# ---- even_parity_serial_tx_flat ----
`config.mk`:
```
export PLATFORM = sky130hd
export DESIGN_NAME = even_parity_serial_tx_flat
export DESIGN_NICKNAME = d
export VERILOG_FILES = /design/src/rtl/even_parity_pkg.sv /design/src/rtl/even_parity_serial_tx_if.sv /design/src/rtl/even_parity_gen.sv /design/src/rtl/even_parity_serial_tx.sv /design/src/flat_wrapper.sv
export SDC_FILE = /design/constraint.sdc
export NUM_CORES = 1
export LEC_CHECK = 0
export ABC_AREA = 1
export CORE_MARGIN = 2
export CORE_UTILIZATION = 51
export CTS_BUF_LIST = sky130_fd_sc_hd__clkbuf_4 sky130_fd_sc_hd__clkbuf_8
export CTS_CLUSTER_SIZE = 25
export DETAILED_ROUTE_END_ITERATION = 10
export PLACE_DENSITY = 0.77
export REMOVE_ABC_BUFFERS = 1
export SLEW_MARGIN = 10
export SYNTH_ARGS = -nofsm -noshare
export SYNTH_HDL_FRONTEND = slang
export SYNTH_SLANG_ARGS = --single-unit
```
`constraint.sdc`:
```
create_clock -name clock -period 1.7 [get_ports clock]
set_input_delay 0.255 -clock clock [delete_from_list [all_inputs] [get_ports clock]]
set_output_delay 0.255 -clock clock [all_outputs]
set_load 0.01 [all_outputs]
```
`src/rtl/even_parity_pkg.sv`:
```
// rtl/even_parity_pkg.sv - shared FSM state type and default frame width for the even-parity serial transmitter
package even_parity_pkg;

    localparam int DEFAULT_DATA_WIDTH = 3;
    localparam int DEFAULT_CNT_WIDTH  = 8;

    typedef enum logic [1:0] {
        IDLE   = 2'd0,
        SHIFT  = 2'd1,
        PARITY = 2'd2
    } state_t;

endpackage

```
`src/rtl/even_parity_serial_tx_if.sv`:
```
// rtl/even_parity_serial_tx_if.sv - upstream word handshake, serial frame stream and parity-word side outputs
interface even_parity_serial_tx_if
    import even_parity_pkg::*;
#(
    parameter int DATA_WIDTH = DEFAULT_DATA_WIDTH,
    parameter int CNT_WIDTH  = DEFAULT_CNT_WIDTH
);
    logic [DATA_WIDTH-1:0] in_data;
    logic                  in_valid;
    logic                  in_ready;
    logic                  tx_bit;
    logic                  tx_valid;
    logic                  tx_last;
    logic [DATA_WIDTH:0]   par_word;
    logic                  par_word_valid;
    logic [CNT_WIDTH-1:0]  frame_count;

    modport master (
        output in_data, in_valid,
        input  in_ready, tx_bit, tx_valid, tx_last, par_word, par_word_valid, frame_count
    );

    modport slave (
        input  in_data, in_valid,
        output in_ready, tx_bit, tx_valid, tx_last, par_word, par_word_valid, frame_count
    );
endinterface

```
`src/rtl/even_parity_gen.sv`:
```
// rtl/even_parity_gen.sv - combinational even-parity bit: XOR reduction of the data word
module even_parity_gen #(
    parameter int DATA_WIDTH = 3
) (
    input  logic [DATA_WIDTH-1:0] data,
    output logic                  parity
);
    assign parity = ^data;
endmodule

```
`src/rtl/even_parity_serial_tx.sv`:
```
// rtl/even_parity_serial_tx.sv - frames a word as MSB-first data bits plus an even parity bit on a serial stream
module even_parity_serial_tx
    import even_parity_pkg::*;
#(
    parameter int DATA_WIDTH = DEFAULT_DATA_WIDTH,
    parameter int CNT_WIDTH  = DEFAULT_CNT_WIDTH
) (
    input  logic                    clock,
    input  logic                    reset,
    even_parity_serial_tx_if.slave  bus
);
    localparam int BIT_CNT_W = $clog2(DATA_WIDTH + 1);

    state_t                state;
    state_t                state_next;
    logic [DATA_WIDTH-1:0] shift_reg;
    logic                  parity_reg;
    logic [BIT_CNT_W-1:0]  bit_cnt;
    logic [DATA_WIDTH:0]   par_word_reg;
    logic                  par_word_valid_reg;
    logic [CNT_WIDTH-1:0]  frame_count_reg;
    logic                  parity_in;
    logic                  ready;
    logic                  bit_out;
    logic                  valid_out;
    logic                  last_out;
    logic                  accept;
    logic                  last_data_bit;

    even_parity_gen #(.DATA_WIDTH(DATA_WIDTH)) u_parity_gen (
        .data   (bus.in_data),
        .parity (parity_in)
    );

    assign accept        = bus.in_valid && ready;
    assign last_data_bit = (bit_cnt == BIT_CNT_W'(DATA_WIDTH - 1));

    always_ff @(posedge clock or posedge reset) begin
        if (reset) begin
            state <= IDLE;
        end else begin
            state <= state_next;
        end
    end

    always_comb begin
        state_next = state;
        case (state)
            IDLE:    if (accept) state_next = SHIFT;
            SHIFT:   if (last_data_bit) state_next = PARITY;
            PARITY:  state_next = accept ? SHIFT : IDLE;
            default: state_next = IDLE;
        endcase
    end

    // Accepting in PARITY keeps the stream gapless between frames.
    always_comb begin
        ready     = 1'b1;
        bit_out   = 1'b0;
        valid_out = 1'b0;
        last_out  = 1'b0;
        case (state)
            SHIFT: begin
                ready     = 1'b0;
                bit_out   = shift_reg[DATA_WIDTH-1];
                valid_out = 1'b1;
            end
            PARITY: begin
                bit_out   = parity_reg;
                valid_out = 1'b1;
                last_out  = 1'b1;
            end
            default: ;
        endcase
    end

    always_ff @(posedge clock or posedge reset) begin
        if (reset) begin
            shift_reg          <= '0;
            parity_reg         <= 1'b0;
            bit_cnt            <= '0;
            par_word_reg       <= '0;
            par_word_valid_reg <= 1'b0;
            frame_count_reg    <= '0;
        end else begin
            par_word_valid_reg <= accept;
            if (accept) begin
                shift_reg    <= bus.in_data;
                parity_reg   <= parity_in;
                bit_cnt      <= '0;
                par_word_reg <= {bus.in_data, parity_in};
            end else if (state == SHIFT) begin
                shift_reg <= {shift_reg[DATA_WIDTH-2:0], 1'b0};
                bit_cnt   <= bit_cnt + BIT_CNT_W'(1);
            end
            if (state == PARITY) begin
                frame_count_reg <= frame_count_reg + CNT_WIDTH'(1);
            end
        end
    end

    assign bus.in_ready       = ready;
    assign bus.tx_bit         = bit_out;
    assign bus.tx_valid       = valid_out;
    assign bus.tx_last        = last_out;
    assign bus.par_word       = par_word_reg;
    assign bus.par_word_valid = par_word_valid_reg;
    assign bus.frame_count    = frame_count_reg;
endmodule

```
`src/flat_wrapper.sv`:
```
// flat-port wrapper written by rule: the top's interface ports become plain ports
module even_parity_serial_tx_flat import even_parity_pkg::*;
#(
    parameter int DATA_WIDTH = DEFAULT_DATA_WIDTH,
    parameter int CNT_WIDTH  = DEFAULT_CNT_WIDTH
)
  (clock, reset, bus_in_data, bus_in_valid, bus_in_ready, bus_tx_bit, bus_tx_valid, bus_tx_last, bus_par_word, bus_par_word_valid, bus_frame_count);
  even_parity_serial_tx_if #(.DATA_WIDTH(DATA_WIDTH), .CNT_WIDTH(CNT_WIDTH)) bus_i ();
  input  logic clock;
  input  logic reset;
  input wire logic [$bits(bus_i.in_data)-1:0] bus_in_data;
  input wire logic [$bits(bus_i.in_valid)-1:0] bus_in_valid;
  output wire logic [$bits(bus_i.in_ready)-1:0] bus_in_ready;
  output wire logic [$bits(bus_i.tx_bit)-1:0] bus_tx_bit;
  output wire logic [$bits(bus_i.tx_valid)-1:0] bus_tx_valid;
  output wire logic [$bits(bus_i.tx_last)-1:0] bus_tx_last;
  output wire logic [$bits(bus_i.par_word)-1:0] bus_par_word;
  output wire logic [$bits(bus_i.par_word_valid)-1:0] bus_par_word_valid;
  output wire logic [$bits(bus_i.frame_count)-1:0] bus_frame_count;
  assign bus_i.in_data = bus_in_data;
  assign bus_i.in_valid = bus_in_valid;
  assign bus_in_ready = bus_i.in_ready;
  assign bus_tx_bit = bus_i.tx_bit;
  assign bus_tx_valid = bus_i.tx_valid;
  assign bus_tx_last = bus_i.tx_last;
  assign bus_par_word = bus_i.par_word;
  assign bus_par_word_valid = bus_i.par_word_valid;
  assign bus_frame_count = bus_i.frame_count;
  even_parity_serial_tx #(.DATA_WIDTH(DATA_WIDTH), .CNT_WIDTH(CNT_WIDTH)) u_core (.clock(clock), .reset(reset), .bus(bus_i));
endmodule
```
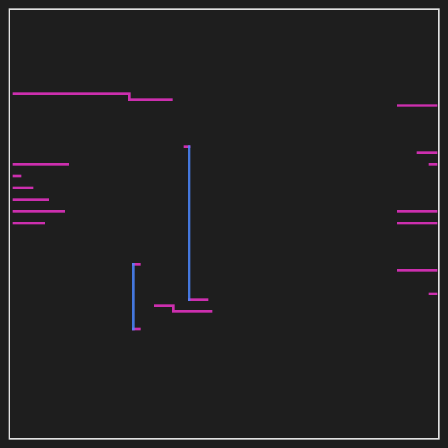
even_parity_serial_tx_flat/metal_stack.png
Only two layers are drawn.
legend:
  blue:
    layer: met4
    wire_length: 25.2 um
  magenta:
    layer: met3
    wire_length: 72.7 um
vias post-DR: 858
global-route usage over all layers: 18.8%

==> summary.txt <==
impl run done, here's what came out: run status=complete, no violations, # clk buffers=4, total number of nets in the final design=170, vertical die dimension=49.5 um, area share of fa/ha/maj cells after synthesis=8.31%, Combinational Power=996 uW, count of cell instances traversed by the critical path=3, worst hold path type=primary input to async pin, kind of critical path=flip-flop to output port, Complex Gates by Area=4.51%, CP max-delay cell=sky130_fd_sc_hd__dfrtp_1, instance count of the mapped netlist=127, number of CTS-inserted buffers=3, ys async rst share=100%, leading cell types in the layout, fill and taps excluded=sky130_fd_sc_hd__nand2_1 (38), sky130_fd_sc_hd__inv_1 (24), sky130_fd_sc_hd__dfrtp_1 (20), power after layout=2060 uW, sum of negative setup slack=0 ns, worst reg-to-reg path cell count=7, WL met2=1000 um, relative slew slack=83.4%, Clock power frac=13.3%, final setup fails=0

# ---- vol_level_meter ----
vol_level_meter/met2.png
Cells faint in the background.
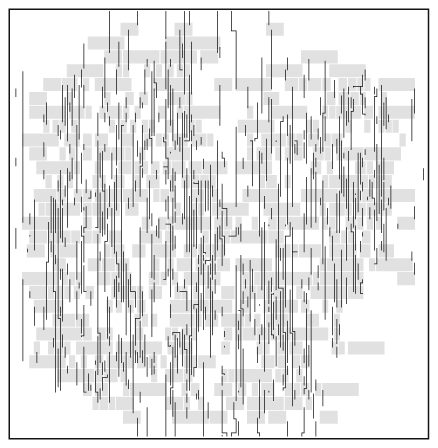
vol_level_meter/metal_stack.png
Only two layers are drawn.
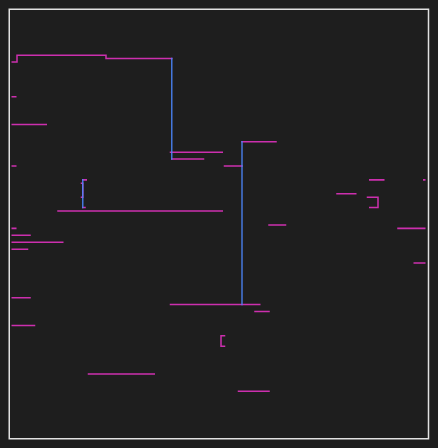
<file path="config.mk">
export PLATFORM = sky130hd
export DESIGN_NAME = vol_level_meter
export DESIGN_NICKNAME = d
export VERILOG_FILES = /design/src/rtl/vol_pkg.sv /design/src/rtl/vol_quant.sv /design/src/rtl/vol_level_meter.sv
export SDC_FILE = /design/constraint.sdc
export NUM_CORES = 1
export LEC_CHECK = 0
export ABC_AREA = 1
export CAP_MARGIN = 20
export CORE_AREA = 2 2 80 82
export DETAILED_ROUTE_END_ITERATION = 10
export DIE_AREA = 0 0 82 84
export PLACE_DENSITY = 0.63
export SYNTH_ARGS = -nofsm -noshare
export SYNTH_HDL_FRONTEND = slang
export SYNTH_HIERARCHICAL = 1
export SYNTH_SLANG_ARGS = --single-unit
</file>
<file path="constraint.sdc">
create_clock -name clk -period 2.6 [get_ports clk]
set_clock_uncertainty 0.2 [all_clocks]
set_input_delay 0.26 -clock clk [delete_from_list [all_inputs] [get_ports clk]]
set_output_delay 0.26 -clock clk [all_outputs]
set_load 0.01 [all_outputs]
</file>
<file path="src/rtl/vol_pkg.sv">
// -----------------------------------------------------------------------------
// vol_pkg
// Shared constants and types for the microphone volume meter and the volume-bar
// renderer that consumes its output.
//
// Contents:
//   SAMPLE_W  - width of a raw mic sample (unsigned, idles at mid-scale)
//   BASE      - idle midpoint; samples at or below it are treated as silence
//   STEP_SH   - log2 of the level step size (128 counts per level)
//   LVL_W     - width of a volume level
//   LVL_MAX   - largest volume level (saturation point)
//   sample_t  - raw sample type
//   level_t   - volume level type, shared with the bar renderer so that the
//               width of `num` can never drift between producer and consumer
// -----------------------------------------------------------------------------
package vol_pkg;

   localparam int SAMPLE_W = 12;
   localparam int BASE     = 2048;
   localparam int STEP_SH  = 7;
   localparam int LVL_W    = 4;
   localparam int LVL_MAX  = 15;

   typedef logic [SAMPLE_W-1:0] sample_t;
   typedef logic [LVL_W-1:0]    level_t;

endpackage : vol_pkg

</file>
<file path="src/rtl/vol_quant.sv">
// -----------------------------------------------------------------------------
// vol_quant
// Purely combinational quantiser: maps a window peak to a volume level.
//
//   level = 0                                  when peak <= BASE
//   level = min(LVL_MAX, (peak - BASE) >> STEP_SH)  otherwise
//
// Integer floor, no rounding; saturates at LVL_MAX. Kept as its own block so a
// future peak-hold or multi-channel meter can instantiate the same mapping.
//
// Ports:
//   peak   (in,  SAMPLE_W) - unsigned peak sample to quantise
//   level  (out, LVL_W)    - resulting volume level 0..LVL_MAX
// -----------------------------------------------------------------------------
module vol_quant
   import vol_pkg::*;
(
   input  logic [SAMPLE_W-1:0] peak,
   output logic [LVL_W-1:0]    level
);

   localparam logic [SAMPLE_W-1:0] BASE_V    = SAMPLE_W'(BASE);
   localparam logic [SAMPLE_W-1:0] LVL_MAX_V = SAMPLE_W'(LVL_MAX);

   logic [SAMPLE_W-1:0] delta;
   logic [SAMPLE_W-1:0] steps;

   always_comb begin
      delta = '0;
      steps = '0;
      level = '0;
      if (peak > BASE_V) begin
         // peak > BASE here, so the subtraction cannot underflow.
         delta = peak - BASE_V;
         steps = delta >> STEP_SH;
         if (steps > LVL_MAX_V) begin
            level = LVL_W'(LVL_MAX);
         end else begin
            level = steps[LVL_W-1:0];
         end
      end
   end

endmodule : vol_quant

</file>
<file path="src/rtl/vol_level_meter.sv">
// -----------------------------------------------------------------------------
// vol_level_meter
// Turns the 20 kHz mic sample stream into a 4-bit volume level for the OLED
// volume bar. The running peak is tracked over WINDOW accepted samples; at the
// window's final sample the peak (including that final sample) is quantised
// and registered. Outputs hold steady between windows so the bar does not
// flicker per sample.
//
// Input strobe semantics: sample_en is a single-cycle qualifier with no
// back-pressure. mic_in is taken in every cycle where sample_en is high,
// including back-to-back cycles; each such cycle counts as exactly one sample.
// Cycles with sample_en low change nothing.
//
// Parameters:
//   WINDOW - accepted samples per window, legal range 2..65535
//   CNT_W  - window counter width, must hold WINDOW-1
//
// Ports:
//   clk        (in)           - system clock
//   rst        (in)           - synchronous active-high reset; wins over all
//                               other inputs and discards a partial window
//   sample_en  (in)           - sample strobe, mic_in valid this cycle
//   mic_in     (in, SAMPLE_W) - raw mic sample, unsigned, mid-scale idle
//   freeze     (in)           - at window end, block the output update; the
//                               next window still accumulates normally
//   num        (out, LVL_W)   - registered volume level 0..15
//   num_valid  (out)          - one-cycle pulse when num/peak were updated
//   peak       (out, SAMPLE_W)- registered window peak that produced num
// -----------------------------------------------------------------------------
module vol_level_meter
   import vol_pkg::*;
#(
   parameter int WINDOW = 4000,
   parameter int CNT_W  = 16
) (
   input  logic                clk,
   input  logic                rst,
   input  logic                sample_en,
   input  logic [SAMPLE_W-1:0] mic_in,
   input  logic                freeze,
   output logic [LVL_W-1:0]    num,
   output logic                num_valid,
   output logic [SAMPLE_W-1:0] peak
);

   localparam logic [CNT_W-1:0] CNT_LAST = CNT_W'(WINDOW - 1);

   // Window state: position within the window and the peak seen so far.
   logic [CNT_W-1:0]    cnt;
   logic [SAMPLE_W-1:0] run_max;

   // Peak including the sample presented this cycle, so the last sample of a
   // window lands in the latched peak without an extra cycle of latency.
   logic [SAMPLE_W-1:0] cand;
   logic [LVL_W-1:0]    cand_level;
   logic                window_end;

   always_comb begin
      cand = run_max;
      if (mic_in > run_max) begin
         cand = mic_in;
      end
   end

   assign window_end = sample_en && (cnt == CNT_LAST);

   vol_quant u_quant (
      .peak  (cand),
      .level (cand_level)
   );

   always_ff @(posedge clk) begin
      if (rst) begin
         cnt       <= '0;
         run_max   <= '0;
         num       <= '0;
         num_valid <= 1'b0;
         peak      <= '0;
      end else begin
         // Default low: the pulse lasts exactly one cycle. Since WINDOW >= 2,
         // two window ends can never fall on consecutive cycles.
         num_valid <= 1'b0;
         if (window_end) begin
            // Explicit wrap; the counter never passes WINDOW-1.
            cnt     <= '0;
            run_max <= '0;
            if (!freeze) begin
               peak      <= cand;
               num       <= cand_level;
               num_valid <= 1'b1;
            end
         end else if (sample_en) begin
            cnt     <= cnt + 1'b1;
            run_max <= cand;
         end
      end
   end

endmodule : vol_level_meter

</file>
==> summary.txt <==
impl run done, here's what came out: Max-area cell share=34.8%, count of nets left with antenna violations after detail routing=0, instance count of the mapped netlist=386, Cell Count, Final, Fillers Out=529, Sw Pwr=451 uW, run status=complete, no violations, combinational family with the most area after synthesis=simple AND/OR/NAND/NOR gates, total buffers and inverters traversed by the critical path=3, shortest clock period the worst path allows after layout=2.43 ns, detailed-route DRC error count=0, vertical die dimension=84 um, mean instance size in the synthesized netlist=6.70 um2, post-detailed-route via-to-cell ratio=4.73, worst hold path type=primary input to flip-flop, clk pwr=455 uW
Notes on vol_level_meter/met2.png above:
longest straight run: 37.6 um
nets with wire on the layer: 376
share of all routed wire: 49%
wire length on this layer: 2970 um
vias post-DR: 2500
routing usage on met2: 32.0%

Notes on vol_level_meter/metal_stack.png above:
legend:
  blue:
    layer: met4
    wire_length: 57.1 um
  magenta:
    layer: met3
    wire_length: 194 um
Total Routed Length: 6110 um
global-route usage over all layers: 18.9%
routed wirelength normalized by instance count: 11.6 um


# ---- uart_receiver ----
uart_receiver/final_clocks.png
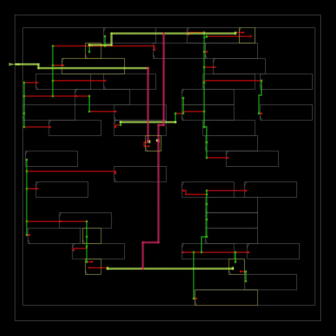
uart_receiver/drive_strength.png
Scale bar: 20 um.
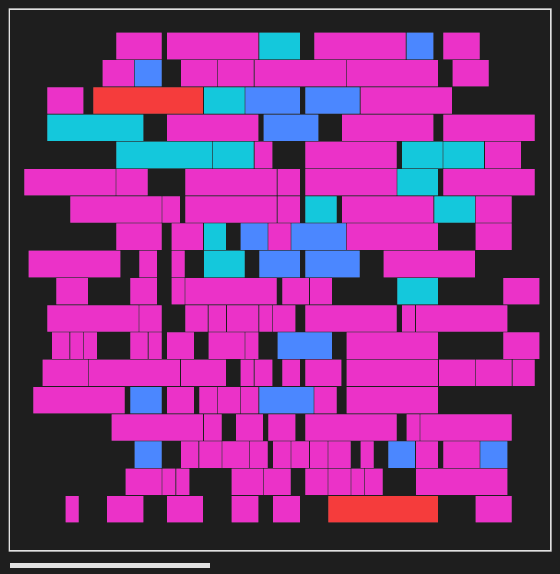
uart_receiver/met4.png
Scale bar: 20 um. Cells faint in the background.
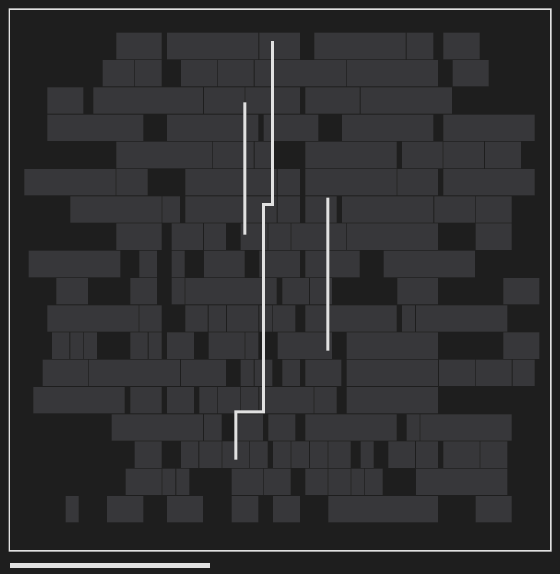
`src/rtl/uart_receiver.sv`:
```
// UART receiver: 2-flop synchronized line, oversampled start/data/stop decoding, valid/ready output.
// Optional even-parity bit between data and stop, enabled by defining UART_RX_PARITY_EN.
module uart_receiver #(
    parameter int DATA_BITS = 8,
    parameter int OS_RATE   = 16
) (
    input  logic                 clk,
    input  logic                 rst,
    input  logic                 os_tick,
    input  logic                 rx,
    input  logic                 rx_ready,
    output logic [DATA_BITS-1:0] rx_data,
    output logic                 rx_valid,
    output logic                 frame_err,
    output logic                 overrun_err,
    output logic                 parity_err,
    output logic                 busy
);
    localparam int TW = $clog2(OS_RATE);
    localparam int BW = $clog2(DATA_BITS);
    localparam logic [TW-1:0] TICK_MID  = TW'(OS_RATE / 2 - 1);
    localparam logic [TW-1:0] TICK_LAST = TW'(OS_RATE - 1);
    localparam logic [BW-1:0] BIT_LAST  = BW'(DATA_BITS - 1);

    typedef enum logic [2:0] {
        ST_IDLE,
        ST_START,
        ST_DATA,
        ST_PARITY,
        ST_STOP
    } state_t;

    logic                 sync1_q, sync2_q;
    logic                 rx_s;
    logic [1:0]           fill_q;
    logic                 armed_q, armed_d;
    state_t               state_q, state_d;
    logic [TW-1:0]        tick_q, tick_d;
    logic [BW-1:0]        bit_q, bit_d;
    logic [DATA_BITS-1:0] shift_q, shift_d;
    logic [DATA_BITS-1:0] rx_data_q, rx_data_d;
    logic                 rx_valid_q, rx_valid_d;
    logic                 frame_err_q, frame_err_d;
    logic                 overrun_err_q, overrun_err_d;
`ifdef UART_RX_PARITY_EN
    logic                 par_q, par_d;
    logic                 parity_err_q, parity_err_d;
`endif

    assign rx_s = sync2_q;

    // fill_q tracks whether both synchronizer flops hold real line samples
    // since reset; until then the forced-high reset value must not arm a start.
    always_ff @(posedge clk or negedge rst) begin
        if (!rst) begin
            sync1_q <= 1'b1;
            sync2_q <= 1'b1;
            fill_q  <= 2'd0;
        end else begin
            sync1_q <= rx;
            sync2_q <= sync1_q;
            if (fill_q != 2'd2) begin
                fill_q <= fill_q + 2'd1;
            end
        end
    end

    always_ff @(posedge clk or negedge rst) begin
        if (!rst) begin
            state_q       <= ST_IDLE;
            armed_q       <= 1'b0;
            tick_q        <= '0;
            bit_q         <= '0;
            shift_q       <= '0;
            rx_data_q     <= '0;
            rx_valid_q    <= 1'b0;
            frame_err_q   <= 1'b0;
            overrun_err_q <= 1'b0;
`ifdef UART_RX_PARITY_EN
            par_q         <= 1'b0;
            parity_err_q  <= 1'b0;
`endif
        end else begin
            state_q       <= state_d;
            armed_q       <= armed_d;
            tick_q        <= tick_d;
            bit_q         <= bit_d;
            shift_q       <= shift_d;
            rx_data_q     <= rx_data_d;
            rx_valid_q    <= rx_valid_d;
            frame_err_q   <= frame_err_d;
            overrun_err_q <= overrun_err_d;
`ifdef UART_RX_PARITY_EN
            par_q         <= par_d;
            parity_err_q  <= parity_err_d;
`endif
        end
    end

    always_comb begin
        state_d       = state_q;
        armed_d       = armed_q;
        tick_d        = tick_q;
        bit_d         = bit_q;
        shift_d       = shift_q;
        rx_data_d     = rx_data_q;
        // A handshake consumes the word; a load on the same clk overrides below.
        rx_valid_d    = rx_valid_q & ~rx_ready;
        frame_err_d   = 1'b0;
        overrun_err_d = 1'b0;
`ifdef UART_RX_PARITY_EN
        par_d         = par_q;
        parity_err_d  = 1'b0;
`endif
        case (state_q)
            ST_IDLE: begin
                tick_d = '0;
                bit_d  = '0;
                if (rx_s && fill_q[1]) begin
                    armed_d = 1'b1;
                end
                if (armed_q && !rx_s) begin
                    state_d = ST_START;
                end
            end
            ST_START: begin
                if (os_tick) begin
                    if (tick_q == TICK_MID) begin
                        tick_d  = '0;
                        bit_d   = '0;
                        state_d = rx_s ? ST_IDLE : ST_DATA;
                    end else begin
                        tick_d = tick_q + TW'(1);
                    end
                end
            end
            ST_DATA: begin
                if (os_tick) begin
                    if (tick_q == TICK_LAST) begin
                        tick_d  = '0;
                        shift_d = {rx_s, shift_q[DATA_BITS-1:1]};
                        if (bit_q == BIT_LAST) begin
                            bit_d = '0;
`ifdef UART_RX_PARITY_EN
                            state_d = ST_PARITY;
`else
                            state_d = ST_STOP;
`endif
                        end else begin
                            bit_d = bit_q + BW'(1);
                        end
                    end else begin
                        tick_d = tick_q + TW'(1);
                    end
                end
            end
            ST_PARITY: begin
`ifdef UART_RX_PARITY_EN
                if (os_tick) begin
                    if (tick_q == TICK_LAST) begin
                        tick_d  = '0;
                        par_d   = rx_s;
                        state_d = ST_STOP;
                    end else begin
                        tick_d = tick_q + TW'(1);
                    end
                end
`else
                state_d = ST_IDLE;
`endif
            end
            ST_STOP: begin
                if (os_tick) begin
                    if (tick_q == TICK_LAST) begin
                        tick_d  = '0;
                        state_d = ST_IDLE;
`ifdef UART_RX_PARITY_EN
                        parity_err_d = ^{shift_q, par_q};
`endif
                        if (rx_s) begin
                            if (!rx_valid_q || rx_ready) begin
                                rx_data_d  = shift_q;
                                rx_valid_d = 1'b1;
                            end else begin
                                overrun_err_d = 1'b1;
                            end
                        end else begin
                            // Line may still be in a break; wait for it to go high.
                            frame_err_d = 1'b1;
                            armed_d     = 1'b0;
                        end
                    end else begin
                        tick_d = tick_q + TW'(1);
                    end
                end
            end
            default: begin
                state_d = ST_IDLE;
            end
        endcase
    end

    assign rx_data     = rx_data_q;
    assign rx_valid    = rx_valid_q;
    assign frame_err   = frame_err_q;
    assign overrun_err = overrun_err_q;
    assign busy        = (state_q != ST_IDLE);
`ifdef UART_RX_PARITY_EN
    assign parity_err  = parity_err_q;
`else
    assign parity_err  = 1'b0;
`endif

endmodule

```
`config.mk`:
```
export PLATFORM = sky130hd
export DESIGN_NAME = uart_receiver
export DESIGN_NICKNAME = d
export VERILOG_FILES = /design/src/rtl/uart_receiver.sv
export SDC_FILE = /design/constraint.sdc
export NUM_CORES = 1
export LEC_CHECK = 0
export CAP_MARGIN = 20
export CORE_UTILIZATION = 59
export CTS_CLUSTER_DIAMETER = 200
export CTS_CLUSTER_SIZE = 16
export DETAILED_ROUTE_END_ITERATION = 7
export PLACE_DENSITY = 0.83
export SYNTH_ARGS = -nofsm -noshare
export SYNTH_HDL_FRONTEND = slang
export SYNTH_SLANG_ARGS = --single-unit
```
`constraint.sdc`:
```
create_clock -name clk -period 5.32 [get_ports clk]
set_input_delay 1.596 -clock clk [delete_from_list [all_inputs] [get_ports clk]]
set_output_delay 1.596 -clock clk [all_outputs]
set_load 0.05 [all_outputs]
```
==> summary.txt <==
impl run done, here's what came out: number of iterations in the first detailed-routing pass=4, number of placement rows=18, run status=complete, no violations, worst reg-to-reg path cell count=5, Seq. cell area=853 um2, Yosys Instances=133, power after layout=726 uW, dominant logic cell type in the layout=sky130_fd_sc_hd__dfrtp_1, critical hold path startpoint=sync1_q$_DFF_PN1_, GP Congestion=0.815, max-capacitance violation count=0, vertical die dimension=53.9 um, largest power group=registers, launching point of the worst reg2reg path=tick_q[0]$_DFFE_PN0P_, Metal-1 WL=1300 um, WL met2=1360 um, global-route usage over all layers=24.6%, instance count of the mapped netlist=133, post-synthesis cell type count=40, ANT cells=0, Complex Gates by Area=8.65%, worst slack at placement=1.66 ns
About uart_receiver/final_clocks.png:
number of sequential storage elements: 34
worst-skew pair later-pin latency: 0.35 ns
clk pwr: 238 uW
number of CTS-inserted buffers: 5
setup clock skew after layout: 0.0123 ns

About uart_receiver/drive_strength.png:
legend:
  cyan:
    size: drive 2
    cells: 13
  red:
    size: drive 6 and up
    cells: 2
  blue:
    size: drive 3 to 4
    cells: 15
  magenta:
    size: drive 1 or less
    cells: 118
layout buffer count excluding clock buffers: 17
Non-Filler Cell Area, Final: 1840 um2
min setup slack post-route: 1.57 ns
P&R area growth vs syn: 15.7%

About uart_receiver/met4.png:
share of all routed wire: 2.5%
main direction: vertical
vias post-DR: 1063
Total Routed Length: 2930 um


# ---- register_write_arbiter ----
## src/rtl/register_write_arbiter.sv

```systemverilog
// Two-requester register-file write arbiter with alternating priority and a one-cycle registered write port.
// Latency: a transfer in cycle N appears on write_enable/write_address/write_data in cycle N+1.
// Backpressure: the losing or stalled requester holds its request; nothing is queued here. Optional macro REGFILE_ARB_PC_FILTER_EN.
module register_write_arbiter #(
  parameter int num_bits     = 32,
  parameter int address_bits = 4
) (
  input  logic                    clock,
  input  logic                    reset,
  input  logic                    stall,
  input  logic                    req0_valid,
  input  logic [address_bits-1:0] req0_address,
  input  logic [num_bits-1:0]     req0_data,
  output logic                    req0_ready,
  input  logic                    req1_valid,
  input  logic [address_bits-1:0] req1_address,
  input  logic [num_bits-1:0]     req1_data,
  output logic                    req1_ready,
  output logic                    write_enable,
  output logic [address_bits-1:0] write_address,
  output logic [num_bits-1:0]     write_data,
  input  logic [address_bits-1:0] query_address,
  output logic                    query_hazard,
  output logic                    pc_drop
);

  // 1 = requester 1 won most recently, so requester 0 wins the next contention.
  logic                    last_grant;
  logic                    transfer0;
  logic                    transfer1;
  logic                    transfer;
  logic [address_bits-1:0] sel_address;
  logic [num_bits-1:0]     sel_data;
  logic                    keep_write;

  // Grant decision: depends only on valids, stall, reset and priority, never on payload.
  always_comb begin
    req0_ready = 1'b0;
    req1_ready = 1'b0;
    if (!reset && !stall) begin
      if (req0_valid && (!req1_valid || last_grant)) begin
        req0_ready = 1'b1;
      end else if (req1_valid) begin
        req1_ready = 1'b1;
      end
    end
  end

  assign transfer0 = req0_valid & req0_ready;
  assign transfer1 = req1_valid & req1_ready;
  assign transfer  = transfer0 | transfer1;

  // Payload of whichever requester transfers this cycle.
  always_comb begin
    sel_address = req0_address;
    sel_data    = req0_data;
    if (transfer1) begin
      sel_address = req1_address;
      sel_data    = req1_data;
    end
  end

`ifdef REGFILE_ARB_PC_FILTER_EN
  localparam logic [address_bits-1:0] pc_address = address_bits'(15);
  logic is_pc;
  logic drop_q;

  assign is_pc      = (sel_address == pc_address);
  assign keep_write = ~is_pc;
  assign pc_drop    = drop_q;

  // Flag for one cycle that an accepted program-counter write was swallowed.
  always_ff @(posedge clock) begin
    if (reset) begin
      drop_q <= 1'b0;
    end else begin
      drop_q <= transfer & is_pc;
    end
  end
`else
  assign keep_write = 1'b1;
  assign pc_drop    = 1'b0;
`endif

  // Output stage and priority state; address/data hold when nothing is written.
  always_ff @(posedge clock) begin
    if (reset) begin
      write_enable  <= 1'b0;
      write_address <= '0;
      write_data    <= '0;
      last_grant    <= 1'b1;
    end else begin
      write_enable <= transfer & keep_write;
      if (transfer) begin
        last_grant <= transfer1;
      end
      if (transfer && keep_write) begin
        write_address <= sel_address;
        write_data    <= sel_data;
      end
    end
  end

  // A register is hazardous while a write to it is requested or sitting on the write port.
  assign query_hazard = (write_enable && (write_address == query_address)) ||
                        (req0_valid && (req0_address == query_address)) ||
                        (req1_valid && (req1_address == query_address));

endmodule

```

## config.mk

```make
export PLATFORM = sky130hd
export DESIGN_NAME = register_write_arbiter
export DESIGN_NICKNAME = d
export VERILOG_FILES = /design/src/rtl/register_write_arbiter.sv
export SDC_FILE = /design/constraint.sdc
export NUM_CORES = 1
export LEC_CHECK = 0
export CORE_MARGIN = 3
export CORE_UTILIZATION = 37
export CTS_BUF_LIST = sky130_fd_sc_hd__clkbuf_16
export CTS_CLUSTER_DIAMETER = 30
export DETAILED_ROUTE_END_ITERATION = 16
export HOLD_SLACK_MARGIN = 0.08
export PLACE_DENSITY_LB_ADDON = 0.1
export SLEW_MARGIN = 10
export SYNTH_ARGS = -nofsm -noshare
export SYNTH_HDL_FRONTEND = slang
export SYNTH_SLANG_ARGS = --single-unit
```

## constraint.sdc

```tcl
create_clock -name clock -period 1.9 [get_ports clock]
set_clock_uncertainty 0.2 [all_clocks]
set_input_delay 0.38 -clock clock [delete_from_list [all_inputs] [get_ports clock]]
set_output_delay 0.38 -clock clock [all_outputs]
set_load 0.02 [all_outputs]
```

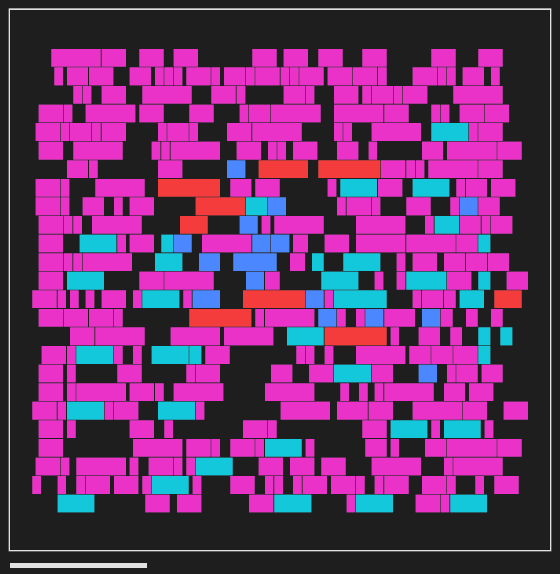
register_write_arbiter/drive_strength.png
Scale bar: 20 um.
legend:
  magenta:
    size: drive 1 or less
    cells: 294
  red:
    size: drive 6 and up
    cells: 9
  blue:
    size: drive 3 to 4
    cells: 16
  cyan:
    size: drive 2
    cells: 37
layout buffer count excluding clock buffers: 136
P&R area growth vs syn: 72.2%

==> summary.txt <==
impl run done, here's what came out: prevailing post-synth register cell=sky130_fd_sc_hd__dfxtp_1, first-pass GRT wire length=9700 um, leakage power figure=0.00133 uW, crit path to=query_hazard, run status=complete, no violations, clk pwr=761 uW, post-synthesis cell type count=22, worst slack at placement=-0.721 ns, Seq. cell area=762 um2, number of CTS-inserted buffers=5, Longest Clk Path Bufs=2, xor+xnor area frac=5.32%, number of warnings in the stage logs=27, ys async rst share=0%, net count after synthesis=312, CP max-delay cell=sky130_fd_sc_hd__dlygate4sd2_1, total clock sinks=38, ANT cells=0, Clock Pin Slew Worst Setup and Hold Paths=0.05 ns, width of the die=79.1 um, fraction of area in registers=22.4%, proportion of layout cells with a drive suffix above 1=17.4%, number of sequential storage elements=38, Comb power frac=26.5%
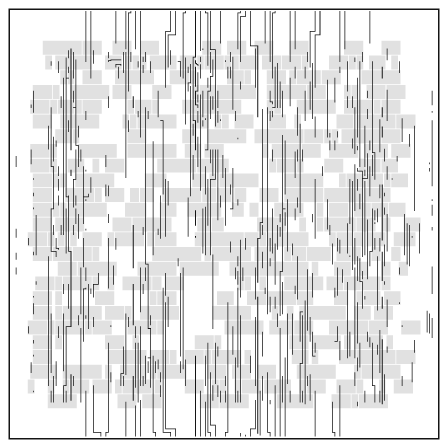
register_write_arbiter/met2.png
Cells faint in the background.
wire length on this layer: 2780 um
nets with wire on the layer: 360
share of all routed wire: 47%
main direction: vertical
longest straight run: 38.1 um
vias post-DR: 2060
routing usage on met2: 33.2%
Total Routed Length: 5870 um


# ---- regfile_wb_arbiter ----
regfile_wb_arbiter/metal_stack.png
Only two layers are drawn.
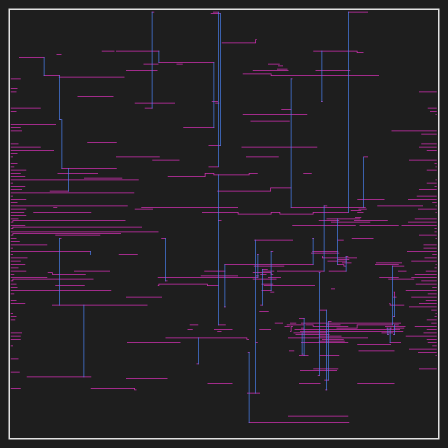
regfile_wb_arbiter/drive_strength.png
Scale bar: 50 um.
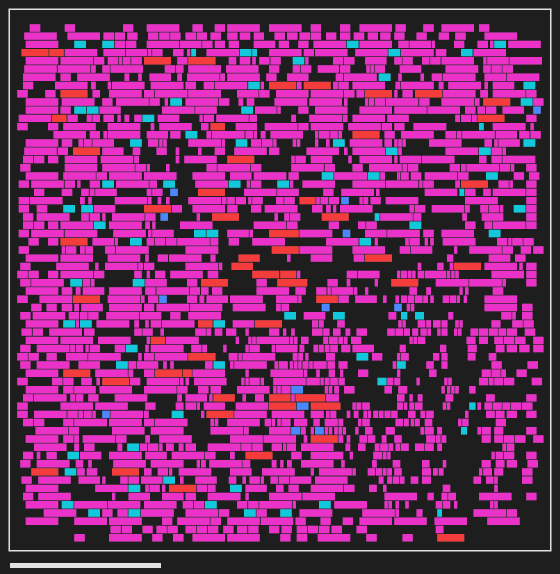
regfile_wb_arbiter/met2.png
Cells faint in the background.
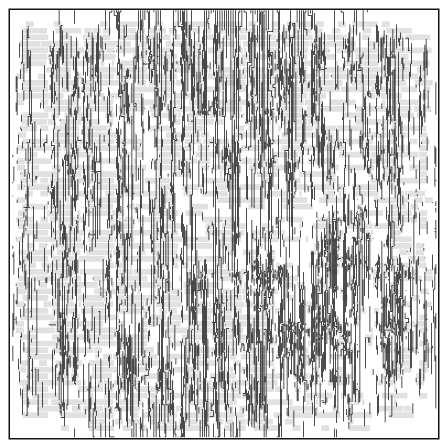
==> config.mk <==
export PLATFORM = sky130hd
export DESIGN_NAME = regfile_wb_arbiter
export DESIGN_NICKNAME = d
export VERILOG_FILES = /design/src/rtl/regfile_wb_arbiter.sv
export SDC_FILE = /design/constraint.sdc
export NUM_CORES = 1
export LEC_CHECK = 0
export CORE_MARGIN = 2
export CORE_UTILIZATION = 50
export CTS_CLUSTER_SIZE = 24
export DETAILED_ROUTE_END_ITERATION = 8
export GPL_TIMING_DRIVEN = 0
export PLACE_DENSITY = 0.73
export SLEW_MARGIN = 25
export SYNTH_ARGS = -nofsm -noshare
export SYNTH_HDL_FRONTEND = slang
export SYNTH_SLANG_ARGS = --single-unit
export TNS_END_PERCENT = 1
==> constraint.sdc <==
create_clock -name clk -period 8.5 [get_ports clk]
set_input_delay 1.7 -clock clk [delete_from_list [all_inputs] [get_ports clk]]
set_output_delay 1.7 -clock clk [all_outputs]
set_load 0.02 [all_outputs]
==> src/rtl/regfile_wb_arbiter.sv <==
// Write-back front end: two result channels (A = ALU, B = load), each with its own FIFO,
// merged round-robin onto the single registered write port. Optional counters under WB_STATS_EN.
module regfile_wb_arbiter #(
    parameter int N     = 32,
    parameter int Bits  = 64,
    parameter int DEPTH = 2
) (
    input  logic                 clk,
    input  logic                 rst,
    input  logic                 a_valid,
    output logic                 a_ready,
    input  logic [$clog2(N)-1:0] a_rd,
    input  logic [Bits-1:0]      a_data,
    input  logic                 b_valid,
    output logic                 b_ready,
    input  logic [$clog2(N)-1:0] b_rd,
    input  logic [Bits-1:0]      b_data,
    output logic                 wr_en,
    output logic [$clog2(N)-1:0] ptr_wr,
    output logic [Bits-1:0]      data_wr,
    output logic [N-1:0]         pending
`ifdef WB_STATS_EN
    ,
    output logic [31:0]          wb_count,
    output logic [15:0]          x0_drops
`endif
);
    localparam int RW = $clog2(N);
    localparam int IW = $clog2(DEPTH);
    localparam int PW = IW + 1;
    localparam int CH = 2;

    typedef enum logic {GRANT_A = 1'b0, GRANT_B = 1'b1} grant_e;

    // Handshake: a pair transfers at a rising edge where valid && ready; ready depends only
    // on FIFO state, and a producer seeing valid && !ready must hold rd/data until accepted.
    logic            in_valid [CH];
    logic [RW-1:0]   in_rd    [CH];
    logic [Bits-1:0] in_data  [CH];

    logic [RW-1:0]    mem_rd    [CH][DEPTH];
    logic [Bits-1:0]  mem_data  [CH][DEPTH];
    logic [PW-1:0]    wp        [CH];
    logic [PW-1:0]    rp        [CH];
    logic             full      [CH];
    logic             empty     [CH];
    logic             push      [CH];
    logic             pop       [CH];
    logic [DEPTH-1:0] ent_valid [CH];

    grant_e          last_grant;
    grant_e          grant_ch;
    logic            grant_any;
    logic            gsel;
    logic [RW-1:0]   head_rd;
    logic [Bits-1:0] head_data;

    assign in_valid[0] = a_valid;
    assign in_rd[0]    = a_rd;
    assign in_data[0]  = a_data;
    assign in_valid[1] = b_valid;
    assign in_rd[1]    = b_rd;
    assign in_data[1]  = b_data;

    assign a_ready = !full[0];
    assign b_ready = !full[1];

    // Pointers carry one extra wrap bit so full and empty are distinguishable.
    always_comb begin
        for (int c = 0; c < CH; c++) begin
            full[c]  = (wp[c][IW-1:0] == rp[c][IW-1:0]) && (wp[c][IW] != rp[c][IW]);
            empty[c] = (wp[c] == rp[c]);
            push[c]  = in_valid[c] && !full[c];
            for (int i = 0; i < DEPTH; i++) begin
                ent_valid[c][i] = ({1'b0, IW'(i) - rp[c][IW-1:0]} < (wp[c] - rp[c]));
            end
        end
    end

    always_comb begin
        grant_any = !empty[0] || !empty[1];
        grant_ch  = GRANT_A;
        if (!empty[0] && !empty[1]) begin
            grant_ch = (last_grant == GRANT_A) ? GRANT_B : GRANT_A;
        end else if (!empty[1]) begin
            grant_ch = GRANT_B;
        end
        gsel      = (grant_ch == GRANT_B);
        pop[0]    = grant_any && !gsel;
        pop[1]    = grant_any && gsel;
        head_rd   = mem_rd[gsel][rp[gsel][IW-1:0]];
        head_data = mem_data[gsel][rp[gsel][IW-1:0]];
    end

    // FIFO storage is left unreset; only the pointers define which entries are live.
    always_ff @(posedge clk) begin
        if (!rst) begin
            for (int c = 0; c < CH; c++) begin
                wp[c] <= '0;
                rp[c] <= '0;
            end
            wr_en      <= 1'b0;
            ptr_wr     <= '0;
            data_wr    <= '0;
            last_grant <= GRANT_A;
        end else begin
            for (int c = 0; c < CH; c++) begin
                if (push[c]) begin
                    mem_rd[c][wp[c][IW-1:0]]   <= in_rd[c];
                    mem_data[c][wp[c][IW-1:0]] <= in_data[c];
                    wp[c]                      <= wp[c] + 1'b1;
                end
                if (pop[c]) begin
                    rp[c] <= rp[c] + 1'b1;
                end
            end
            wr_en <= 1'b0;
            if (grant_any) begin
                last_grant <= grant_ch;
                // Writes to x0 are consumed here so the bank never sees them.
                if (head_rd != '0) begin
                    wr_en   <= 1'b1;
                    ptr_wr  <= head_rd;
                    data_wr <= head_data;
                end
            end
        end
    end

    always_comb begin
        pending = '0;
        for (int c = 0; c < CH; c++) begin
            for (int i = 0; i < DEPTH; i++) begin
                if (ent_valid[c][i]) begin
                    pending[mem_rd[c][i]] = 1'b1;
                end
            end
        end
        if (wr_en) begin
            pending[ptr_wr] = 1'b1;
        end
        pending[0] = 1'b0;
    end

`ifdef WB_STATS_EN
    always_ff @(posedge clk) begin
        if (!rst) begin
            wb_count <= '0;
            x0_drops <= '0;
        end else begin
            if (wr_en) begin
                wb_count <= wb_count + 32'd1;
            end
            if (grant_any && (head_rd == '0)) begin
                x0_drops <= x0_drops + 16'd1;
            end
        end
    end
`endif

endmodule
==> summary.txt <==
impl run done, here's what came out: TritonCTS clock tree=built, first-pass GRT wire length=62500 um, worst reg-to-reg path cell count=13, Flop pwr share=35.3%, number of CTS-inserted buffers=38, count of nets left with antenna violations after detail routing=0, largest fanout of any net on the critical path=10, detailed-route DRC error count=0, number of warnings in the stage logs=28, Req. time, crit path=6.80 ns, run status=complete, no violations, share of synthesized cell area in and, or, nand and nor gates=7.97%, Internal Dissipation=4330 uW, launching point of the worst reg2reg path=rp[1][0]$_SDFFCE_PN0P_, total buffers and inverters traversed by the critical path=5, hold path cells=2, sum of negative setup slack=0 ns
## Picture notes: regfile_wb_arbiter/metal_stack.png
legend:
  blue:
    layer: met4
    wire_length: 964 um
  magenta:
    layer: met3
    wire_length: 3150 um
routed wirelength normalized by instance count: 22.7 um
global-route usage over all layers: 26.0%
Total Routed Length: 41900 um
vias post-DR: 10700

## Picture notes: regfile_wb_arbiter/drive_strength.png
legend:
  magenta:
    size: drive 1 or less
    cells: 1307
  red:
    size: drive 6 and up
    cells: 56
  blue:
    size: drive 3 to 4
    cells: 13
  cyan:
    size: drive 2
    cells: 78
min setup slack post-route: 2.56 ns
Non-Filler Cell Area, Final: 19600 um2
P&R area growth vs syn: 28.3%
layout buffer count excluding clock buffers: 335

## Picture notes: regfile_wb_arbiter/met2.png
main direction: vertical
nets with wire on the layer: 1371
share of all routed wire: 49%
routing usage on met2: 44.5%


# ---- pipelined_adder ----
**config.mk**
```make
export PLATFORM = sky130hd
export DESIGN_NAME = pipelined_adder
export DESIGN_NICKNAME = d
export VERILOG_FILES = /design/src/rtl/adder_pkg.sv /design/src/rtl/adder_chunk_stage.sv /design/src/rtl/pipelined_adder.sv
export SDC_FILE = /design/constraint.sdc
export NUM_CORES = 1
export LEC_CHECK = 0
export CAP_MARGIN = 5
export CORE_ASPECT_RATIO = 2
export CORE_MARGIN = 5
export CORE_UTILIZATION = 40
export CTS_CLUSTER_SIZE = 16
export DETAILED_ROUTE_END_ITERATION = 10
export HOLD_SLACK_MARGIN = 0.05
export PLACE_DENSITY = 0.71
export SETUP_SLACK_MARGIN = 0.15
export SLEW_MARGIN = 20
export SYNTH_ARGS = -nofsm -noshare
export SYNTH_HDL_FRONTEND = slang
export SYNTH_SLANG_ARGS = --single-unit
```
**constraint.sdc**
```tcl
create_clock -name clk -period 3.5 [get_ports clk]
set_input_delay 0.7 -clock clk [delete_from_list [all_inputs] [get_ports clk]]
set_output_delay 0.7 -clock clk [all_outputs]
set_load 0.02 [all_outputs]
```
**src/rtl/adder_pkg.sv**
```systemverilog
// Shared definitions for the pipelined adder: default geometry, the
// ADD/SUB opcode encoding and helpers giving the bit bounds of a chunk.
package adder_pkg;

    localparam int unsigned ADD_WIDTH  = 32;
    localparam int unsigned ADD_STAGES = 4;

    typedef enum logic {
        OP_ADD = 1'b0,
        OP_SUB = 1'b1
    } op_e;

    // Lowest bit index of chunk idx for a chunk width of cw.
    function automatic int unsigned chunk_lo(input int unsigned idx, input int unsigned cw);
        return idx * cw;
    endfunction

    // Highest bit index of chunk idx for a chunk width of cw.
    function automatic int unsigned chunk_hi(input int unsigned idx, input int unsigned cw);
        return (idx * cw) + cw - 1;
    endfunction

endpackage

```
**src/rtl/adder_chunk_stage.sv**
```systemverilog
// One CW-bit slice of the pipelined adder: a purely combinational ripple
// chain of 1-bit full-adder cells.
module adder_chunk_stage #(
    parameter int unsigned CW = 8
) (
    input  logic [CW-1:0] a,
    input  logic [CW-1:0] b,
    input  logic          ci,
    output logic [CW-1:0] s,
    output logic          co
);

    logic [CW:0] c;

    // Ripple the carry through CW full-adder cells.
    always_comb begin
        c    = '0;
        s    = '0;
        c[0] = ci;
        for (int unsigned i = 0; i < CW; i++) begin
            s[i]   = a[i] ^ b[i] ^ c[i];
            c[i+1] = (a[i] & b[i]) | (c[i] & (a[i] ^ b[i]));
        end
    end

    assign co = c[CW];

endmodule

```
**src/rtl/pipelined_adder.sv**
```systemverilog
// Pipelined WIDTH-bit adder/subtractor split into STAGES carry-chained
// chunks, one chunk per stage, with valid/ready handshake on both sides.
// Optional flag outputs (zero/neg/ovf) are built when the macro
// PIPELINED_ADDER_FLAGS_EN is defined.
module pipelined_adder
    import adder_pkg::*;
#(
    parameter int unsigned WIDTH  = ADD_WIDTH,
    parameter int unsigned STAGES = ADD_STAGES
) (
    input  logic             clk,
    input  logic             rst_n,
    input  logic             in_valid,
    output logic             in_ready,
    input  logic [WIDTH-1:0] a,
    input  logic [WIDTH-1:0] b,
    input  logic             sub,
    input  logic             cin,
    output logic             out_valid,
    input  logic             out_ready,
    output logic [WIDTH-1:0] sum,
    output logic             cout
`ifdef PIPELINED_ADDER_FLAGS_EN
    ,
    output logic             zero,
    output logic             neg,
    output logic             ovf
`endif
);

    localparam int unsigned CW = WIDTH / STAGES;

    op_e              op;
    logic             adv;

    // Pipeline registers, one entry per stage.
    logic             v    [STAGES];
    logic             cy   [STAGES];
    logic [WIDTH-1:0] res  [STAGES];
    logic [WIDTH-1:0] a_d  [STAGES];
    logic [WIDTH-1:0] b_d  [STAGES];

    // Combinational inputs seen by each stage and its chunk result.
    logic             st_v   [STAGES];
    logic             st_c   [STAGES];
    logic [WIDTH-1:0] st_a   [STAGES];
    logic [WIDTH-1:0] st_b   [STAGES];
    logic [WIDTH-1:0] st_res [STAGES];
    logic [CW-1:0]    ch_sum [STAGES];
    logic             ch_co  [STAGES];
    logic [WIDTH-1:0] nxt_res[STAGES];

    assign op       = op_e'(sub);
    assign adv      = ~(v[STAGES-1] & ~out_ready);
    assign in_ready = adv;

    for (genvar k = 0; k < STAGES; k++) begin : g_stage
        localparam int unsigned LO = chunk_lo(k, CW);
        localparam int unsigned HI = chunk_hi(k, CW);

        logic [WIDTH-1:0] merged;

        if (k == 0) begin : g_first
            assign st_v[k]   = in_valid;
            assign st_a[k]   = a;
            assign st_b[k]   = (op == OP_SUB) ? ~b : b;
            assign st_c[k]   = (op == OP_SUB) ? 1'b1 : cin;
            assign st_res[k] = '0;
        end else begin : g_rest
            assign st_v[k]   = v[k-1];
            assign st_a[k]   = a_d[k-1];
            assign st_b[k]   = b_d[k-1];
            assign st_c[k]   = cy[k-1];
            assign st_res[k] = res[k-1];
        end

        adder_chunk_stage #(
            .CW (CW)
        ) u_chunk (
            .a  (st_a[k][HI:LO]),
            .b  (st_b[k][HI:LO]),
            .ci (st_c[k]),
            .s  (ch_sum[k]),
            .co (ch_co[k])
        );

        // Splice this stage's chunk into the partially built result.
        always_comb begin
            merged        = st_res[k];
            merged[HI:LO] = ch_sum[k];
        end

        assign nxt_res[k] = merged;
    end

    // Advance every stage together; hold all state while the output stalls.
    always_ff @(posedge clk or negedge rst_n) begin
        if (!rst_n) begin
            for (int unsigned k = 0; k < STAGES; k++) begin
                v[k]   <= 1'b0;
                cy[k]  <= 1'b0;
                res[k] <= '0;
                a_d[k] <= '0;
                b_d[k] <= '0;
            end
        end else if (adv) begin
            for (int unsigned k = 0; k < STAGES; k++) begin
                v[k]   <= st_v[k];
                cy[k]  <= ch_co[k];
                res[k] <= nxt_res[k];
                a_d[k] <= st_a[k];
                b_d[k] <= st_b[k];
            end
        end
    end

    assign out_valid = v[STAGES-1];
    assign sum       = res[STAGES-1];
    assign cout      = cy[STAGES-1];

`ifdef PIPELINED_ADDER_FLAGS_EN
    logic msb_cin;

    // Carry into the MSB, recovered from the MSB operand bits and sum bit.
    assign msb_cin = st_a[STAGES-1][WIDTH-1] ^ st_b[STAGES-1][WIDTH-1]
                   ^ nxt_res[STAGES-1][WIDTH-1];

    // Flags are registered alongside the final sum with the same enable.
    always_ff @(posedge clk or negedge rst_n) begin
        if (!rst_n) begin
            zero <= 1'b0;
            neg  <= 1'b0;
            ovf  <= 1'b0;
        end else if (adv) begin
            zero <= (nxt_res[STAGES-1] == '0);
            neg  <= nxt_res[STAGES-1][WIDTH-1];
            ovf  <= msb_cin ^ ch_co[STAGES-1];
        end
    end
`endif

endmodule

```
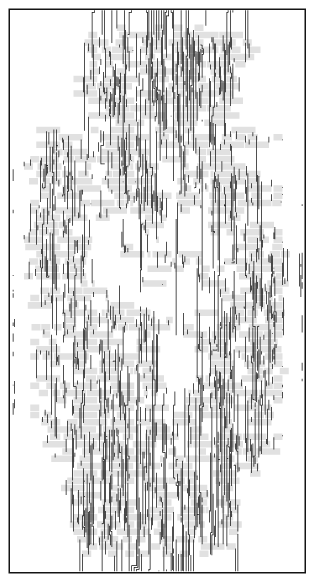
pipelined_adder/met2.png
Cells faint in the background.
wire length on this layer: 8470 um
main direction: vertical
routing usage on met2: 25.1%
Total Routed Length: 15100 um
vias post-DR: 4209

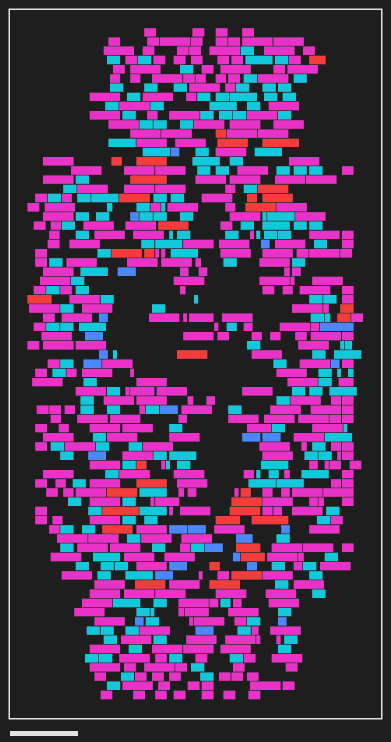
pipelined_adder/drive_strength.png
Scale bar: 20 um.
legend:
  blue:
    size: drive 3 to 4
    cells: 26
  magenta:
    size: drive 1 or less
    cells: 367
  red:
    size: drive 6 and up
    cells: 35
  cyan:
    size: drive 2
    cells: 199
P&R area growth vs syn: 26.3%
Non-Filler Cell Area, Final: 10000 um2
layout buffer count excluding clock buffers: 115
min setup slack post-route: -0.350 ns

==> summary.txt <==
impl run done, here's what came out: min setup slack post-route=-0.350 ns, Longest Clk Path Bufs=2, ClkCell Share=6.34%, setup clock skew after layout=0.00634 ns, number of CTS-inserted buffers=17, largest power group=registers, number of warnings in the stage logs=29, Routed met3 length=403 um, first-pass GRT wire length=25200 um, worst hold path type=primary input to async pin, global route overflow=0, clk pwr=2070 uW, I/O pins=105, total clock sinks=184, total number of multi-input combinational cells=265, combinational family with the most area after synthesis=multiplexers, violated checks=negative setup slack, # resized after CTS=31, instance count of the mapped netlist=506, share of synthesized cell area in and, or, nand and nor gates=1.62%, global-route usage over all layers=14.3%, run status=finished with violations, final setup fails=3, met3 Track Usage GR=2.37%, uppermost metal layer occupied by signal nets=met4, Reg2Reg Setup Slack=-0.04 ns, post-synthesis cell type count=18, largest net degree at the start of global routing=99, Metal-1 WL=5950 um

# ---- sine_nco_reader ----
## src/rtl/sine_nco_pkg.sv

```systemverilog
// ============================================================================
// sine_nco_pkg
//   Shared types and constants for the sine NCO table reader.
//   Rev 1.0
// ============================================================================
`default_nettype none

package sine_nco_pkg;

   localparam int FIFO_DEPTH = 4;
   localparam int FIFO_AW    = $clog2(FIFO_DEPTH);
   localparam int CREDIT_W   = $clog2(FIFO_DEPTH + 1);

   typedef enum logic [1:0] {
      IDLE = 2'd0,
      RUN  = 2'd1,
      LOAD = 2'd2
   } nco_state_e;

   // Slots already claimed (buffered + in flight), less the one leaving now,
   // must leave room for one more read.
   function automatic logic credit_avail(
      input logic [CREDIT_W-1:0] fifo_count,
      input logic [CREDIT_W-1:0] inflight,
      input logic                pop
   );
      logic [CREDIT_W:0] occ;
      occ = {1'b0, fifo_count} + {1'b0, inflight} - {{CREDIT_W{1'b0}}, pop};
      return occ < (CREDIT_W + 1)'(FIFO_DEPTH);
   endfunction

endpackage

`default_nettype wire

```

## src/rtl/sine_sample_fifo.sv

```systemverilog
// ============================================================================
// sine_sample_fifo
//   Small show-ahead synchronous FIFO holding samples returned by the RAM.
//   Rev 1.0
// ============================================================================
`default_nettype none

module sine_sample_fifo
   import sine_nco_pkg::*;
#(
   parameter int DW = 8
) (
   input  logic                clk,
   input  logic                rst_n,
   input  logic                push,
   input  logic [DW-1:0]       din,
   input  logic                pop,
   output logic [DW-1:0]       dout,
   output logic                valid,
   output logic [CREDIT_W-1:0] count
);

   logic [DW-1:0]       r_mem [FIFO_DEPTH];
   logic [FIFO_AW-1:0]  r_wr_ptr;
   logic [FIFO_AW-1:0]  r_rd_ptr;
   logic [CREDIT_W-1:0] r_count;
   logic                w_do_push;
   logic                w_do_pop;

   assign w_do_pop  = pop && (r_count != '0);
   assign w_do_push = push && ((r_count != CREDIT_W'(FIFO_DEPTH)) || w_do_pop);

   always_ff @(posedge clk) begin
      if (!rst_n) begin
         for (int i = 0; i < FIFO_DEPTH; i++) begin
            r_mem[i] <= '0;
         end
         r_wr_ptr <= '0;
         r_rd_ptr <= '0;
         r_count  <= '0;
      end else begin
         if (w_do_push) begin
            r_mem[r_wr_ptr] <= din;
            r_wr_ptr        <= r_wr_ptr + FIFO_AW'(1);
         end
         if (w_do_pop) begin
            r_rd_ptr <= r_rd_ptr + FIFO_AW'(1);
         end
         case ({w_do_push, w_do_pop})
            2'b10:   r_count <= r_count + CREDIT_W'(1);
            2'b01:   r_count <= r_count - CREDIT_W'(1);
            default: r_count <= r_count;
         endcase
      end
   end

   assign dout  = r_mem[r_rd_ptr];
   assign valid = (r_count != '0);
   assign count = r_count;

endmodule

`default_nettype wire

```

## src/rtl/sine_nco_reader.sv

```systemverilog
// ============================================================================
// sine_nco_reader
//   Drives a read-first sine-table RAM: NCO sample streaming or table reload.
//   Rev 1.0
// ============================================================================
`default_nettype none

module sine_nco_reader
   import sine_nco_pkg::*;
#(
   parameter  int DW    = 8,
   parameter  int WORDS = 256,
   parameter  int PW    = 32,
   localparam int AW    = $clog2(WORDS)
) (
   input  logic                 clk,
   input  logic                 rst_n,
   input  logic                 enable,
   input  logic                 load_start,
   input  logic                 phase_clr,
   input  logic [PW-1:0]        freq_word,
   input  logic [AW-1:0]        phase_ofs,
   input  logic                 s_valid,
   output logic                 s_ready,
   input  logic signed [DW-1:0] s_data,
   output logic [AW-1:0]        ram_addr,
   output logic                 ram_we,
   output logic signed [DW-1:0] ram_din,
   input  logic signed [DW-1:0] ram_qout,
   output logic                 m_valid,
   input  logic                 m_ready,
   output logic signed [DW-1:0] m_data
);

   nco_state_e          r_state;
   nco_state_e          w_next_state;

   logic [PW-1:0]       r_acc;
   logic [AW-1:0]       r_load_cnt;
   logic                r_rd_v1;
   logic                r_rd_v2;

   logic [CREDIT_W-1:0] w_fifo_count;
   logic [CREDIT_W-1:0] w_inflight;
   logic                w_pop;
   logic                w_credit_ok;
   logic                w_issue;
   logic                w_load_accept;
   logic                w_load_last;

   assign w_pop       = m_valid && m_ready;
   assign w_inflight  = {{(CREDIT_W-1){1'b0}}, r_rd_v1} + {{(CREDIT_W-1){1'b0}}, r_rd_v2};
   assign w_credit_ok = credit_avail(w_fifo_count, w_inflight, w_pop);
   assign w_load_last = w_load_accept && (r_load_cnt == AW'(WORDS - 1));

   always_ff @(posedge clk) begin
      if (!rst_n) begin
         r_state <= IDLE;
      end else begin
         r_state <= w_next_state;
      end
   end

   always_comb begin
      w_next_state = r_state;
      case (r_state)
         IDLE: begin
            // A reload must not race reads still travelling through the RAM.
            if (load_start && (w_inflight == '0)) begin
               w_next_state = LOAD;
            end else if (enable) begin
               w_next_state = RUN;
            end
         end
         RUN: begin
            if (!enable) begin
               w_next_state = IDLE;
            end
         end
         LOAD: begin
            if (w_load_last) begin
               w_next_state = IDLE;
            end
         end
         default: w_next_state = IDLE;
      endcase
   end

   always_comb begin
      s_ready       = 1'b0;
      w_issue       = 1'b0;
      w_load_accept = 1'b0;
      case (r_state)
         RUN: begin
            w_issue = enable && w_credit_ok;
         end
         LOAD: begin
            s_ready       = 1'b1;
            w_load_accept = s_valid;
         end
         default: begin
            s_ready = 1'b0;
         end
      endcase
   end

   always_ff @(posedge clk) begin
      if (!rst_n) begin
         r_acc      <= '0;
         r_load_cnt <= '0;
         r_rd_v1    <= 1'b0;
         r_rd_v2    <= 1'b0;
         ram_addr   <= '0;
         ram_we     <= 1'b0;
         ram_din    <= '0;
      end else begin
         // RAM output lands one cycle after the address; r_rd_v2 marks it.
         r_rd_v1 <= w_issue;
         r_rd_v2 <= r_rd_v1;
         ram_we  <= 1'b0;

         if (phase_clr) begin
            r_acc <= '0;
         end else if (w_issue) begin
            r_acc <= r_acc + freq_word;
         end

         if (w_issue) begin
            ram_addr <= r_acc[PW-1 -: AW] + phase_ofs;
         end else if (w_load_accept) begin
            ram_addr   <= r_load_cnt;
            ram_din    <= s_data;
            ram_we     <= 1'b1;
            r_load_cnt <= w_load_last ? '0 : r_load_cnt + AW'(1);
         end
      end
   end

   sine_sample_fifo #(
      .DW(DW)
   ) u_fifo (
      .clk   (clk),
      .rst_n (rst_n),
      .push  (r_rd_v2),
      .din   (ram_qout),
      .pop   (w_pop),
      .dout  (m_data),
      .valid (m_valid),
      .count (w_fifo_count)
   );

endmodule

`default_nettype wire

```

## config.mk

```make
export PLATFORM = sky130hd
export DESIGN_NAME = sine_nco_reader
export DESIGN_NICKNAME = d
export VERILOG_FILES = /design/src/rtl/sine_nco_pkg.sv /design/src/rtl/sine_sample_fifo.sv /design/src/rtl/sine_nco_reader.sv
export SDC_FILE = /design/constraint.sdc
export NUM_CORES = 1
export LEC_CHECK = 0
export CAP_MARGIN = 20
export CORE_ASPECT_RATIO = 1.75
export CORE_MARGIN = 2
export CORE_UTILIZATION = 55
export CTS_CLUSTER_DIAMETER = 100
export DETAILED_ROUTE_END_ITERATION = 8
export GPL_TIMING_DRIVEN = 0
export HOLD_SLACK_MARGIN = 0.02
export PLACE_DENSITY = 0.92
export SLEW_MARGIN = 30
export SYNTH_ARGS = -nofsm -noshare
export SYNTH_HDL_FRONTEND = slang
export SYNTH_HIERARCHICAL = 1
export SYNTH_SLANG_ARGS = --single-unit
```

## constraint.sdc

```tcl
create_clock -name clk -period 4.2 [get_ports clk]
set_input_delay 0.42 -clock clk [delete_from_list [all_inputs] [get_ports clk]]
set_output_delay 0.42 -clock clk [all_outputs]
set_load 0.01 [all_outputs]
```

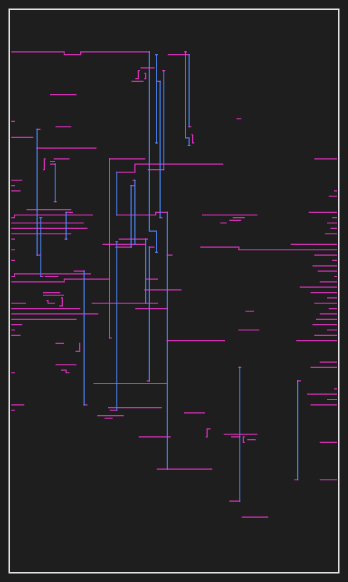
sine_nco_reader/metal_stack.png
Only two layers are drawn.
legend:
  blue:
    layer: met4
    wire_length: 581 um
  magenta:
    layer: met3
    wire_length: 780 um
vias post-DR: 5317
Total Routed Length: 15800 um
routed wirelength normalized by instance count: 17.7 um
global-route usage over all layers: 26.3%

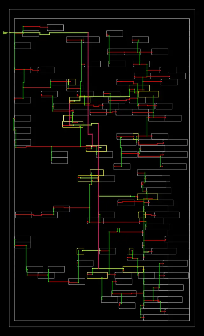
sine_nco_reader/final_clocks.png
number of CTS-inserted buffers: 9
# clk buffers: 9
clk pwr: 819 uW
total clock sinks: 102

==> summary.txt <==
impl run done, here's what came out: max-capacitance violation count=0, htree depth=3, share of synthesized cell area in and, or, nand and nor gates=20.8%, hold-fix buffer count after cts=0, TritonCTS clock tree=built, Clock power frac=38.8%, net count after synthesis=769, number of register bits inferred by synthesis=102, total number of multi-input combinational cells=512, proportion of layout cells with a drive suffix above 1=4.85%, number of global-route vias before repair=5513, Comb power frac=11.7%, yosys synthesis warning count=6, power density cells=285 nW/um2, Clock Pin Slew Worst Setup and Hold Paths=0.07 ns, count of nets left with antenna violations after detail routing=0, Flop+latch power=1050 uW, area share of fa/ha/maj cells after synthesis=10.3%, Cell Count, Final, Fillers Out=893, Max rail drop VDD=0.231 mV, critical hold path startpoint=r_acc[21]$_SDFFE_PP0P_, run status=complete, no violations, detailed-route DRC error count=0, leakage power figure=0.00293 uW, ranking of synthesized cells by instance count=sky130_fd_sc_hd__nand2_1 (88), sky130_fd_sc_hd__dfxtp_1 (70), sky130_fd_sc_hd__a21oi_1 (57)
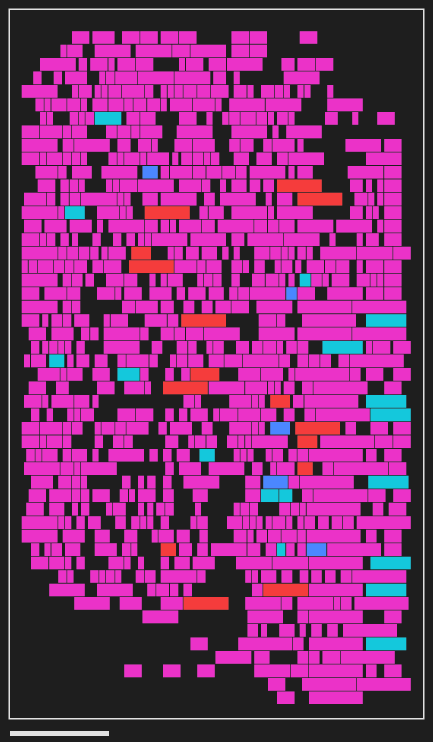
sine_nco_reader/drive_strength.png
Scale bar: 20 um.
legend:
  magenta:
    size: drive 1 or less
    cells: 726
  cyan:
    size: drive 2
    cells: 17
  blue:
    size: drive 3 to 4
    cells: 5
  red:
    size: drive 6 and up
    cells: 15
Non-Filler Cell Area, Final: 7410 um2
layout buffer count excluding clock buffers: 113
P&R area growth vs syn: 22.2%


# ---- qcl_hold_timer ----
qcl_hold_timer/met1.png
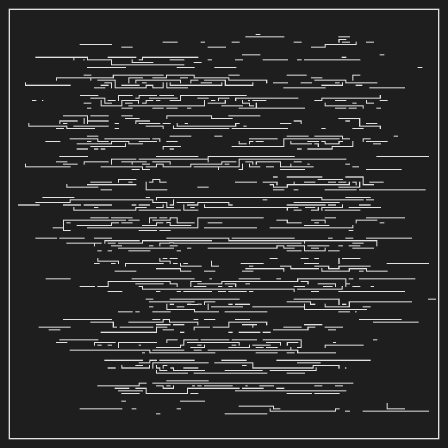
qcl_hold_timer/final_clocks.png
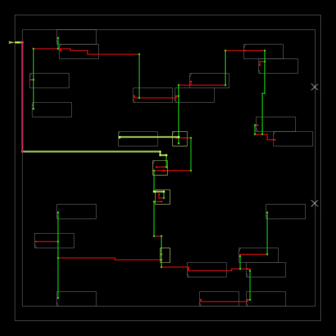
**config.mk**
```make
export PLATFORM = sky130hd
export DESIGN_NAME = qcl_hold_timer
export DESIGN_NICKNAME = d
export VERILOG_FILES = /design/src/rtl/qcl_hold_timer_pkg.sv /design/src/rtl/qcl_hold_timer_ctr.sv /design/src/rtl/qcl_hold_timer.sv
export SDC_FILE = /design/constraint.sdc
export NUM_CORES = 1
export LEC_CHECK = 0
export CAP_MARGIN = 20
export CORE_UTILIZATION = 52
export DETAILED_ROUTE_END_ITERATION = 10
export PLACE_DENSITY = 0.85
export SLEW_MARGIN = 0
export SYNTH_ARGS = -nofsm -noshare
export SYNTH_HDL_FRONTEND = slang
export SYNTH_SLANG_ARGS = --single-unit
```
**constraint.sdc**
```tcl
create_clock -name clk_i -period 5.9 [get_ports clk_i]
set_clock_uncertainty 0.1 [all_clocks]
set_input_delay 0.885 -clock clk_i [delete_from_list [all_inputs] [get_ports clk_i]]
set_output_delay 0.885 -clock clk_i [all_outputs]
set_load 0.03 [all_outputs]
```
**src/rtl/qcl_hold_timer_pkg.sv**
```systemverilog
// Shared types and default sizing for the hold-time sequencer.
package qcl_hold_timer_pkg;

  typedef enum logic [1:0] {
    IDLE = 2'd0,
    HOLD = 2'd1,
    GAP  = 2'd2
  } hold_state_e;

  localparam int unsigned QCL_CNT_WIDTH = 16;
  localparam int unsigned QCL_MIN_GAP   = 1;

endpackage

```
**src/rtl/qcl_hold_timer_ctr.sv**
```systemverilog
// Loadable down-counter shared by the HOLD window and the GAP interval.
module qcl_hold_timer_ctr #(
  parameter int unsigned width_p = 16
) (
  input  logic               clk_i,
  input  logic               reset_i,
  input  logic               load_i,
  input  logic [width_p-1:0] val_i,
  input  logic               dec_i,
  output logic [width_p-1:0] cnt_o,
  output logic               is_one_o
);

  always_ff @(posedge clk_i) begin
    if (reset_i)     cnt_o <= '0;
    else if (load_i) cnt_o <= val_i;
    else if (dec_i)  cnt_o <= cnt_o - 1'b1;
  end

  assign is_one_o = (cnt_o == width_p'(1));

endmodule

```
**src/rtl/qcl_hold_timer.sv**
```systemverilog
// Hold-time sequencer: set pulse, clear pulse N cycles later, then a forced idle gap.
module qcl_hold_timer
  import qcl_hold_timer_pkg::*;
#(
  parameter int unsigned cnt_width_p = QCL_CNT_WIDTH,
  parameter int unsigned min_gap_p   = QCL_MIN_GAP
) (
  input  logic                   clk_i,
  input  logic                   reset_i,
  input  logic                   trigger_i,
  input  logic [cnt_width_p-1:0] hold_cycles_i,
  input  logic                   retrigger_en_i,
  input  logic                   abort_i,
  output logic                   set_o,
  output logic                   clear_o,
  output logic                   busy_o,
  output logic [cnt_width_p-1:0] remaining_o,
  output logic                   drop_o
);

  if (min_gap_p < 1 || (64'(min_gap_p) >> cnt_width_p) != 64'd0) begin : g_bad_gap
    $error("qcl_hold_timer: min_gap_p must be >= 1 and < 2**cnt_width_p");
  end

  localparam logic [cnt_width_p-1:0] GAP_LOAD = cnt_width_p'(min_gap_p);

  hold_state_e            state_q, state_n;
  logic                   set_n, clr_n, drop_n;
  logic                   ld, dec, is_one;
  logic [cnt_width_p-1:0] ld_val, cnt;
  logic                   n_nz;

  assign n_nz = (hold_cycles_i != '0);

  qcl_hold_timer_ctr #(.width_p(cnt_width_p)) u_ctr (
    .clk_i    (clk_i),
    .reset_i  (reset_i),
    .load_i   (ld),
    .val_i    (ld_val),
    .dec_i    (dec),
    .cnt_o    (cnt),
    .is_one_o (is_one)
  );

  always_ff @(posedge clk_i) begin
    if (reset_i) begin
      state_q <= IDLE;
      set_o   <= 1'b0;
      clear_o <= 1'b0;
      drop_o  <= 1'b0;
    end else begin
      state_q <= state_n;
      set_o   <= set_n;
      clear_o <= clr_n;
      drop_o  <= drop_n;
    end
  end

  always_comb begin
    state_n = state_q;
    set_n   = 1'b0;
    clr_n   = 1'b0;
    drop_n  = 1'b0;
    ld      = 1'b0;
    ld_val  = '0;
    dec     = 1'b0;
    unique case (state_q)
      IDLE: begin
        if (trigger_i) begin
          if (n_nz) begin
            state_n = HOLD;
            ld      = 1'b1;
            ld_val  = hold_cycles_i;
            set_n   = 1'b1;
          end else begin
            drop_n  = 1'b1;
          end
        end
      end
      HOLD: begin
        if (abort_i) begin
          clr_n   = 1'b1;
          state_n = GAP;
          ld      = 1'b1;
          ld_val  = GAP_LOAD;
        end else if (trigger_i && retrigger_en_i && n_nz) begin
          // Reload beats expiry: a retrigger on the last cycle still extends.
          ld      = 1'b1;
          ld_val  = hold_cycles_i;
        end else begin
          drop_n = trigger_i;
          if (is_one) begin
            clr_n   = 1'b1;
            state_n = GAP;
            ld      = 1'b1;
            ld_val  = GAP_LOAD;
          end else begin
            dec = 1'b1;
          end
        end
      end
      GAP: begin
        drop_n = trigger_i;
        if (is_one) begin
          state_n = IDLE;
          ld      = 1'b1;
        end else begin
          dec = 1'b1;
        end
      end
      default: state_n = IDLE;
    endcase
  end

  assign busy_o      = (state_q != IDLE);
  assign remaining_o = (state_q == HOLD) ? cnt : '0;

  // Downstream flop treats simultaneous set and reset as fatal.
  a_no_set_clr: assert property (@(posedge clk_i) !(set_o && clear_o));

endmodule

```
==> summary.txt <==
impl run done, here's what came out: net count after synthesis=218, number of CTS-inserted buffers=3, detailed-route DRC error count=4, yosys synthesis warning count=0, Flop pwr share=26.7%, width of the die=57.2 um, sum of negative setup slack=0 ns, run status=finished with violations, Clock power frac=7.9%, Comb power frac=65.5%, highest-utilization routing layer at the global route stage=met2, chip area estimate from yosys synthesis=1580 um2, uppermost metal layer occupied by signal nets=met4, violated checks=design-rule violations, largest net degree at the start of global routing=19, # placed instances=256, P&R area growth vs syn=27.9%, share of synthesized cell area in and, or, nand and nor gates=30.2%, final tally of hold violations=0, Cell Count, Final, Fillers Out=261, number of flip-flops in the largest register=16, routed wirelength normalized by instance count=16.8 um, total number of nets in the final design=258, actual transition at the worst max-transition pin=0.987 ns, number of register bits inferred by synthesis=21, power density cells=461 nW/um2, CP cell instances=clkdlybuf4s50_1, or4_1, or4_4, a41oi_4, nand2_1, mux2_4, o21ai_2, number of buffers inserted to repair setup after CTS=0, GP Congestion=0.859
Notes on qcl_hold_timer/met1.png above:
longest straight run: 26.7 um
main direction: horizontal
nets with wire on the layer: 231
share of all routed wire: 42%
met1 track utilization from global routing: 37.6%
vias post-DR: 1679
Total Routed Length: 4390 um

Notes on qcl_hold_timer/final_clocks.png above:
worst-skew pair later-pin latency: 0.31 ns
clk pwr: 73.4 uW


# ---- rv_lsu_flat ----
==> src/rtl/rv_lsu_if.sv <==
// Request/grant/response data-memory bus between rv_lsu (master) and the memory system (slave).
interface rv_lsu_if #(
  parameter int ADDR_WIDTH = 32,
  parameter int DATA_WIDTH = 32
);
  logic                  bus_req_o;
  logic                  bus_gnt_i;
  logic                  bus_we_o;
  logic [ADDR_WIDTH-1:0] bus_addr_o;
  logic [3:0]            bus_be_o;
  logic [DATA_WIDTH-1:0] bus_wdata_o;
  logic                  bus_rvalid_i;
  logic [DATA_WIDTH-1:0] bus_rdata_i;

  modport master (
    output bus_req_o, bus_we_o, bus_addr_o, bus_be_o, bus_wdata_o,
    input  bus_gnt_i, bus_rvalid_i, bus_rdata_i
  );

  modport slave (
    input  bus_req_o, bus_we_o, bus_addr_o, bus_be_o, bus_wdata_o,
    output bus_gnt_i, bus_rvalid_i, bus_rdata_i
  );
endinterface

==> src/rtl/rv_lsu.sv <==
// RV32I load/store unit: one bus transaction per core access, lane steering and load extension.
// Define LSU_TIMEOUT_EN to build in the bus watchdog (limit TIMEOUT_CYCLES).
module rv_lsu #(
  parameter int DATA_WIDTH     = 32,
  parameter int ADDR_WIDTH     = 32,
  parameter int TIMEOUT_CYCLES = 255
) (
  input  logic                  clk,
  input  logic                  rst_n,
  input  logic                  lsu_req_i,
  input  logic                  lsu_we_i,
  input  logic [2:0]            lsu_funct3_i,
  input  logic [ADDR_WIDTH-1:0] lsu_addr_i,
  input  logic [DATA_WIDTH-1:0] lsu_wdata_i,
  output logic [DATA_WIDTH-1:0] lsu_rdata_o,
  output logic                  lsu_stall_o,
  output logic                  lsu_done_o,
  output logic                  lsu_err_o,
  rv_lsu_if.master              bus
);

  typedef enum logic [1:0] {IDLE, REQ, WAIT_RV, DONE} state_t;

  state_t                state_reg;
  logic [2:0]            funct3_reg;
  logic [1:0]            offset_reg;
  logic                  legal;
  logic                  timeout;
  logic [3:0]            be_next;
  logic [DATA_WIDTH-1:0] wdata_next;
  logic [DATA_WIDTH-1:0] load_data;
  logic [7:0]            lane_byte;
  logic [15:0]           lane_half;
  logic [7:0]            rbyte [4];

  genvar gi;
  generate
    for (gi = 0; gi < 4; gi++) begin : g_rlane
      assign rbyte[gi] = bus.bus_rdata_i[gi*8 +: 8];
    end
  endgenerate

  always_comb begin
    legal = 1'b0;
    case (lsu_funct3_i)
      3'b000:  legal = 1'b1;
      3'b001:  legal = ~lsu_addr_i[0];
      3'b010:  legal = (lsu_addr_i[1:0] == 2'b00);
      3'b100:  legal = ~lsu_we_i;
      3'b101:  legal = ~lsu_we_i & ~lsu_addr_i[0];
      default: legal = 1'b0;
    endcase
  end

  // Narrow stores replicate their data across lanes so the byte enables alone pick the target.
  always_comb begin
    be_next    = 4'b1111;
    wdata_next = lsu_wdata_i;
    if (lsu_we_i) begin
      case (lsu_funct3_i[1:0])
        2'b00: begin
          be_next    = 4'b0001 << lsu_addr_i[1:0];
          wdata_next = {4{lsu_wdata_i[7:0]}};
        end
        2'b01: begin
          be_next    = lsu_addr_i[1] ? 4'b1100 : 4'b0011;
          wdata_next = {2{lsu_wdata_i[15:0]}};
        end
        default: ;
      endcase
    end
  end

  always_comb begin
    lane_byte = rbyte[offset_reg];
    lane_half = offset_reg[1] ? bus.bus_rdata_i[31:16] : bus.bus_rdata_i[15:0];
    case (funct3_reg)
      3'b000:  load_data = {{(DATA_WIDTH-8){lane_byte[7]}}, lane_byte};
      3'b100:  load_data = {{(DATA_WIDTH-8){1'b0}}, lane_byte};
      3'b001:  load_data = {{(DATA_WIDTH-16){lane_half[15]}}, lane_half};
      3'b101:  load_data = {{(DATA_WIDTH-16){1'b0}}, lane_half};
      default: load_data = bus.bus_rdata_i;
    endcase
  end

  assign lsu_stall_o = lsu_req_i & legal & (state_reg != DONE);

`ifdef LSU_TIMEOUT_EN
  localparam int CNT_W = $clog2(TIMEOUT_CYCLES + 1);
  logic [CNT_W-1:0] cnt_reg;

  // Cleared in IDLE and on the REQ->WAIT_RV hop, so each waiting state starts from zero.
  always_ff @(posedge clk) begin
    if (!rst_n || state_reg == IDLE || (state_reg == REQ && bus.bus_gnt_i)) begin
      cnt_reg <= '0;
    end else begin
      cnt_reg <= cnt_reg + 1'b1;
    end
  end

  assign timeout = (state_reg == REQ || state_reg == WAIT_RV) &&
                   (cnt_reg == CNT_W'(TIMEOUT_CYCLES - 1));
`else
  assign timeout = 1'b0;
  // The watchdog limit only matters when the watchdog is compiled in.
  if (TIMEOUT_CYCLES < 1) begin : g_timeout_unused
  end
`endif

  always_ff @(posedge clk) begin
    if (!rst_n) begin
      state_reg       <= IDLE;
      funct3_reg      <= 3'b000;
      offset_reg      <= 2'b00;
      bus.bus_req_o   <= 1'b0;
      bus.bus_we_o    <= 1'b0;
      bus.bus_addr_o  <= '0;
      bus.bus_be_o    <= 4'b0000;
      bus.bus_wdata_o <= '0;
      lsu_rdata_o     <= '0;
      lsu_done_o      <= 1'b0;
      lsu_err_o       <= 1'b0;
    end else begin
      lsu_done_o <= 1'b0;
      lsu_err_o  <= 1'b0;
      case (state_reg)
        IDLE: begin
          if (lsu_req_i && legal) begin
            bus.bus_req_o   <= 1'b1;
            bus.bus_we_o    <= lsu_we_i;
            bus.bus_addr_o  <= {lsu_addr_i[ADDR_WIDTH-1:2], 2'b00};
            bus.bus_be_o    <= be_next;
            bus.bus_wdata_o <= wdata_next;
            funct3_reg      <= lsu_funct3_i;
            offset_reg      <= lsu_addr_i[1:0];
            state_reg       <= REQ;
          end else if (lsu_req_i) begin
            lsu_err_o   <= 1'b1;
            lsu_rdata_o <= '0;
          end
        end
        REQ: begin
          if (bus.bus_gnt_i) begin
            bus.bus_req_o <= 1'b0;
            state_reg     <= WAIT_RV;
          end else if (timeout) begin
            bus.bus_req_o <= 1'b0;
            lsu_rdata_o   <= '0;
            lsu_done_o    <= 1'b1;
            lsu_err_o     <= 1'b1;
            state_reg     <= DONE;
          end
        end
        WAIT_RV: begin
          if (bus.bus_rvalid_i) begin
            lsu_rdata_o <= bus.bus_we_o ? '0 : load_data;
            lsu_done_o  <= 1'b1;
            state_reg   <= DONE;
          end else if (timeout) begin
            lsu_rdata_o <= '0;
            lsu_done_o  <= 1'b1;
            lsu_err_o   <= 1'b1;
            state_reg   <= DONE;
          end
        end
        default: state_reg <= IDLE;
      endcase
    end
  end

endmodule

==> src/flat_wrapper.sv <==
// flat-port wrapper written by rule: the top's interface ports become plain ports
module rv_lsu_flat 
#(
  parameter int DATA_WIDTH     = 32,
  parameter int ADDR_WIDTH     = 32,
  parameter int TIMEOUT_CYCLES = 255
)
  (clk, rst_n, lsu_req_i, lsu_we_i, lsu_funct3_i, lsu_addr_i, lsu_wdata_i, lsu_rdata_o, lsu_stall_o, lsu_done_o, lsu_err_o, bus_bus_req_o, bus_bus_we_o, bus_bus_addr_o, bus_bus_be_o, bus_bus_wdata_o, bus_bus_gnt_i, bus_bus_rvalid_i, bus_bus_rdata_i);
  rv_lsu_if #(.ADDR_WIDTH(ADDR_WIDTH), .DATA_WIDTH(DATA_WIDTH)) bus_i ();
  input  logic clk;
  input  logic rst_n;
  input  logic lsu_req_i;
  input  logic lsu_we_i;
  input  logic [2:0] lsu_funct3_i;
  input  logic [ADDR_WIDTH-1:0] lsu_addr_i;
  input  logic [DATA_WIDTH-1:0] lsu_wdata_i;
  output logic [DATA_WIDTH-1:0] lsu_rdata_o;
  output logic lsu_stall_o;
  output logic lsu_done_o;
  output logic lsu_err_o;
  output wire logic [$bits(bus_i.bus_req_o)-1:0] bus_bus_req_o;
  output wire logic [$bits(bus_i.bus_we_o)-1:0] bus_bus_we_o;
  output wire logic [$bits(bus_i.bus_addr_o)-1:0] bus_bus_addr_o;
  output wire logic [$bits(bus_i.bus_be_o)-1:0] bus_bus_be_o;
  output wire logic [$bits(bus_i.bus_wdata_o)-1:0] bus_bus_wdata_o;
  input wire logic [$bits(bus_i.bus_gnt_i)-1:0] bus_bus_gnt_i;
  input wire logic [$bits(bus_i.bus_rvalid_i)-1:0] bus_bus_rvalid_i;
  input wire logic [$bits(bus_i.bus_rdata_i)-1:0] bus_bus_rdata_i;
  assign bus_bus_req_o = bus_i.bus_req_o;
  assign bus_bus_we_o = bus_i.bus_we_o;
  assign bus_bus_addr_o = bus_i.bus_addr_o;
  assign bus_bus_be_o = bus_i.bus_be_o;
  assign bus_bus_wdata_o = bus_i.bus_wdata_o;
  assign bus_i.bus_gnt_i = bus_bus_gnt_i;
  assign bus_i.bus_rvalid_i = bus_bus_rvalid_i;
  assign bus_i.bus_rdata_i = bus_bus_rdata_i;
  rv_lsu #(.DATA_WIDTH(DATA_WIDTH), .ADDR_WIDTH(ADDR_WIDTH), .TIMEOUT_CYCLES(TIMEOUT_CYCLES)) u_core (.clk(clk), .rst_n(rst_n), .lsu_req_i(lsu_req_i), .lsu_we_i(lsu_we_i), .lsu_funct3_i(lsu_funct3_i), .lsu_addr_i(lsu_addr_i), .lsu_wdata_i(lsu_wdata_i), .lsu_rdata_o(lsu_rdata_o), .lsu_stall_o(lsu_stall_o), .lsu_done_o(lsu_done_o), .lsu_err_o(lsu_err_o), .bus(bus_i));
endmodule
==> config.mk <==
export PLATFORM = sky130hd
export DESIGN_NAME = rv_lsu_flat
export DESIGN_NICKNAME = d
export VERILOG_FILES = /design/src/rtl/rv_lsu_if.sv /design/src/rtl/rv_lsu.sv /design/src/flat_wrapper.sv
export SDC_FILE = /design/constraint.sdc
export NUM_CORES = 1
export LEC_CHECK = 0
export CAP_MARGIN = 20
export CORE_UTILIZATION = 45
export DETAILED_ROUTE_END_ITERATION = 12
export HOLD_SLACK_MARGIN = 0.02
export PLACE_DENSITY = 0.85
export SLEW_MARGIN = 20
export SYNTH_ARGS = -nofsm -noshare
export SYNTH_HDL_FRONTEND = slang
export SYNTH_SLANG_ARGS = --single-unit
export TNS_END_PERCENT = 20
==> constraint.sdc <==
create_clock -name clk -period 4.21 [get_ports clk]
set_input_delay 1.0525 -clock clk [delete_from_list [all_inputs] [get_ports clk]]
set_output_delay 1.0525 -clock clk [all_outputs]
set_load 0.05 [all_outputs]
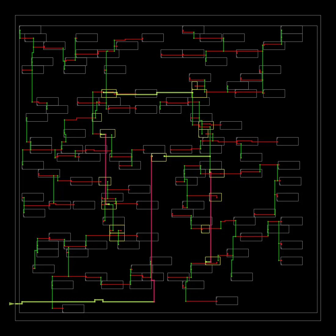
rv_lsu_flat/final_clocks.png
number of CTS-inserted buffers: 9
setup clock skew after layout: 0.0152 ns

==> summary.txt <==
impl run done, here's what came out: run status=complete, no violations, chip area estimate from yosys synthesis=4700 um2, vertical die dimension=104 um, Final Max-Slew Violation Tally=0, Clock power frac=24.1%, Longest Clk Path Bufs=2, placement-stage cell area=6810 um2, first-pass GRT wire length=23000 um, multi-input combinational area share=32.6%, hold path cells=2, global route overflow=0, prevailing post-synth register cell=sky130_fd_sc_hd__dfxtp_1, global-route usage over all layers=26.4%, Worst Hold Path EP=u_core.bus.bus_addr_o[20]$_SDFFE_PN0P_, width of the die=104 um, number of register bits inferred by synthesis=109, combinational family with the most area after synthesis=AND-OR/OR-AND gates, final setup fails=0, Comb power frac=31.1%, Cell Count, Final, Fillers Out=863, mean instance size in the synthesized netlist=8.68 um2, mapped cell area=4700 um2, number of iterations in the first detailed-routing pass=7, count of nets left with antenna violations after detail routing=0, final hold slack=0.459 ns
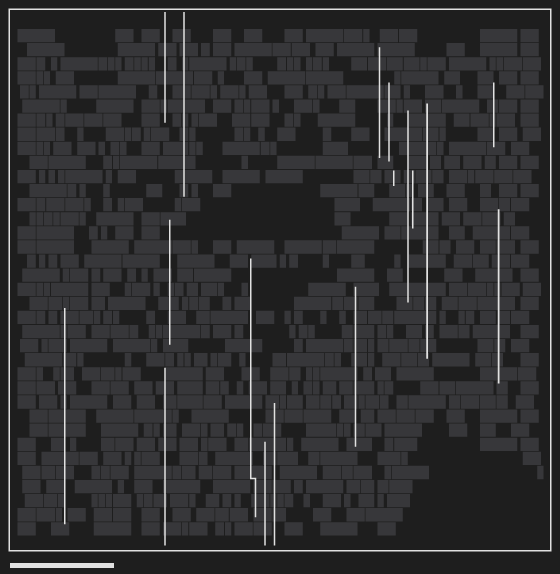
rv_lsu_flat/met4.png
Scale bar: 20 um. Cells faint in the background.
main direction: vertical
share of all routed wire: 3.2%
wire length on this layer: 465 um
nets with wire on the layer: 15
Total Routed Length: 14500 um
vias post-DR: 4795


# ---- msg_serial_tx ----
msg_serial_tx/final_clocks.png
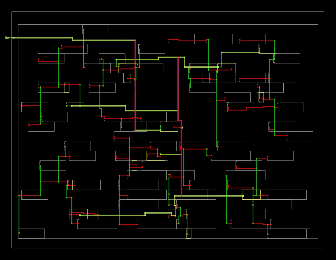
msg_serial_tx/metal_stack.png
Only two layers are drawn.
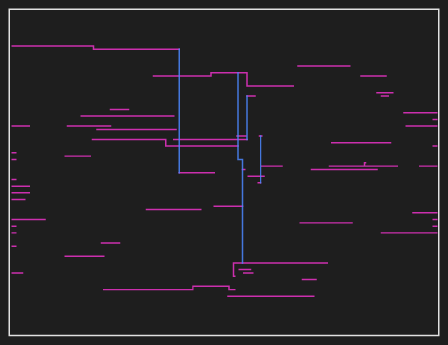
==> src/rtl/msg_serial_tx_pkg.sv <==
// Shared definitions for the message serialiser.
//   tx_state_e : transmitter FSM states (IDLE -> LOAD -> SHIFT -> DONE)
//   sel_bit    : picks the bit currently on the line from a shift register
//                edge (LSB end for LSB-first, MSB end for MSB-first).
package msg_serial_tx_pkg;

  typedef enum logic [1:0] {
    ST_IDLE  = 2'd0,
    ST_LOAD  = 2'd1,
    ST_SHIFT = 2'd2,
    ST_DONE  = 2'd3
  } tx_state_e;

  // Returns msb_end when MSB-first, lsb_end otherwise.
  function automatic logic sel_bit(input logic msb_first,
                                   input logic lsb_end,
                                   input logic msb_end);
    return msb_first ? msb_end : lsb_end;
  endfunction

endpackage

==> src/rtl/msg_serial_tx_fifo.sv <==
// Synchronous message FIFO with show-ahead read.
//   clk, rst   : clock, synchronous active-high reset
//   clr        : synchronous flush (same effect on pointers/count as rst)
//   push/pop   : enqueue / dequeue requests (ignored when full / empty)
//   wr_data    : data to enqueue
//   rd_data    : head of queue, valid whenever empty=0
//   full/empty : status flags
//   count      : number of entries held
// The head is read combinationally so the transmitter can load and pop in
// the same cycle; the store is tiny, so a distributed array is intended.
module msg_serial_tx_fifo #(
  parameter int WIDTH = 5,
  parameter int DEPTH = 4
) (
  input  logic                     clk,
  input  logic                     rst,
  input  logic                     clr,
  input  logic                     push,
  input  logic                     pop,
  input  logic [WIDTH-1:0]         wr_data,
  output logic [WIDTH-1:0]         rd_data,
  output logic                     full,
  output logic                     empty,
  output logic [$clog2(DEPTH):0]   count
);

  localparam int PTR_W = $clog2(DEPTH);

  logic [WIDTH-1:0] mem [DEPTH];
  logic [PTR_W-1:0] wr_ptr_reg;
  logic [PTR_W-1:0] rd_ptr_reg;
  logic [PTR_W:0]   count_reg;
  logic             do_push;
  logic             do_pop;

  assign full    = (count_reg == (PTR_W+1)'(DEPTH));
  assign empty   = (count_reg == '0);
  assign do_push = push && !full;
  assign do_pop  = pop && !empty;
  assign rd_data = mem[rd_ptr_reg];
  assign count   = count_reg;

  // Storage carries no reset; only the pointers define validity.
  always_ff @(posedge clk) begin
    if (do_push) mem[wr_ptr_reg] <= wr_data;
  end

  // DEPTH is a power of two, so pointers wrap by natural overflow.
  always_ff @(posedge clk) begin
    if (rst || clr) begin
      wr_ptr_reg <= '0;
      rd_ptr_reg <= '0;
      count_reg  <= '0;
    end else begin
      if (do_push) wr_ptr_reg <= wr_ptr_reg + 1'b1;
      if (do_pop)  rd_ptr_reg <= rd_ptr_reg + 1'b1;
      case ({do_push, do_pop})
        2'b10:   count_reg <= count_reg + 1'b1;
        2'b01:   count_reg <= count_reg - 1'b1;
        default: count_reg <= count_reg;
      endcase
    end
  end

endmodule

==> src/rtl/msg_serial_tx.sv <==
// Parametrised message serialiser.
//   clk, rst    : clock, synchronous active-high reset
//   init        : soft clear (flush FIFO, abort frame, keep out)
//   SW          : bit period minus one, latched at LOAD
//   msg, msg_valid, msg_ready : enqueue handshake
//   mode        : 0 LSB-first, 1 MSB-first, latched at LOAD
//   sel         : 1 repeats the last frame while the FIFO is empty
//   start       : arms the transmitter
//   tx_bit, tx_strobe : serial data and first-clock-of-bit strobe
//   busy, done  : activity flag and end-of-frame pulse
//   fifo_count  : queued messages
//   out         : copy of the frame being / last transmitted
module msg_serial_tx
  import msg_serial_tx_pkg::*;
#(
  parameter int MSG_W = 5,
  parameter int DIV_W = 10,
  parameter int DEPTH = 4
) (
  input  logic                    clk,
  input  logic                    rst,
  input  logic                    init,
  input  logic [DIV_W-1:0]        SW,
  input  logic [MSG_W-1:0]        msg,
  input  logic                    msg_valid,
  output logic                    msg_ready,
  input  logic                    mode,
  input  logic                    sel,
  input  logic                    start,
  output logic                    tx_bit,
  output logic                    tx_strobe,
  output logic                    busy,
  output logic                    done,
  output logic [$clog2(DEPTH):0]  fifo_count,
  output logic [MSG_W-1:0]        out
);

  localparam int CNT_W = $clog2(MSG_W);
  localparam logic [CNT_W-1:0] LAST_BIT = CNT_W'(MSG_W - 1);

  tx_state_e        state_reg, state_next;
  logic             run_reg;
  logic [MSG_W-1:0] shift_reg;
  logic [MSG_W-1:0] out_reg;
  logic [DIV_W-1:0] d_reg;
  logic [DIV_W-1:0] div_reg;
  logic [CNT_W-1:0] bit_reg;
  logic             mode_reg;

  logic [MSG_W-1:0] fifo_rd_data;
  logic             fifo_full;
  logic             fifo_empty;
  logic             fifo_pop;
  logic [MSG_W-1:0] load_data;
  logic             bit_end;
  logic             frame_end;

  msg_serial_tx_fifo #(
    .WIDTH (MSG_W),
    .DEPTH (DEPTH)
  ) u_fifo (
    .clk     (clk),
    .rst     (rst),
    .clr     (init),
    .push    (msg_valid && !init),
    .pop     (fifo_pop),
    .wr_data (msg),
    .rd_data (fifo_rd_data),
    .full    (fifo_full),
    .empty   (fifo_empty),
    .count   (fifo_count)
  );

  assign msg_ready = !fifo_full;
  assign out       = out_reg;
  assign bit_end   = (div_reg == d_reg);
  assign frame_end = bit_end && (bit_reg == LAST_BIT);
  // An empty FIFO at LOAD means this is a repeat of the previous frame.
  assign load_data = fifo_empty ? out_reg : fifo_rd_data;

  // State register
  always_ff @(posedge clk) begin
    if (rst || init) state_reg <= ST_IDLE;
    else             state_reg <= state_next;
  end

  // Next-state logic
  always_comb begin
    state_next = state_reg;
    case (state_reg)
      ST_IDLE:  if ((start || run_reg) && !fifo_empty) state_next = ST_LOAD;
      ST_LOAD:  state_next = ST_SHIFT;
      ST_SHIFT: if (frame_end) state_next = ST_DONE;
      ST_DONE:  state_next = (!fifo_empty || sel) ? ST_LOAD : ST_IDLE;
      default:  state_next = ST_IDLE;
    endcase
  end

  // Outputs
  always_comb begin
    tx_bit    = 1'b0;
    tx_strobe = 1'b0;
    busy      = (state_reg != ST_IDLE);
    done      = (state_reg == ST_DONE);
    fifo_pop  = (state_reg == ST_LOAD) && !fifo_empty;
    if (state_reg == ST_SHIFT) begin
      tx_bit    = sel_bit(mode_reg, shift_reg[0], shift_reg[MSG_W-1]);
      tx_strobe = (div_reg == '0);
    end
  end

  // run stays set until a DONE finds nothing more to send; a fresh start
  // in the same cycle re-arms it.
  always_ff @(posedge clk) begin
    if (rst || init)
      run_reg <= 1'b0;
    else if (start)
      run_reg <= 1'b1;
    else if (state_reg == ST_DONE && state_next == ST_IDLE)
      run_reg <= 1'b0;
  end

  // Datapath: divider, bit counter, shift register, latched parameters.
  always_ff @(posedge clk) begin
    if (rst) begin
      shift_reg <= '0;
      out_reg   <= '0;
      d_reg     <= '0;
      mode_reg  <= 1'b0;
      div_reg   <= '0;
      bit_reg   <= '0;
    end else if (init) begin
      shift_reg <= '0;
      div_reg   <= '0;
      bit_reg   <= '0;
    end else begin
      case (state_reg)
        ST_LOAD: begin
          shift_reg <= load_data;
          out_reg   <= load_data;
          d_reg     <= SW;
          mode_reg  <= mode;
          div_reg   <= '0;
          bit_reg   <= '0;
        end
        ST_SHIFT: begin
          if (!bit_end) begin
            div_reg <= div_reg + 1'b1;
          end else if (bit_reg != LAST_BIT) begin
            div_reg   <= '0;
            bit_reg   <= bit_reg + 1'b1;
            shift_reg <= mode_reg ? {shift_reg[MSG_W-2:0], 1'b0}
                                  : {1'b0, shift_reg[MSG_W-1:1]};
          end
          // On the final clock both counters hold at their terminal values.
        end
        default: ;
      endcase
    end
  end

endmodule

==> config.mk <==
export PLATFORM = sky130hd
export DESIGN_NAME = msg_serial_tx
export DESIGN_NICKNAME = d
export VERILOG_FILES = /design/src/rtl/msg_serial_tx_pkg.sv /design/src/rtl/msg_serial_tx_fifo.sv /design/src/rtl/msg_serial_tx.sv
export SDC_FILE = /design/constraint.sdc
export NUM_CORES = 1
export LEC_CHECK = 0
export ABC_CLOCK_PERIOD_IN_PS = 3200
export CAP_MARGIN = 20
export CORE_ASPECT_RATIO = 0.75
export CORE_MARGIN = 1.5
export CORE_UTILIZATION = 60
export CTS_CLUSTER_DIAMETER = 120
export DETAILED_ROUTE_END_ITERATION = 6
export GPL_ROUTABILITY_DRIVEN = 0
export HOLD_SLACK_MARGIN = 0.12
export PLACE_DENSITY = 0.84
export REMOVE_ABC_BUFFERS = 1
export SLEW_MARGIN = 20
export SYNTH_ARGS = -nofsm -noshare
export SYNTH_HDL_FRONTEND = slang
export SYNTH_SLANG_ARGS = --single-unit
==> constraint.sdc <==
create_clock -name clk -period 3.2 [get_ports clk]
set_input_delay 0.48 -clock clk [delete_from_list [all_inputs] [get_ports clk]]
set_output_delay 0.48 -clock clk [all_outputs]
set_load 0.01 [all_outputs]
==> summary.txt <==
impl run done, here's what came out: Metal-1 WL=3270 um, hold-fix buffer count after cts=0, mean instance size in the synthesized netlist=10.2 um2, Seq. cell area=1520 um2, maximum clock frequency=389 MHz, ys async rst share=0%, number of placement rows=22, total number of multi-input combinational cells=218, Reg2Reg Setup Slack=0.76 ns, share of synthesized cell area in and, or, nand and nor gates=18.0%, largest fanout of any net on the critical path=9, initial standard-cell utilization of the core=63.7%, run status=complete, no violations, Top class by area=combinational gates, leakage power figure=0.00121 uW, Switching Share=22.9%, sum of negative setup slack=0 ns, power density cells=414 nW/um2, largest power group=registers, vertical die dimension=66.2 um, leading cell types in the layout, fill and taps excluded=sky130_fd_sc_hd__dfxtp_1 (46), sky130_fd_sc_hd__nand2_1 (38), sky130_fd_sc_hd__clkdlybuf4s50_1 (34), fillcell total=352, Synth top cell by count=sky130_fd_sc_hd__dfxtp_1, maximum single-stage delay on the critical path=0.55 ns, multi-input combinational area share=41.2%, number of warnings in the stage logs=34, count of cell instances traversed by the critical path=5, number of global-route vias before repair=2319
Notes on msg_serial_tx/final_clocks.png above:
worst-skew pair later-pin latency: 0.35 ns
number of CTS-inserted buffers: 9
clk pwr: 566 uW

Notes on msg_serial_tx/metal_stack.png above:
legend:
  blue:
    layer: met4
    wire_length: 83.2 um
  magenta:
    layer: met3
    wire_length: 418 um
routed wirelength normalized by instance count: 15.9 um
global-route usage over all layers: 26.4%
Total Routed Length: 6780 um
vias post-DR: 2494


# ---- seq_arith_8b_diff ----
seq_arith_8b_diff/met1.png
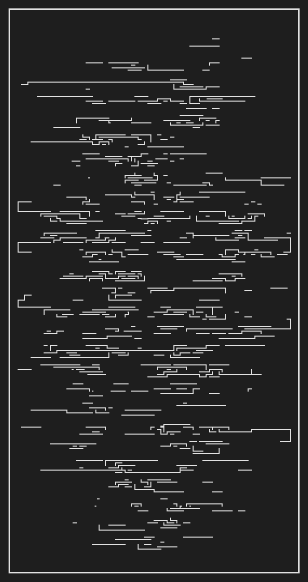
seq_arith_8b_diff/met2.png
Cells faint in the background.
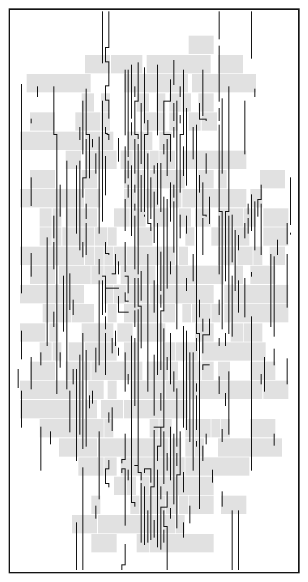
--- src/rtl/seq_arith_pkg.sv ---
// -----------------------------------------------------------------------------
// seq_arith_pkg
// Shared types and constants for the streaming first-difference unit.
//   buf_state_t   : occupancy of the 2-entry output buffer (EMPTY/ONE/TWO)
//   NBITS_DEFAULT : default datapath width
//   entry_t       : {diff, borrow} pairing carried through the buffer
//   BORROW_W      : 1 when SEQ_ARITH_DIFF_BORROW_EN is defined, else 0
// -----------------------------------------------------------------------------
package seq_arith_pkg;

    localparam int NBITS_DEFAULT = 8;

`ifdef SEQ_ARITH_DIFF_BORROW_EN
    localparam int BORROW_W = 1;
`else
    localparam int BORROW_W = 0;
`endif

    typedef enum logic [1:0] {
        EMPTY = 2'd0,
        ONE   = 2'd1,
        TWO   = 2'd2
    } buf_state_t;

    typedef struct packed {
        logic [NBITS_DEFAULT-1:0] diff;
        logic                     borrow;
    } entry_t;

endpackage

--- src/rtl/seq_arith_skid_buf.sv ---
// -----------------------------------------------------------------------------
// seq_arith_skid_buf
// Two-entry output buffer (HEAD = output register, SKID = second entry) with a
// valid/ready handshake on both sides. in_rdy decodes only the state register,
// so it never depends combinationally on out_rdy.
// Ports:
//   clk, reset      : clock, asynchronous active-high reset
//   in_val/in_rdy   : upstream handshake
//   in_data [EW]    : entry to store on accept
//   out_val/out_rdy : downstream handshake
//   out_data [EW]   : HEAD entry
// -----------------------------------------------------------------------------
module seq_arith_skid_buf
    import seq_arith_pkg::*;
#(
    parameter int EW = 8
) (
    input  logic          clk,
    input  logic          reset,
    input  logic          in_val,
    output logic          in_rdy,
    input  logic [EW-1:0] in_data,
    output logic          out_val,
    input  logic          out_rdy,
    output logic [EW-1:0] out_data
);

    buf_state_t    state, state_next;
    logic [EW-1:0] head, skid;
    logic          accept, emit;

    assign accept = in_val && in_rdy;
    assign emit   = out_val && out_rdy;

    // state register
    always_ff @(posedge clk or posedge reset) begin
        if (reset) state <= EMPTY;
        else       state <= state_next;
    end

    // next-state logic
    always_comb begin
        state_next = state;
        case (state)
            EMPTY: if (accept) state_next = ONE;
            ONE: begin
                if (accept && !emit)      state_next = TWO;
                else if (!accept && emit) state_next = EMPTY;
            end
            TWO:     if (emit) state_next = ONE;
            default: state_next = EMPTY;
        endcase
    end

    // outputs decoded from the state register only
    always_comb begin
        in_rdy  = (state != TWO);
        out_val = (state != EMPTY);
    end

    // HEAD/SKID storage; SKID only fills when HEAD is stalled
    always_ff @(posedge clk or posedge reset) begin
        if (reset) begin
            head <= '0;
            skid <= '0;
        end else begin
            case (state)
                EMPTY: if (accept) head <= in_data;
                ONE: begin
                    if (accept && emit) head <= in_data;
                    else if (accept)    skid <= in_data;
                end
                TWO:     if (emit) head <= skid;
                default: ;
            endcase
        end
    end

    assign out_data = head;

endmodule

--- src/rtl/seq_arith_8b_diff.sv ---
// -----------------------------------------------------------------------------
// seq_arith_8b_diff
// Streaming first-difference unit (inverse of a running-sum accumulator):
// out = in_ - previous accepted in_ (mod 2^NBITS), one cycle after accept.
// Optional feature macro: SEQ_ARITH_DIFF_BORROW_EN adds out_borrow, set when
// the subtraction wrapped (in_ < base).
// Ports:
//   clk, reset      : clock, asynchronous active-high reset
//   in_val/in_rdy   : input handshake (in_rdy is registered)
//   in_ [NBITS]     : running-sum sample
//   clear           : re-sync; previous sample treated as 0
//   out_val/out_rdy : output handshake
//   out [NBITS]     : difference
//   out_borrow      : wrap flag (only with SEQ_ARITH_DIFF_BORROW_EN)
// -----------------------------------------------------------------------------
module seq_arith_8b_diff
    import seq_arith_pkg::*;
#(
    parameter int NBITS = NBITS_DEFAULT
) (
    input  logic             clk,
    input  logic             reset,
    input  logic             in_val,
    output logic             in_rdy,
    input  logic [NBITS-1:0] in_,
    input  logic             clear,
    output logic             out_val,
    input  logic             out_rdy,
    output logic [NBITS-1:0] out
`ifdef SEQ_ARITH_DIFF_BORROW_EN
    ,
    output logic             out_borrow
`endif
);

    localparam int EW = NBITS + BORROW_W;

    function automatic logic [NBITS-1:0] wrap_diff(input logic [NBITS-1:0] a,
                                                   input logic [NBITS-1:0] b);
        return a - b;
    endfunction

    logic [NBITS-1:0] prev, base, diff;
    logic             accept;
    logic [EW-1:0]    entry_in, entry_out;

    assign accept = in_val && in_rdy;
    // clear on the accept cycle re-bases this very sample against zero
    assign base   = clear ? '0 : prev;
    assign diff   = wrap_diff(in_, base);

`ifdef SEQ_ARITH_DIFF_BORROW_EN
    logic borrow;
    assign borrow     = (in_ < base);
    assign entry_in   = {borrow, diff};
    assign out        = entry_out[NBITS-1:0];
    assign out_borrow = entry_out[NBITS];
`else
    assign entry_in   = diff;
    assign out        = entry_out;
`endif

    always_ff @(posedge clk or posedge reset) begin
        if (reset)       prev <= '0;
        else if (accept) prev <= in_;
        else if (clear)  prev <= '0;
    end

    seq_arith_skid_buf #(
        .EW (EW)
    ) u_buf (
        .clk      (clk),
        .reset    (reset),
        .in_val   (in_val),
        .in_rdy   (in_rdy),
        .in_data  (entry_in),
        .out_val  (out_val),
        .out_rdy  (out_rdy),
        .out_data (entry_out)
    );

endmodule

--- config.mk ---
export PLATFORM = sky130hd
export DESIGN_NAME = seq_arith_8b_diff
export DESIGN_NICKNAME = d
export VERILOG_FILES = /design/src/rtl/seq_arith_pkg.sv /design/src/rtl/seq_arith_skid_buf.sv /design/src/rtl/seq_arith_8b_diff.sv
export SDC_FILE = /design/constraint.sdc
export NUM_CORES = 1
export LEC_CHECK = 0
export CAP_MARGIN = 40
export CORE_ASPECT_RATIO = 2
export CORE_UTILIZATION = 49
export DETAILED_ROUTE_END_ITERATION = 10
export PLACE_DENSITY = 0.8
export SLEW_MARGIN = 20
export SYNTH_ARGS = -nofsm -noshare
export SYNTH_HDL_FRONTEND = slang
export SYNTH_SLANG_ARGS = --single-unit
--- constraint.sdc ---
create_clock -name clk -period 3.5 [get_ports clk]
set_input_delay 0.7 -clock clk [delete_from_list [all_inputs] [get_ports clk]]
set_output_delay 0.7 -clock clk [all_outputs]
set_load 0.05 [all_outputs]
==> summary.txt <==
impl run done, here's what came out: ClkCell Share=2.35%, total number of multi-input combinational cells=125, run status=complete, no violations, proportion of layout cells with a drive suffix above 1=5.98%, number of warnings in the stage logs=26, Top class by area=combinational gates, number of placement rows=27, worst slack at placement=0.442 ns, sequential element share of the synthesized area=43.9%, Clock Pin Slew Worst Setup and Hold Paths=0.08 ns, maximum clock frequency=362 MHz, Complex Gates by Area=16.8%, CP max-delay cell=sky130_fd_sc_hd__clkdlybuf4s50_1, ANT cells=0, Worst Hold Path EP=u_buf.skid[4]$_DFFE_PP0P_, unrepaired setup endpoints after global routing=false, number of global-route vias before repair=1092, final tally of hold violations=0
## Picture notes: seq_arith_8b_diff/met1.png
share of all routed wire: 40%
nets with wire on the layer: 189
longest straight run: 22.1 um
Total Routed Length: 2880 um
met1 track utilization from global routing: 21.1%
vias post-DR: 1184

## Picture notes: seq_arith_8b_diff/met2.png
main direction: vertical
nets with wire on the layer: 172
wire length on this layer: 1630 um
longest straight run: 36.8 um
share of all routed wire: 57%
routing usage on met2: 36.9%


# ---- sar_scan_sequencer ----
sar_scan_sequencer/met1.png
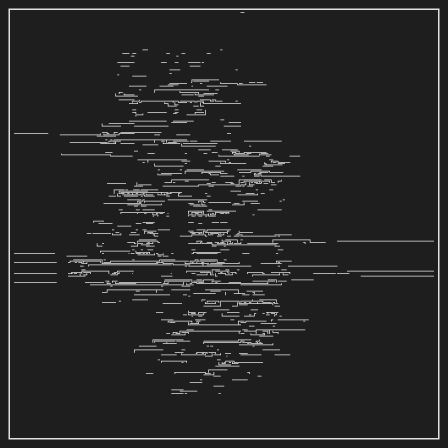
sar_scan_sequencer/metal_stack.png
Only two layers are drawn.
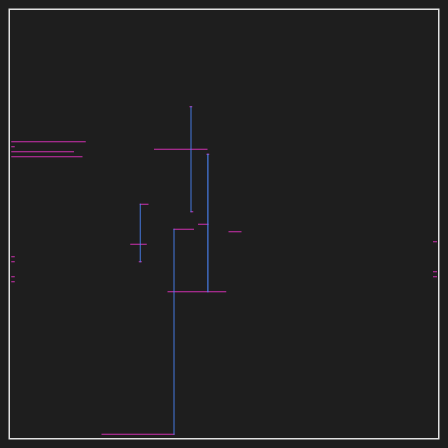
**src/rtl/sar_scan_sequencer.sv**
```systemverilog
// Multi-channel scan controller for the 8-bit SAR core: walks the enabled mux
// channels, settles, converts, and reports each result with its channel tag.
module sar_scan_sequencer #(
  parameter int NCH = 4,
  parameter int CW  = 2,
  parameter int DW  = 8,
  parameter int SW  = 4,
  parameter int TMO = 16
) (
  input  logic          clk,
  input  logic          rst,
  input  logic          start,
  input  logic          cont,
  input  logic          abort,
  input  logic [NCH-1:0] ch_mask,
  input  logic [SW-1:0] settle,
  output logic          sar_start,
  input  logic          sar_done,
  input  logic [DW-1:0] sar_data,
  output logic [CW-1:0] mux_sel,
  output logic          sample,
  output logic [DW-1:0] res_data,
  output logic [CW-1:0] res_ch,
  output logic          res_valid,
  output logic          scan_done,
  output logic          busy,
  output logic          err
);

  localparam int TW = $clog2(TMO + 1);

  localparam logic [2:0] S_IDLE   = 3'd0;
  localparam logic [2:0] S_SETTLE = 3'd1;
  localparam logic [2:0] S_CONV   = 3'd2;
  localparam logic [2:0] S_WAIT   = 3'd3;
  localparam logic [2:0] S_NEXT   = 3'd4;

  logic [2:0]     state;
  logic [NCH-1:0] mask_q;
  logic [SW-1:0]  settle_q;
  logic [SW-1:0]  settle_cnt;
  logic [TW-1:0]  tmo_cnt;
  logic [CW-1:0]  cur_ch;
  logic           last_q;
  logic           higher_found;
  logic [CW-1:0]  higher_ch;
  logic [CW-1:0]  first_ch;
  logic           tmo_hit;

  function automatic logic [CW-1:0] lowest_bit(input logic [NCH-1:0] m);
    lowest_bit = '0;
    for (int i = NCH - 1; i >= 0; i--) begin
      if (m[i]) lowest_bit = CW'(i);
    end
  endfunction

  // Scanning downward leaves the lowest enabled channel above the current one.
  always_comb begin
    higher_found = 1'b0;
    higher_ch    = '0;
    for (int i = NCH - 1; i >= 0; i--) begin
      if (mask_q[i] && (i > int'(cur_ch))) begin
        higher_found = 1'b1;
        higher_ch    = CW'(i);
      end
    end
  end

  assign first_ch = lowest_bit(mask_q);
  assign tmo_hit  = (tmo_cnt == TW'(TMO - 1));

  always_ff @(posedge clk or posedge rst) begin
    if (rst) begin
      state      <= S_IDLE;
      mask_q     <= '0;
      settle_q   <= '0;
      settle_cnt <= '0;
      tmo_cnt    <= '0;
      cur_ch     <= '0;
      last_q     <= 1'b0;
      mux_sel    <= '0;
      sample     <= 1'b0;
      sar_start  <= 1'b0;
      res_data   <= '0;
      res_ch     <= '0;
      res_valid  <= 1'b0;
      scan_done  <= 1'b0;
      busy       <= 1'b0;
      err        <= 1'b0;
    end else begin
      res_valid <= 1'b0;
      scan_done <= 1'b0;
      sar_start <= 1'b0;
      if ((state != S_IDLE) && abort) begin
        state  <= S_IDLE;
        sample <= 1'b0;
        busy   <= 1'b0;
      end else begin
        case (state)
          S_IDLE: begin
            if (start && (ch_mask != '0)) begin
              mask_q     <= ch_mask;
              settle_q   <= settle;
              err        <= 1'b0;
              cur_ch     <= lowest_bit(ch_mask);
              mux_sel    <= lowest_bit(ch_mask);
              settle_cnt <= '0;
              sample     <= 1'b1;
              busy       <= 1'b1;
              state      <= S_SETTLE;
            end
          end
          S_SETTLE: begin
            if (settle_cnt == settle_q) begin
              sample    <= 1'b0;
              sar_start <= 1'b1;
              state     <= S_CONV;
            end else begin
              settle_cnt <= settle_cnt + SW'(1);
            end
          end
          S_CONV: begin
            tmo_cnt <= '0;
            state   <= S_WAIT;
          end
          // scan_done is decided here so it lines up with the last res_valid.
          S_WAIT: begin
            if (sar_done || tmo_hit) begin
              if (sar_done) begin
                res_data  <= sar_data;
                res_ch    <= cur_ch;
                res_valid <= 1'b1;
              end else begin
                err <= 1'b1;
              end
              last_q    <= !higher_found;
              scan_done <= !higher_found;
              cur_ch    <= higher_found ? higher_ch : first_ch;
              state     <= S_NEXT;
            end else begin
              tmo_cnt <= tmo_cnt + TW'(1);
            end
          end
          S_NEXT: begin
            if (last_q && !cont) begin
              busy  <= 1'b0;
              state <= S_IDLE;
            end else begin
              mux_sel    <= cur_ch;
              settle_cnt <= '0;
              sample     <= 1'b1;
              state      <= S_SETTLE;
            end
          end
          default: begin
            state  <= S_IDLE;
            sample <= 1'b0;
            busy   <= 1'b0;
          end
        endcase
      end
    end
  end

endmodule

```
**config.mk**
```make
export PLATFORM = sky130hd
export DESIGN_NAME = sar_scan_sequencer
export DESIGN_NICKNAME = d
export VERILOG_FILES = /design/src/rtl/sar_scan_sequencer.sv
export SDC_FILE = /design/constraint.sdc
export NUM_CORES = 1
export LEC_CHECK = 0
export ABC_AREA = 1
export CORE_MARGIN = 10
export CORE_UTILIZATION = 23
export DETAILED_ROUTE_END_ITERATION = 10
export RECOVER_POWER = 50
export SETUP_SLACK_MARGIN = 0.02
export SYNTH_ARGS = -nofsm -noshare
export SYNTH_HDL_FRONTEND = slang
export SYNTH_SLANG_ARGS = --single-unit
```
**constraint.sdc**
```tcl
create_clock -name clk -period 2.8 [get_ports clk]
set_clock_uncertainty 0.05 [all_clocks]
set_input_delay 0.56 -clock clk [delete_from_list [all_inputs] [get_ports clk]]
set_output_delay 0.56 -clock clk [all_outputs]
set_load 0.01 [all_outputs]
```
==> summary.txt <==
impl run done, here's what came out: Cell Count, Final, Fillers Out=429, ANT cells=0, power after layout=2550 uW, P&R area growth vs syn=27.8%, unrepaired setup endpoints after global routing=false, TritonCTS clock tree=built, hpwl dp=3900 um, mapped cell area=2140 um2, post-synthesis cell type count=29, number of antenna violations at the first check in global routing=0, clk pwr=402 uW, category of the worst setup path capture point=flip-flop, final tally of hold violations=0, total buffers and inverters traversed by the critical path=4, instance count of the mapped netlist=272, total number of multi-input combinational cells=193, Placeable Area=9150 um2, Metal-1 WL=2240 um, total clock sinks=41, number of global-route vias before repair=1852, Clock power frac=15.7%, min setup slack post-route=0.791 ns, # clk buffers=6, run status=complete, no violations
About sar_scan_sequencer/met1.png:
longest straight run: 26.2 um
wire length on this layer: 2240 um
nets with wire on the layer: 321
main direction: horizontal
share of all routed wire: 45%
met1 track utilization from global routing: 9.21%
vias post-DR: 1816
Total Routed Length: 5010 um

About sar_scan_sequencer/metal_stack.png:
legend:
  blue:
    layer: met4
    wire_length: 137 um
  magenta:
    layer: met3
    wire_length: 129 um
global-route usage over all layers: 7.91%
routed wirelength normalized by instance count: 11.7 um


# ---- sum_burst_tx ----
==> config.mk <==
export PLATFORM = sky130hd
export DESIGN_NAME = sum_burst_tx
export DESIGN_NICKNAME = d
export VERILOG_FILES = /design/src/rtl/sum_burst_tx_pkg.sv /design/src/rtl/sum_burst_tx_buffer.sv /design/src/rtl/sum_burst_tx.sv
export SDC_FILE = /design/constraint.sdc
export NUM_CORES = 1
export LEC_CHECK = 0
export CORE_MARGIN = 1.5
export CORE_UTILIZATION = 60
export DETAILED_ROUTE_END_ITERATION = 16
export GPL_ROUTABILITY_DRIVEN = 0
export PLACE_DENSITY_LB_ADDON = 0.1
export REMOVE_ABC_BUFFERS = 1
export SKIP_LAST_GASP = 1
export SLEW_MARGIN = 20
export SYNTH_ARGS = -nofsm -noshare
export SYNTH_HDL_FRONTEND = slang
export SYNTH_SLANG_ARGS = --single-unit
==> constraint.sdc <==
create_clock -name CLK -period 3.8 [get_ports CLK]
set_input_delay 1.14 -clock CLK [delete_from_list [all_inputs] [get_ports CLK]]
set_output_delay 1.14 -clock CLK [all_outputs]
set_load 0.05 [all_outputs]
==> src/rtl/sum_burst_tx_pkg.sv <==
// Shared types and constants for the burst transmitter.
package sum_burst_tx_pkg;

  localparam int BURST_LEN = 128;
  localparam int ADDR_W    = $clog2(BURST_LEN);
  localparam int SUM_W     = 17;
  localparam int DATA_W    = 8;

  typedef enum logic [1:0] {
    FILL     = 2'd0,
    START    = 2'd1,
    SEND     = 2'd2,
    WAIT_SUM = 2'd3
  } state_t;

endpackage

==> src/rtl/sum_burst_tx_buffer.sv <==
// Burst byte buffer: one write port, one read port, registered read (1-cycle latency).
module burst_buffer
  import sum_burst_tx_pkg::*;
#(
  parameter int DEPTH = BURST_LEN,
  parameter int AW    = ADDR_W
) (
  input  logic              CLK,
  input  logic              i_wr_en,
  input  logic [AW-1:0]     i_wr_addr,
  input  logic [DATA_W-1:0] i_wr_data,
  input  logic [AW-1:0]     i_rd_addr,
  output logic [DATA_W-1:0] o_rd_data
);

  logic [DATA_W-1:0] r_mem [DEPTH];

  // Plain RAM without reset so it maps onto block RAM; read data registered.
  always_ff @(posedge CLK) begin
    if (i_wr_en)
      r_mem[i_wr_addr] <= i_wr_data;
    o_rd_data <= r_mem[i_rd_addr];
  end

endmodule

==> src/rtl/sum_burst_tx.sv <==
// Burst transmitter: buffers a host burst, frames it out to the accumulator,
// sums it locally and checks the accumulator's returned sum (or times out).
module sum_burst_tx #(
  parameter int BURST_LEN = sum_burst_tx_pkg::BURST_LEN,
  parameter int TIMEOUT   = 255
) (
  input  logic                              CLK,
  input  logic                              RST_n,
  input  logic                              wr_en,
  input  logic [sum_burst_tx_pkg::DATA_W-1:0] wr_data,
  output logic                              wr_ready,
  output logic                              tx_start,
  output logic [sum_burst_tx_pkg::DATA_W-1:0] tx_data,
  input  logic [sum_burst_tx_pkg::SUM_W-1:0]  sum_in,
  input  logic                              sum_enable,
  output logic [sum_burst_tx_pkg::SUM_W-1:0]  expected_sum,
  output logic                              done,
  output logic                              match,
  output logic                              timeout,
  output logic                              busy
);
  import sum_burst_tx_pkg::*;

  localparam int AW = $clog2(BURST_LEN);
  localparam int TW = $clog2(TIMEOUT + 1);
  localparam logic [AW-1:0] LAST_IDX = AW'(BURST_LEN - 1);

  state_t            r_state;
  state_t            w_state_next;
  logic [AW-1:0]     r_wr_ptr;
  logic [AW-1:0]     r_rd_ptr;
  logic [AW-1:0]     r_cnt;
  logic [TW-1:0]     r_tmo_cnt;
  logic [SUM_W-1:0]  r_exp_sum;
  logic              r_done;
  logic              r_match;
  logic              r_timeout;
  logic              w_wr_accept;
  logic [DATA_W-1:0] w_rd_data;

  assign w_wr_accept  = wr_en && (r_state == FILL);
  assign tx_data      = (r_state == SEND) ? w_rd_data : '0;
  assign expected_sum = r_exp_sum;
  assign done         = r_done;
  assign match        = r_match;
  assign timeout      = r_timeout;

  burst_buffer #(
    .DEPTH (BURST_LEN),
    .AW    (AW)
  ) u_buffer (
    .CLK       (CLK),
    .i_wr_en   (w_wr_accept),
    .i_wr_addr (r_wr_ptr),
    .i_wr_data (wr_data),
    .i_rd_addr (r_rd_ptr),
    .o_rd_data (w_rd_data)
  );

  // Next-state and state-decoded strobes.
  always_comb begin
    w_state_next = r_state;
    wr_ready     = 1'b0;
    tx_start     = 1'b0;
    busy         = 1'b1;
    case (r_state)
      FILL: begin
        wr_ready = 1'b1;
        busy     = 1'b0;
        if (w_wr_accept && (r_wr_ptr == LAST_IDX))
          w_state_next = START;
      end
      START: begin
        tx_start     = 1'b1;
        w_state_next = SEND;
      end
      SEND: begin
        if (r_cnt == LAST_IDX)
          w_state_next = WAIT_SUM;
      end
      WAIT_SUM: begin
        if (sum_enable || (r_tmo_cnt == '0))
          w_state_next = FILL;
      end
      default: w_state_next = FILL;
    endcase
  end

  // State register.
  always_ff @(posedge CLK or negedge RST_n) begin
    if (!RST_n)
      r_state <= FILL;
    else
      r_state <= w_state_next;
  end

  // Write/read pointers and byte counter; the START read of address 0 lines byte 0 up with the first SEND cycle.
  always_ff @(posedge CLK or negedge RST_n) begin
    if (!RST_n) begin
      r_wr_ptr <= '0;
      r_rd_ptr <= '0;
      r_cnt    <= '0;
    end else begin
      case (r_state)
        FILL: begin
          if (w_wr_accept)
            r_wr_ptr <= r_wr_ptr + 1'b1;
          r_rd_ptr <= '0;
          r_cnt    <= '0;
        end
        START: r_rd_ptr <= r_rd_ptr + 1'b1;
        SEND: begin
          r_rd_ptr <= r_rd_ptr + 1'b1;
          r_cnt    <= r_cnt + 1'b1;
        end
        WAIT_SUM: begin
          if (w_state_next == FILL) begin
            r_wr_ptr <= '0;
            r_rd_ptr <= '0;
          end
        end
        default: ;
      endcase
    end
  end

  // Running sum, timeout countdown and registered result flags; sum_enable beats expiry.
  always_ff @(posedge CLK or negedge RST_n) begin
    if (!RST_n) begin
      r_exp_sum <= '0;
      r_tmo_cnt <= '0;
      r_done    <= 1'b0;
      r_match   <= 1'b0;
      r_timeout <= 1'b0;
    end else begin
      r_done <= 1'b0;
      case (r_state)
        START: begin
          r_exp_sum <= '0;
          r_match   <= 1'b0;
          r_timeout <= 1'b0;
        end
        SEND: begin
          r_exp_sum <= r_exp_sum + SUM_W'(w_rd_data);
          r_tmo_cnt <= TW'(TIMEOUT);
        end
        WAIT_SUM: begin
          if (sum_enable) begin
            r_match <= (sum_in == r_exp_sum);
            r_done  <= 1'b1;
          end else if (r_tmo_cnt == '0) begin
            r_timeout <= 1'b1;
            r_match   <= 1'b0;
            r_done    <= 1'b1;
          end else begin
            r_tmo_cnt <= r_tmo_cnt - TW'(1);
          end
        end
        default: ;
      endcase
    end
  end

endmodule

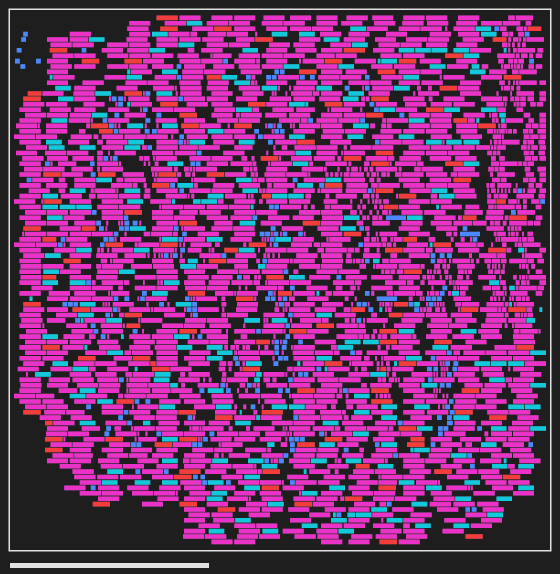
sum_burst_tx/drive_strength.png
Scale bar: 100 um.
legend:
  red:
    size: drive 6 and up
    cells: 141
  magenta:
    size: drive 1 or less
    cells: 1954
  cyan:
    size: drive 2
    cells: 259
  blue:
    size: drive 3 to 4
    cells: 256
Non-Filler Cell Area, Final: 49900 um2
min setup slack post-route: 0.184 ns
P&R area growth vs syn: 15.0%
layout buffer count excluding clock buffers: 317

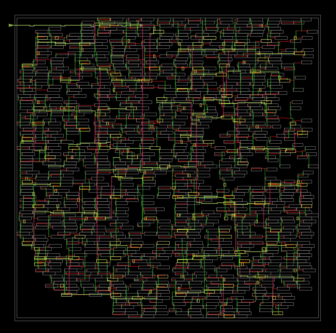
sum_burst_tx/final_clocks.png
clk pwr: 9980 uW
total clock sinks: 1083
setup clock skew after layout: 0.0246 ns
number of CTS-inserted buffers: 105
number of sequential storage elements: 1083

==> summary.txt <==
impl run done, here's what came out: run status=complete, no violations, Flop+latch power=13000 uW, hold-fix buffer count after cts=0, Longest Clk Path Bufs=3, final hold slack=0.492 ns, power after layout=23300 uW, Placeable Area=71500 um2, Comb power frac=1.1%, Worst Hold Path EP=r_cnt[6]$_DFFE_PN0P_, leading cell types in the layout, fill and taps excluded=sky130_fd_sc_hd__edfxtp_1 (1024), sky130_fd_sc_hd__buf_4 (246), sky130_fd_sc_hd__mux4_2 (211), unrepaired setup endpoints after global routing=false, sum of negative setup slack=0 ns, placement-stage cell area=46600 um2, met3 Track Usage GR=4.65%, category of the worst setup path capture point=output port, global-route usage over all layers=29.3%, vertical die dimension=272 um, shortest clock period the worst path allows after layout=3.62 ns, yosys synthesis warning count=0, Complex Gates by Area=3.45%, worst slack at placement=0.290 ns, number of iterations in the first detailed-routing pass=5, number of register bits inferred by synthesis=1083, mean instance size in the synthesized netlist=19.6 um2, proportion of layout cells with a drive suffix above 1=25.1%, flip-flops with a built-in enable=1024, Cell Count, Final, Fillers Out=3560, Yosys Instances=2212


==> notes/layouts.md <==
Pictures saved along the way, in no particular order.

Signal wires by layer.
Only two layers are drawn.
picture 1
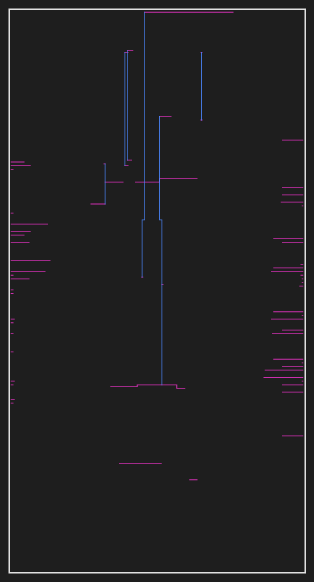
picture 2
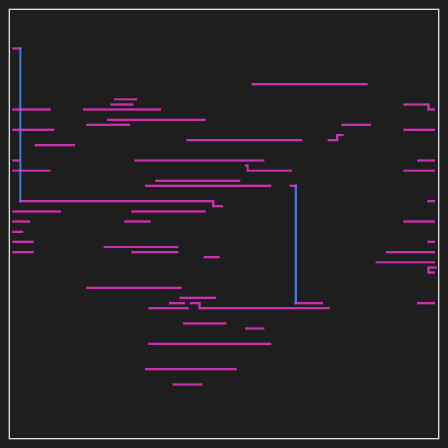
picture 3
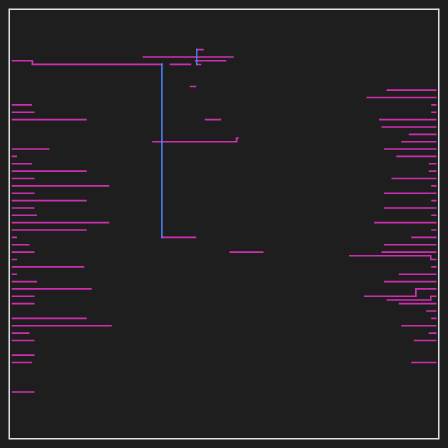
picture 4
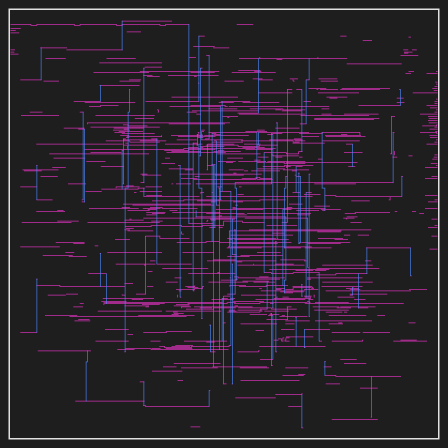
picture 5
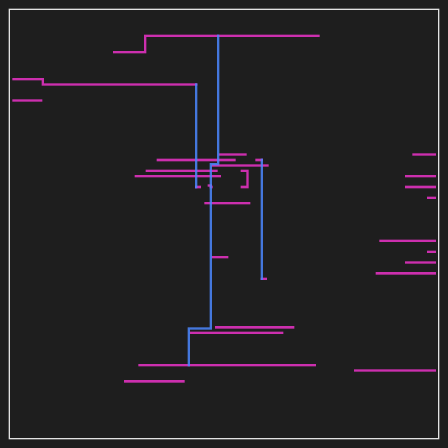
picture 6
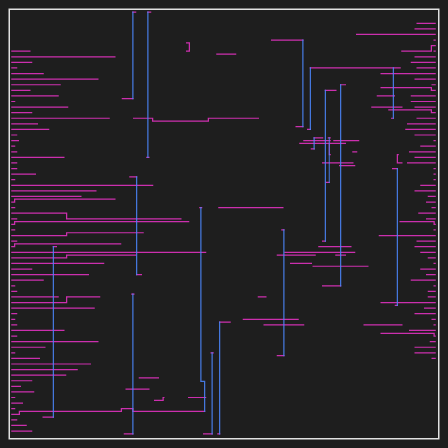
Picture 4 comes from sum_burst_tx.
Picture 6 comes from rv_lsu_flat.
Picture 2 comes from qcl_hold_timer.
Picture 1 comes from pipelined_adder.
Picture 5 comes from uart_receiver.
Picture 3 comes from register_write_arbiter.
- least wire: picture 5

Key to picture 5:
legend:
  magenta:
    layer: met3
    wire_length: 196 um
  blue:
    layer: met4
    wire_length: 73.0 um


==> layout pictures side by side <==
Cell sizes after repair.
Plate I
Scale bar: 20 um.
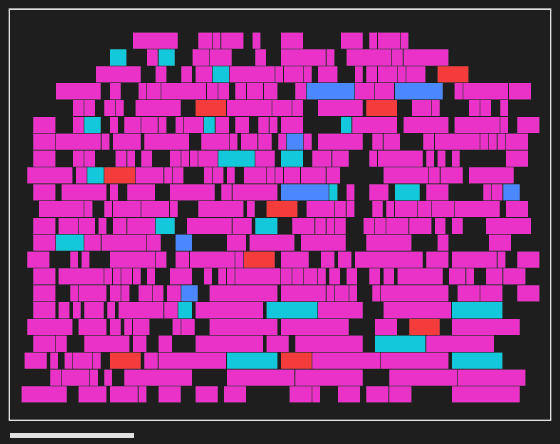
Plate II
Scale bar: 10 um.
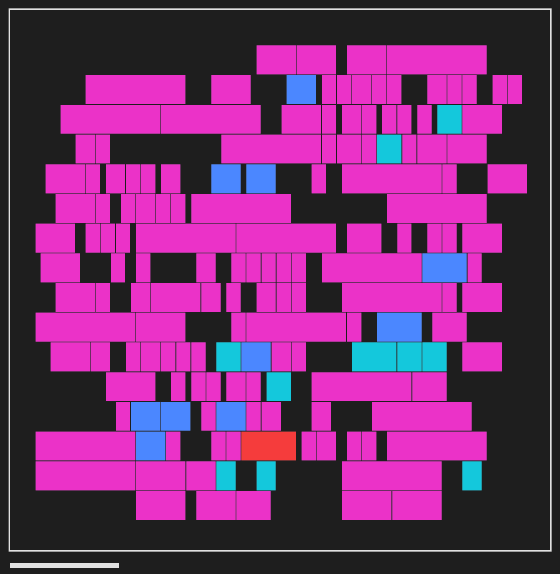
Plate III
Scale bar: 20 um.
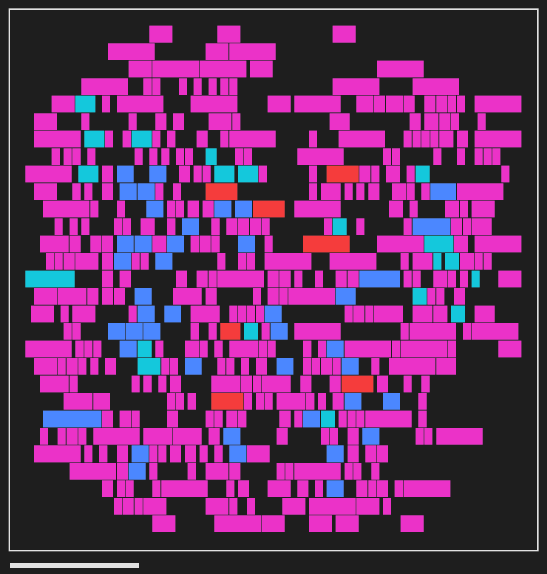
Plate IV
Scale bar: 10 um.
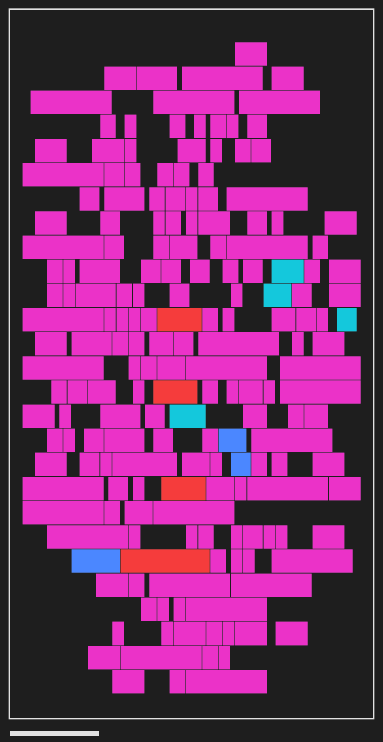
Plate V
Scale bar: 20 um.
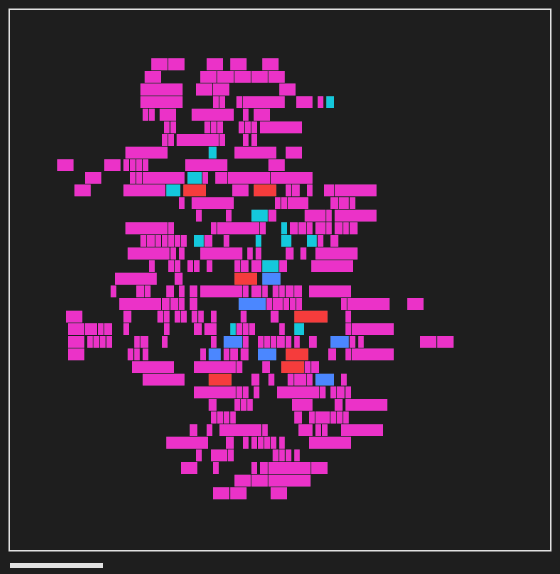
Plate VI
Scale bar: 20 um.
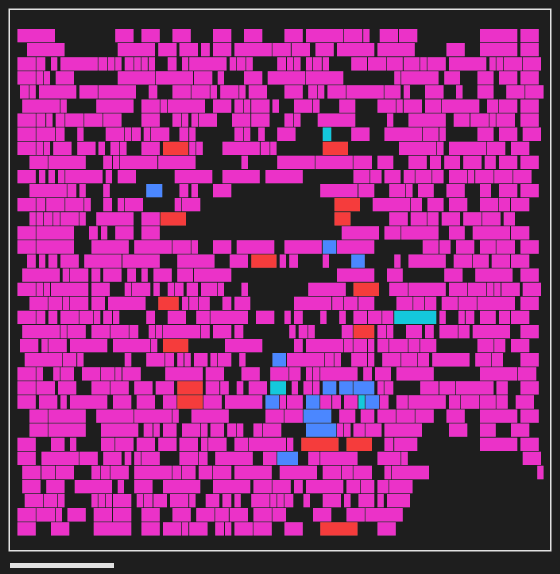
- Plate V = sar_scan_sequencer
- Plate I = msg_serial_tx
- Plate VI = rv_lsu_flat
- Plate II = even_parity_serial_tx_flat
- Plate IV = seq_arith_8b_diff
- Plate III = vol_level_meter
Of these, smallest die: Plate II

Key to Plate I:
legend:
  magenta:
    size: drive 1 or less
    cells: 317
  blue:
    size: drive 3 to 4
    cells: 7
  cyan:
    size: drive 2
    cells: 20
  red:
    size: drive 6 and up
    cells: 9

Power and IR drop assume default switching activity.
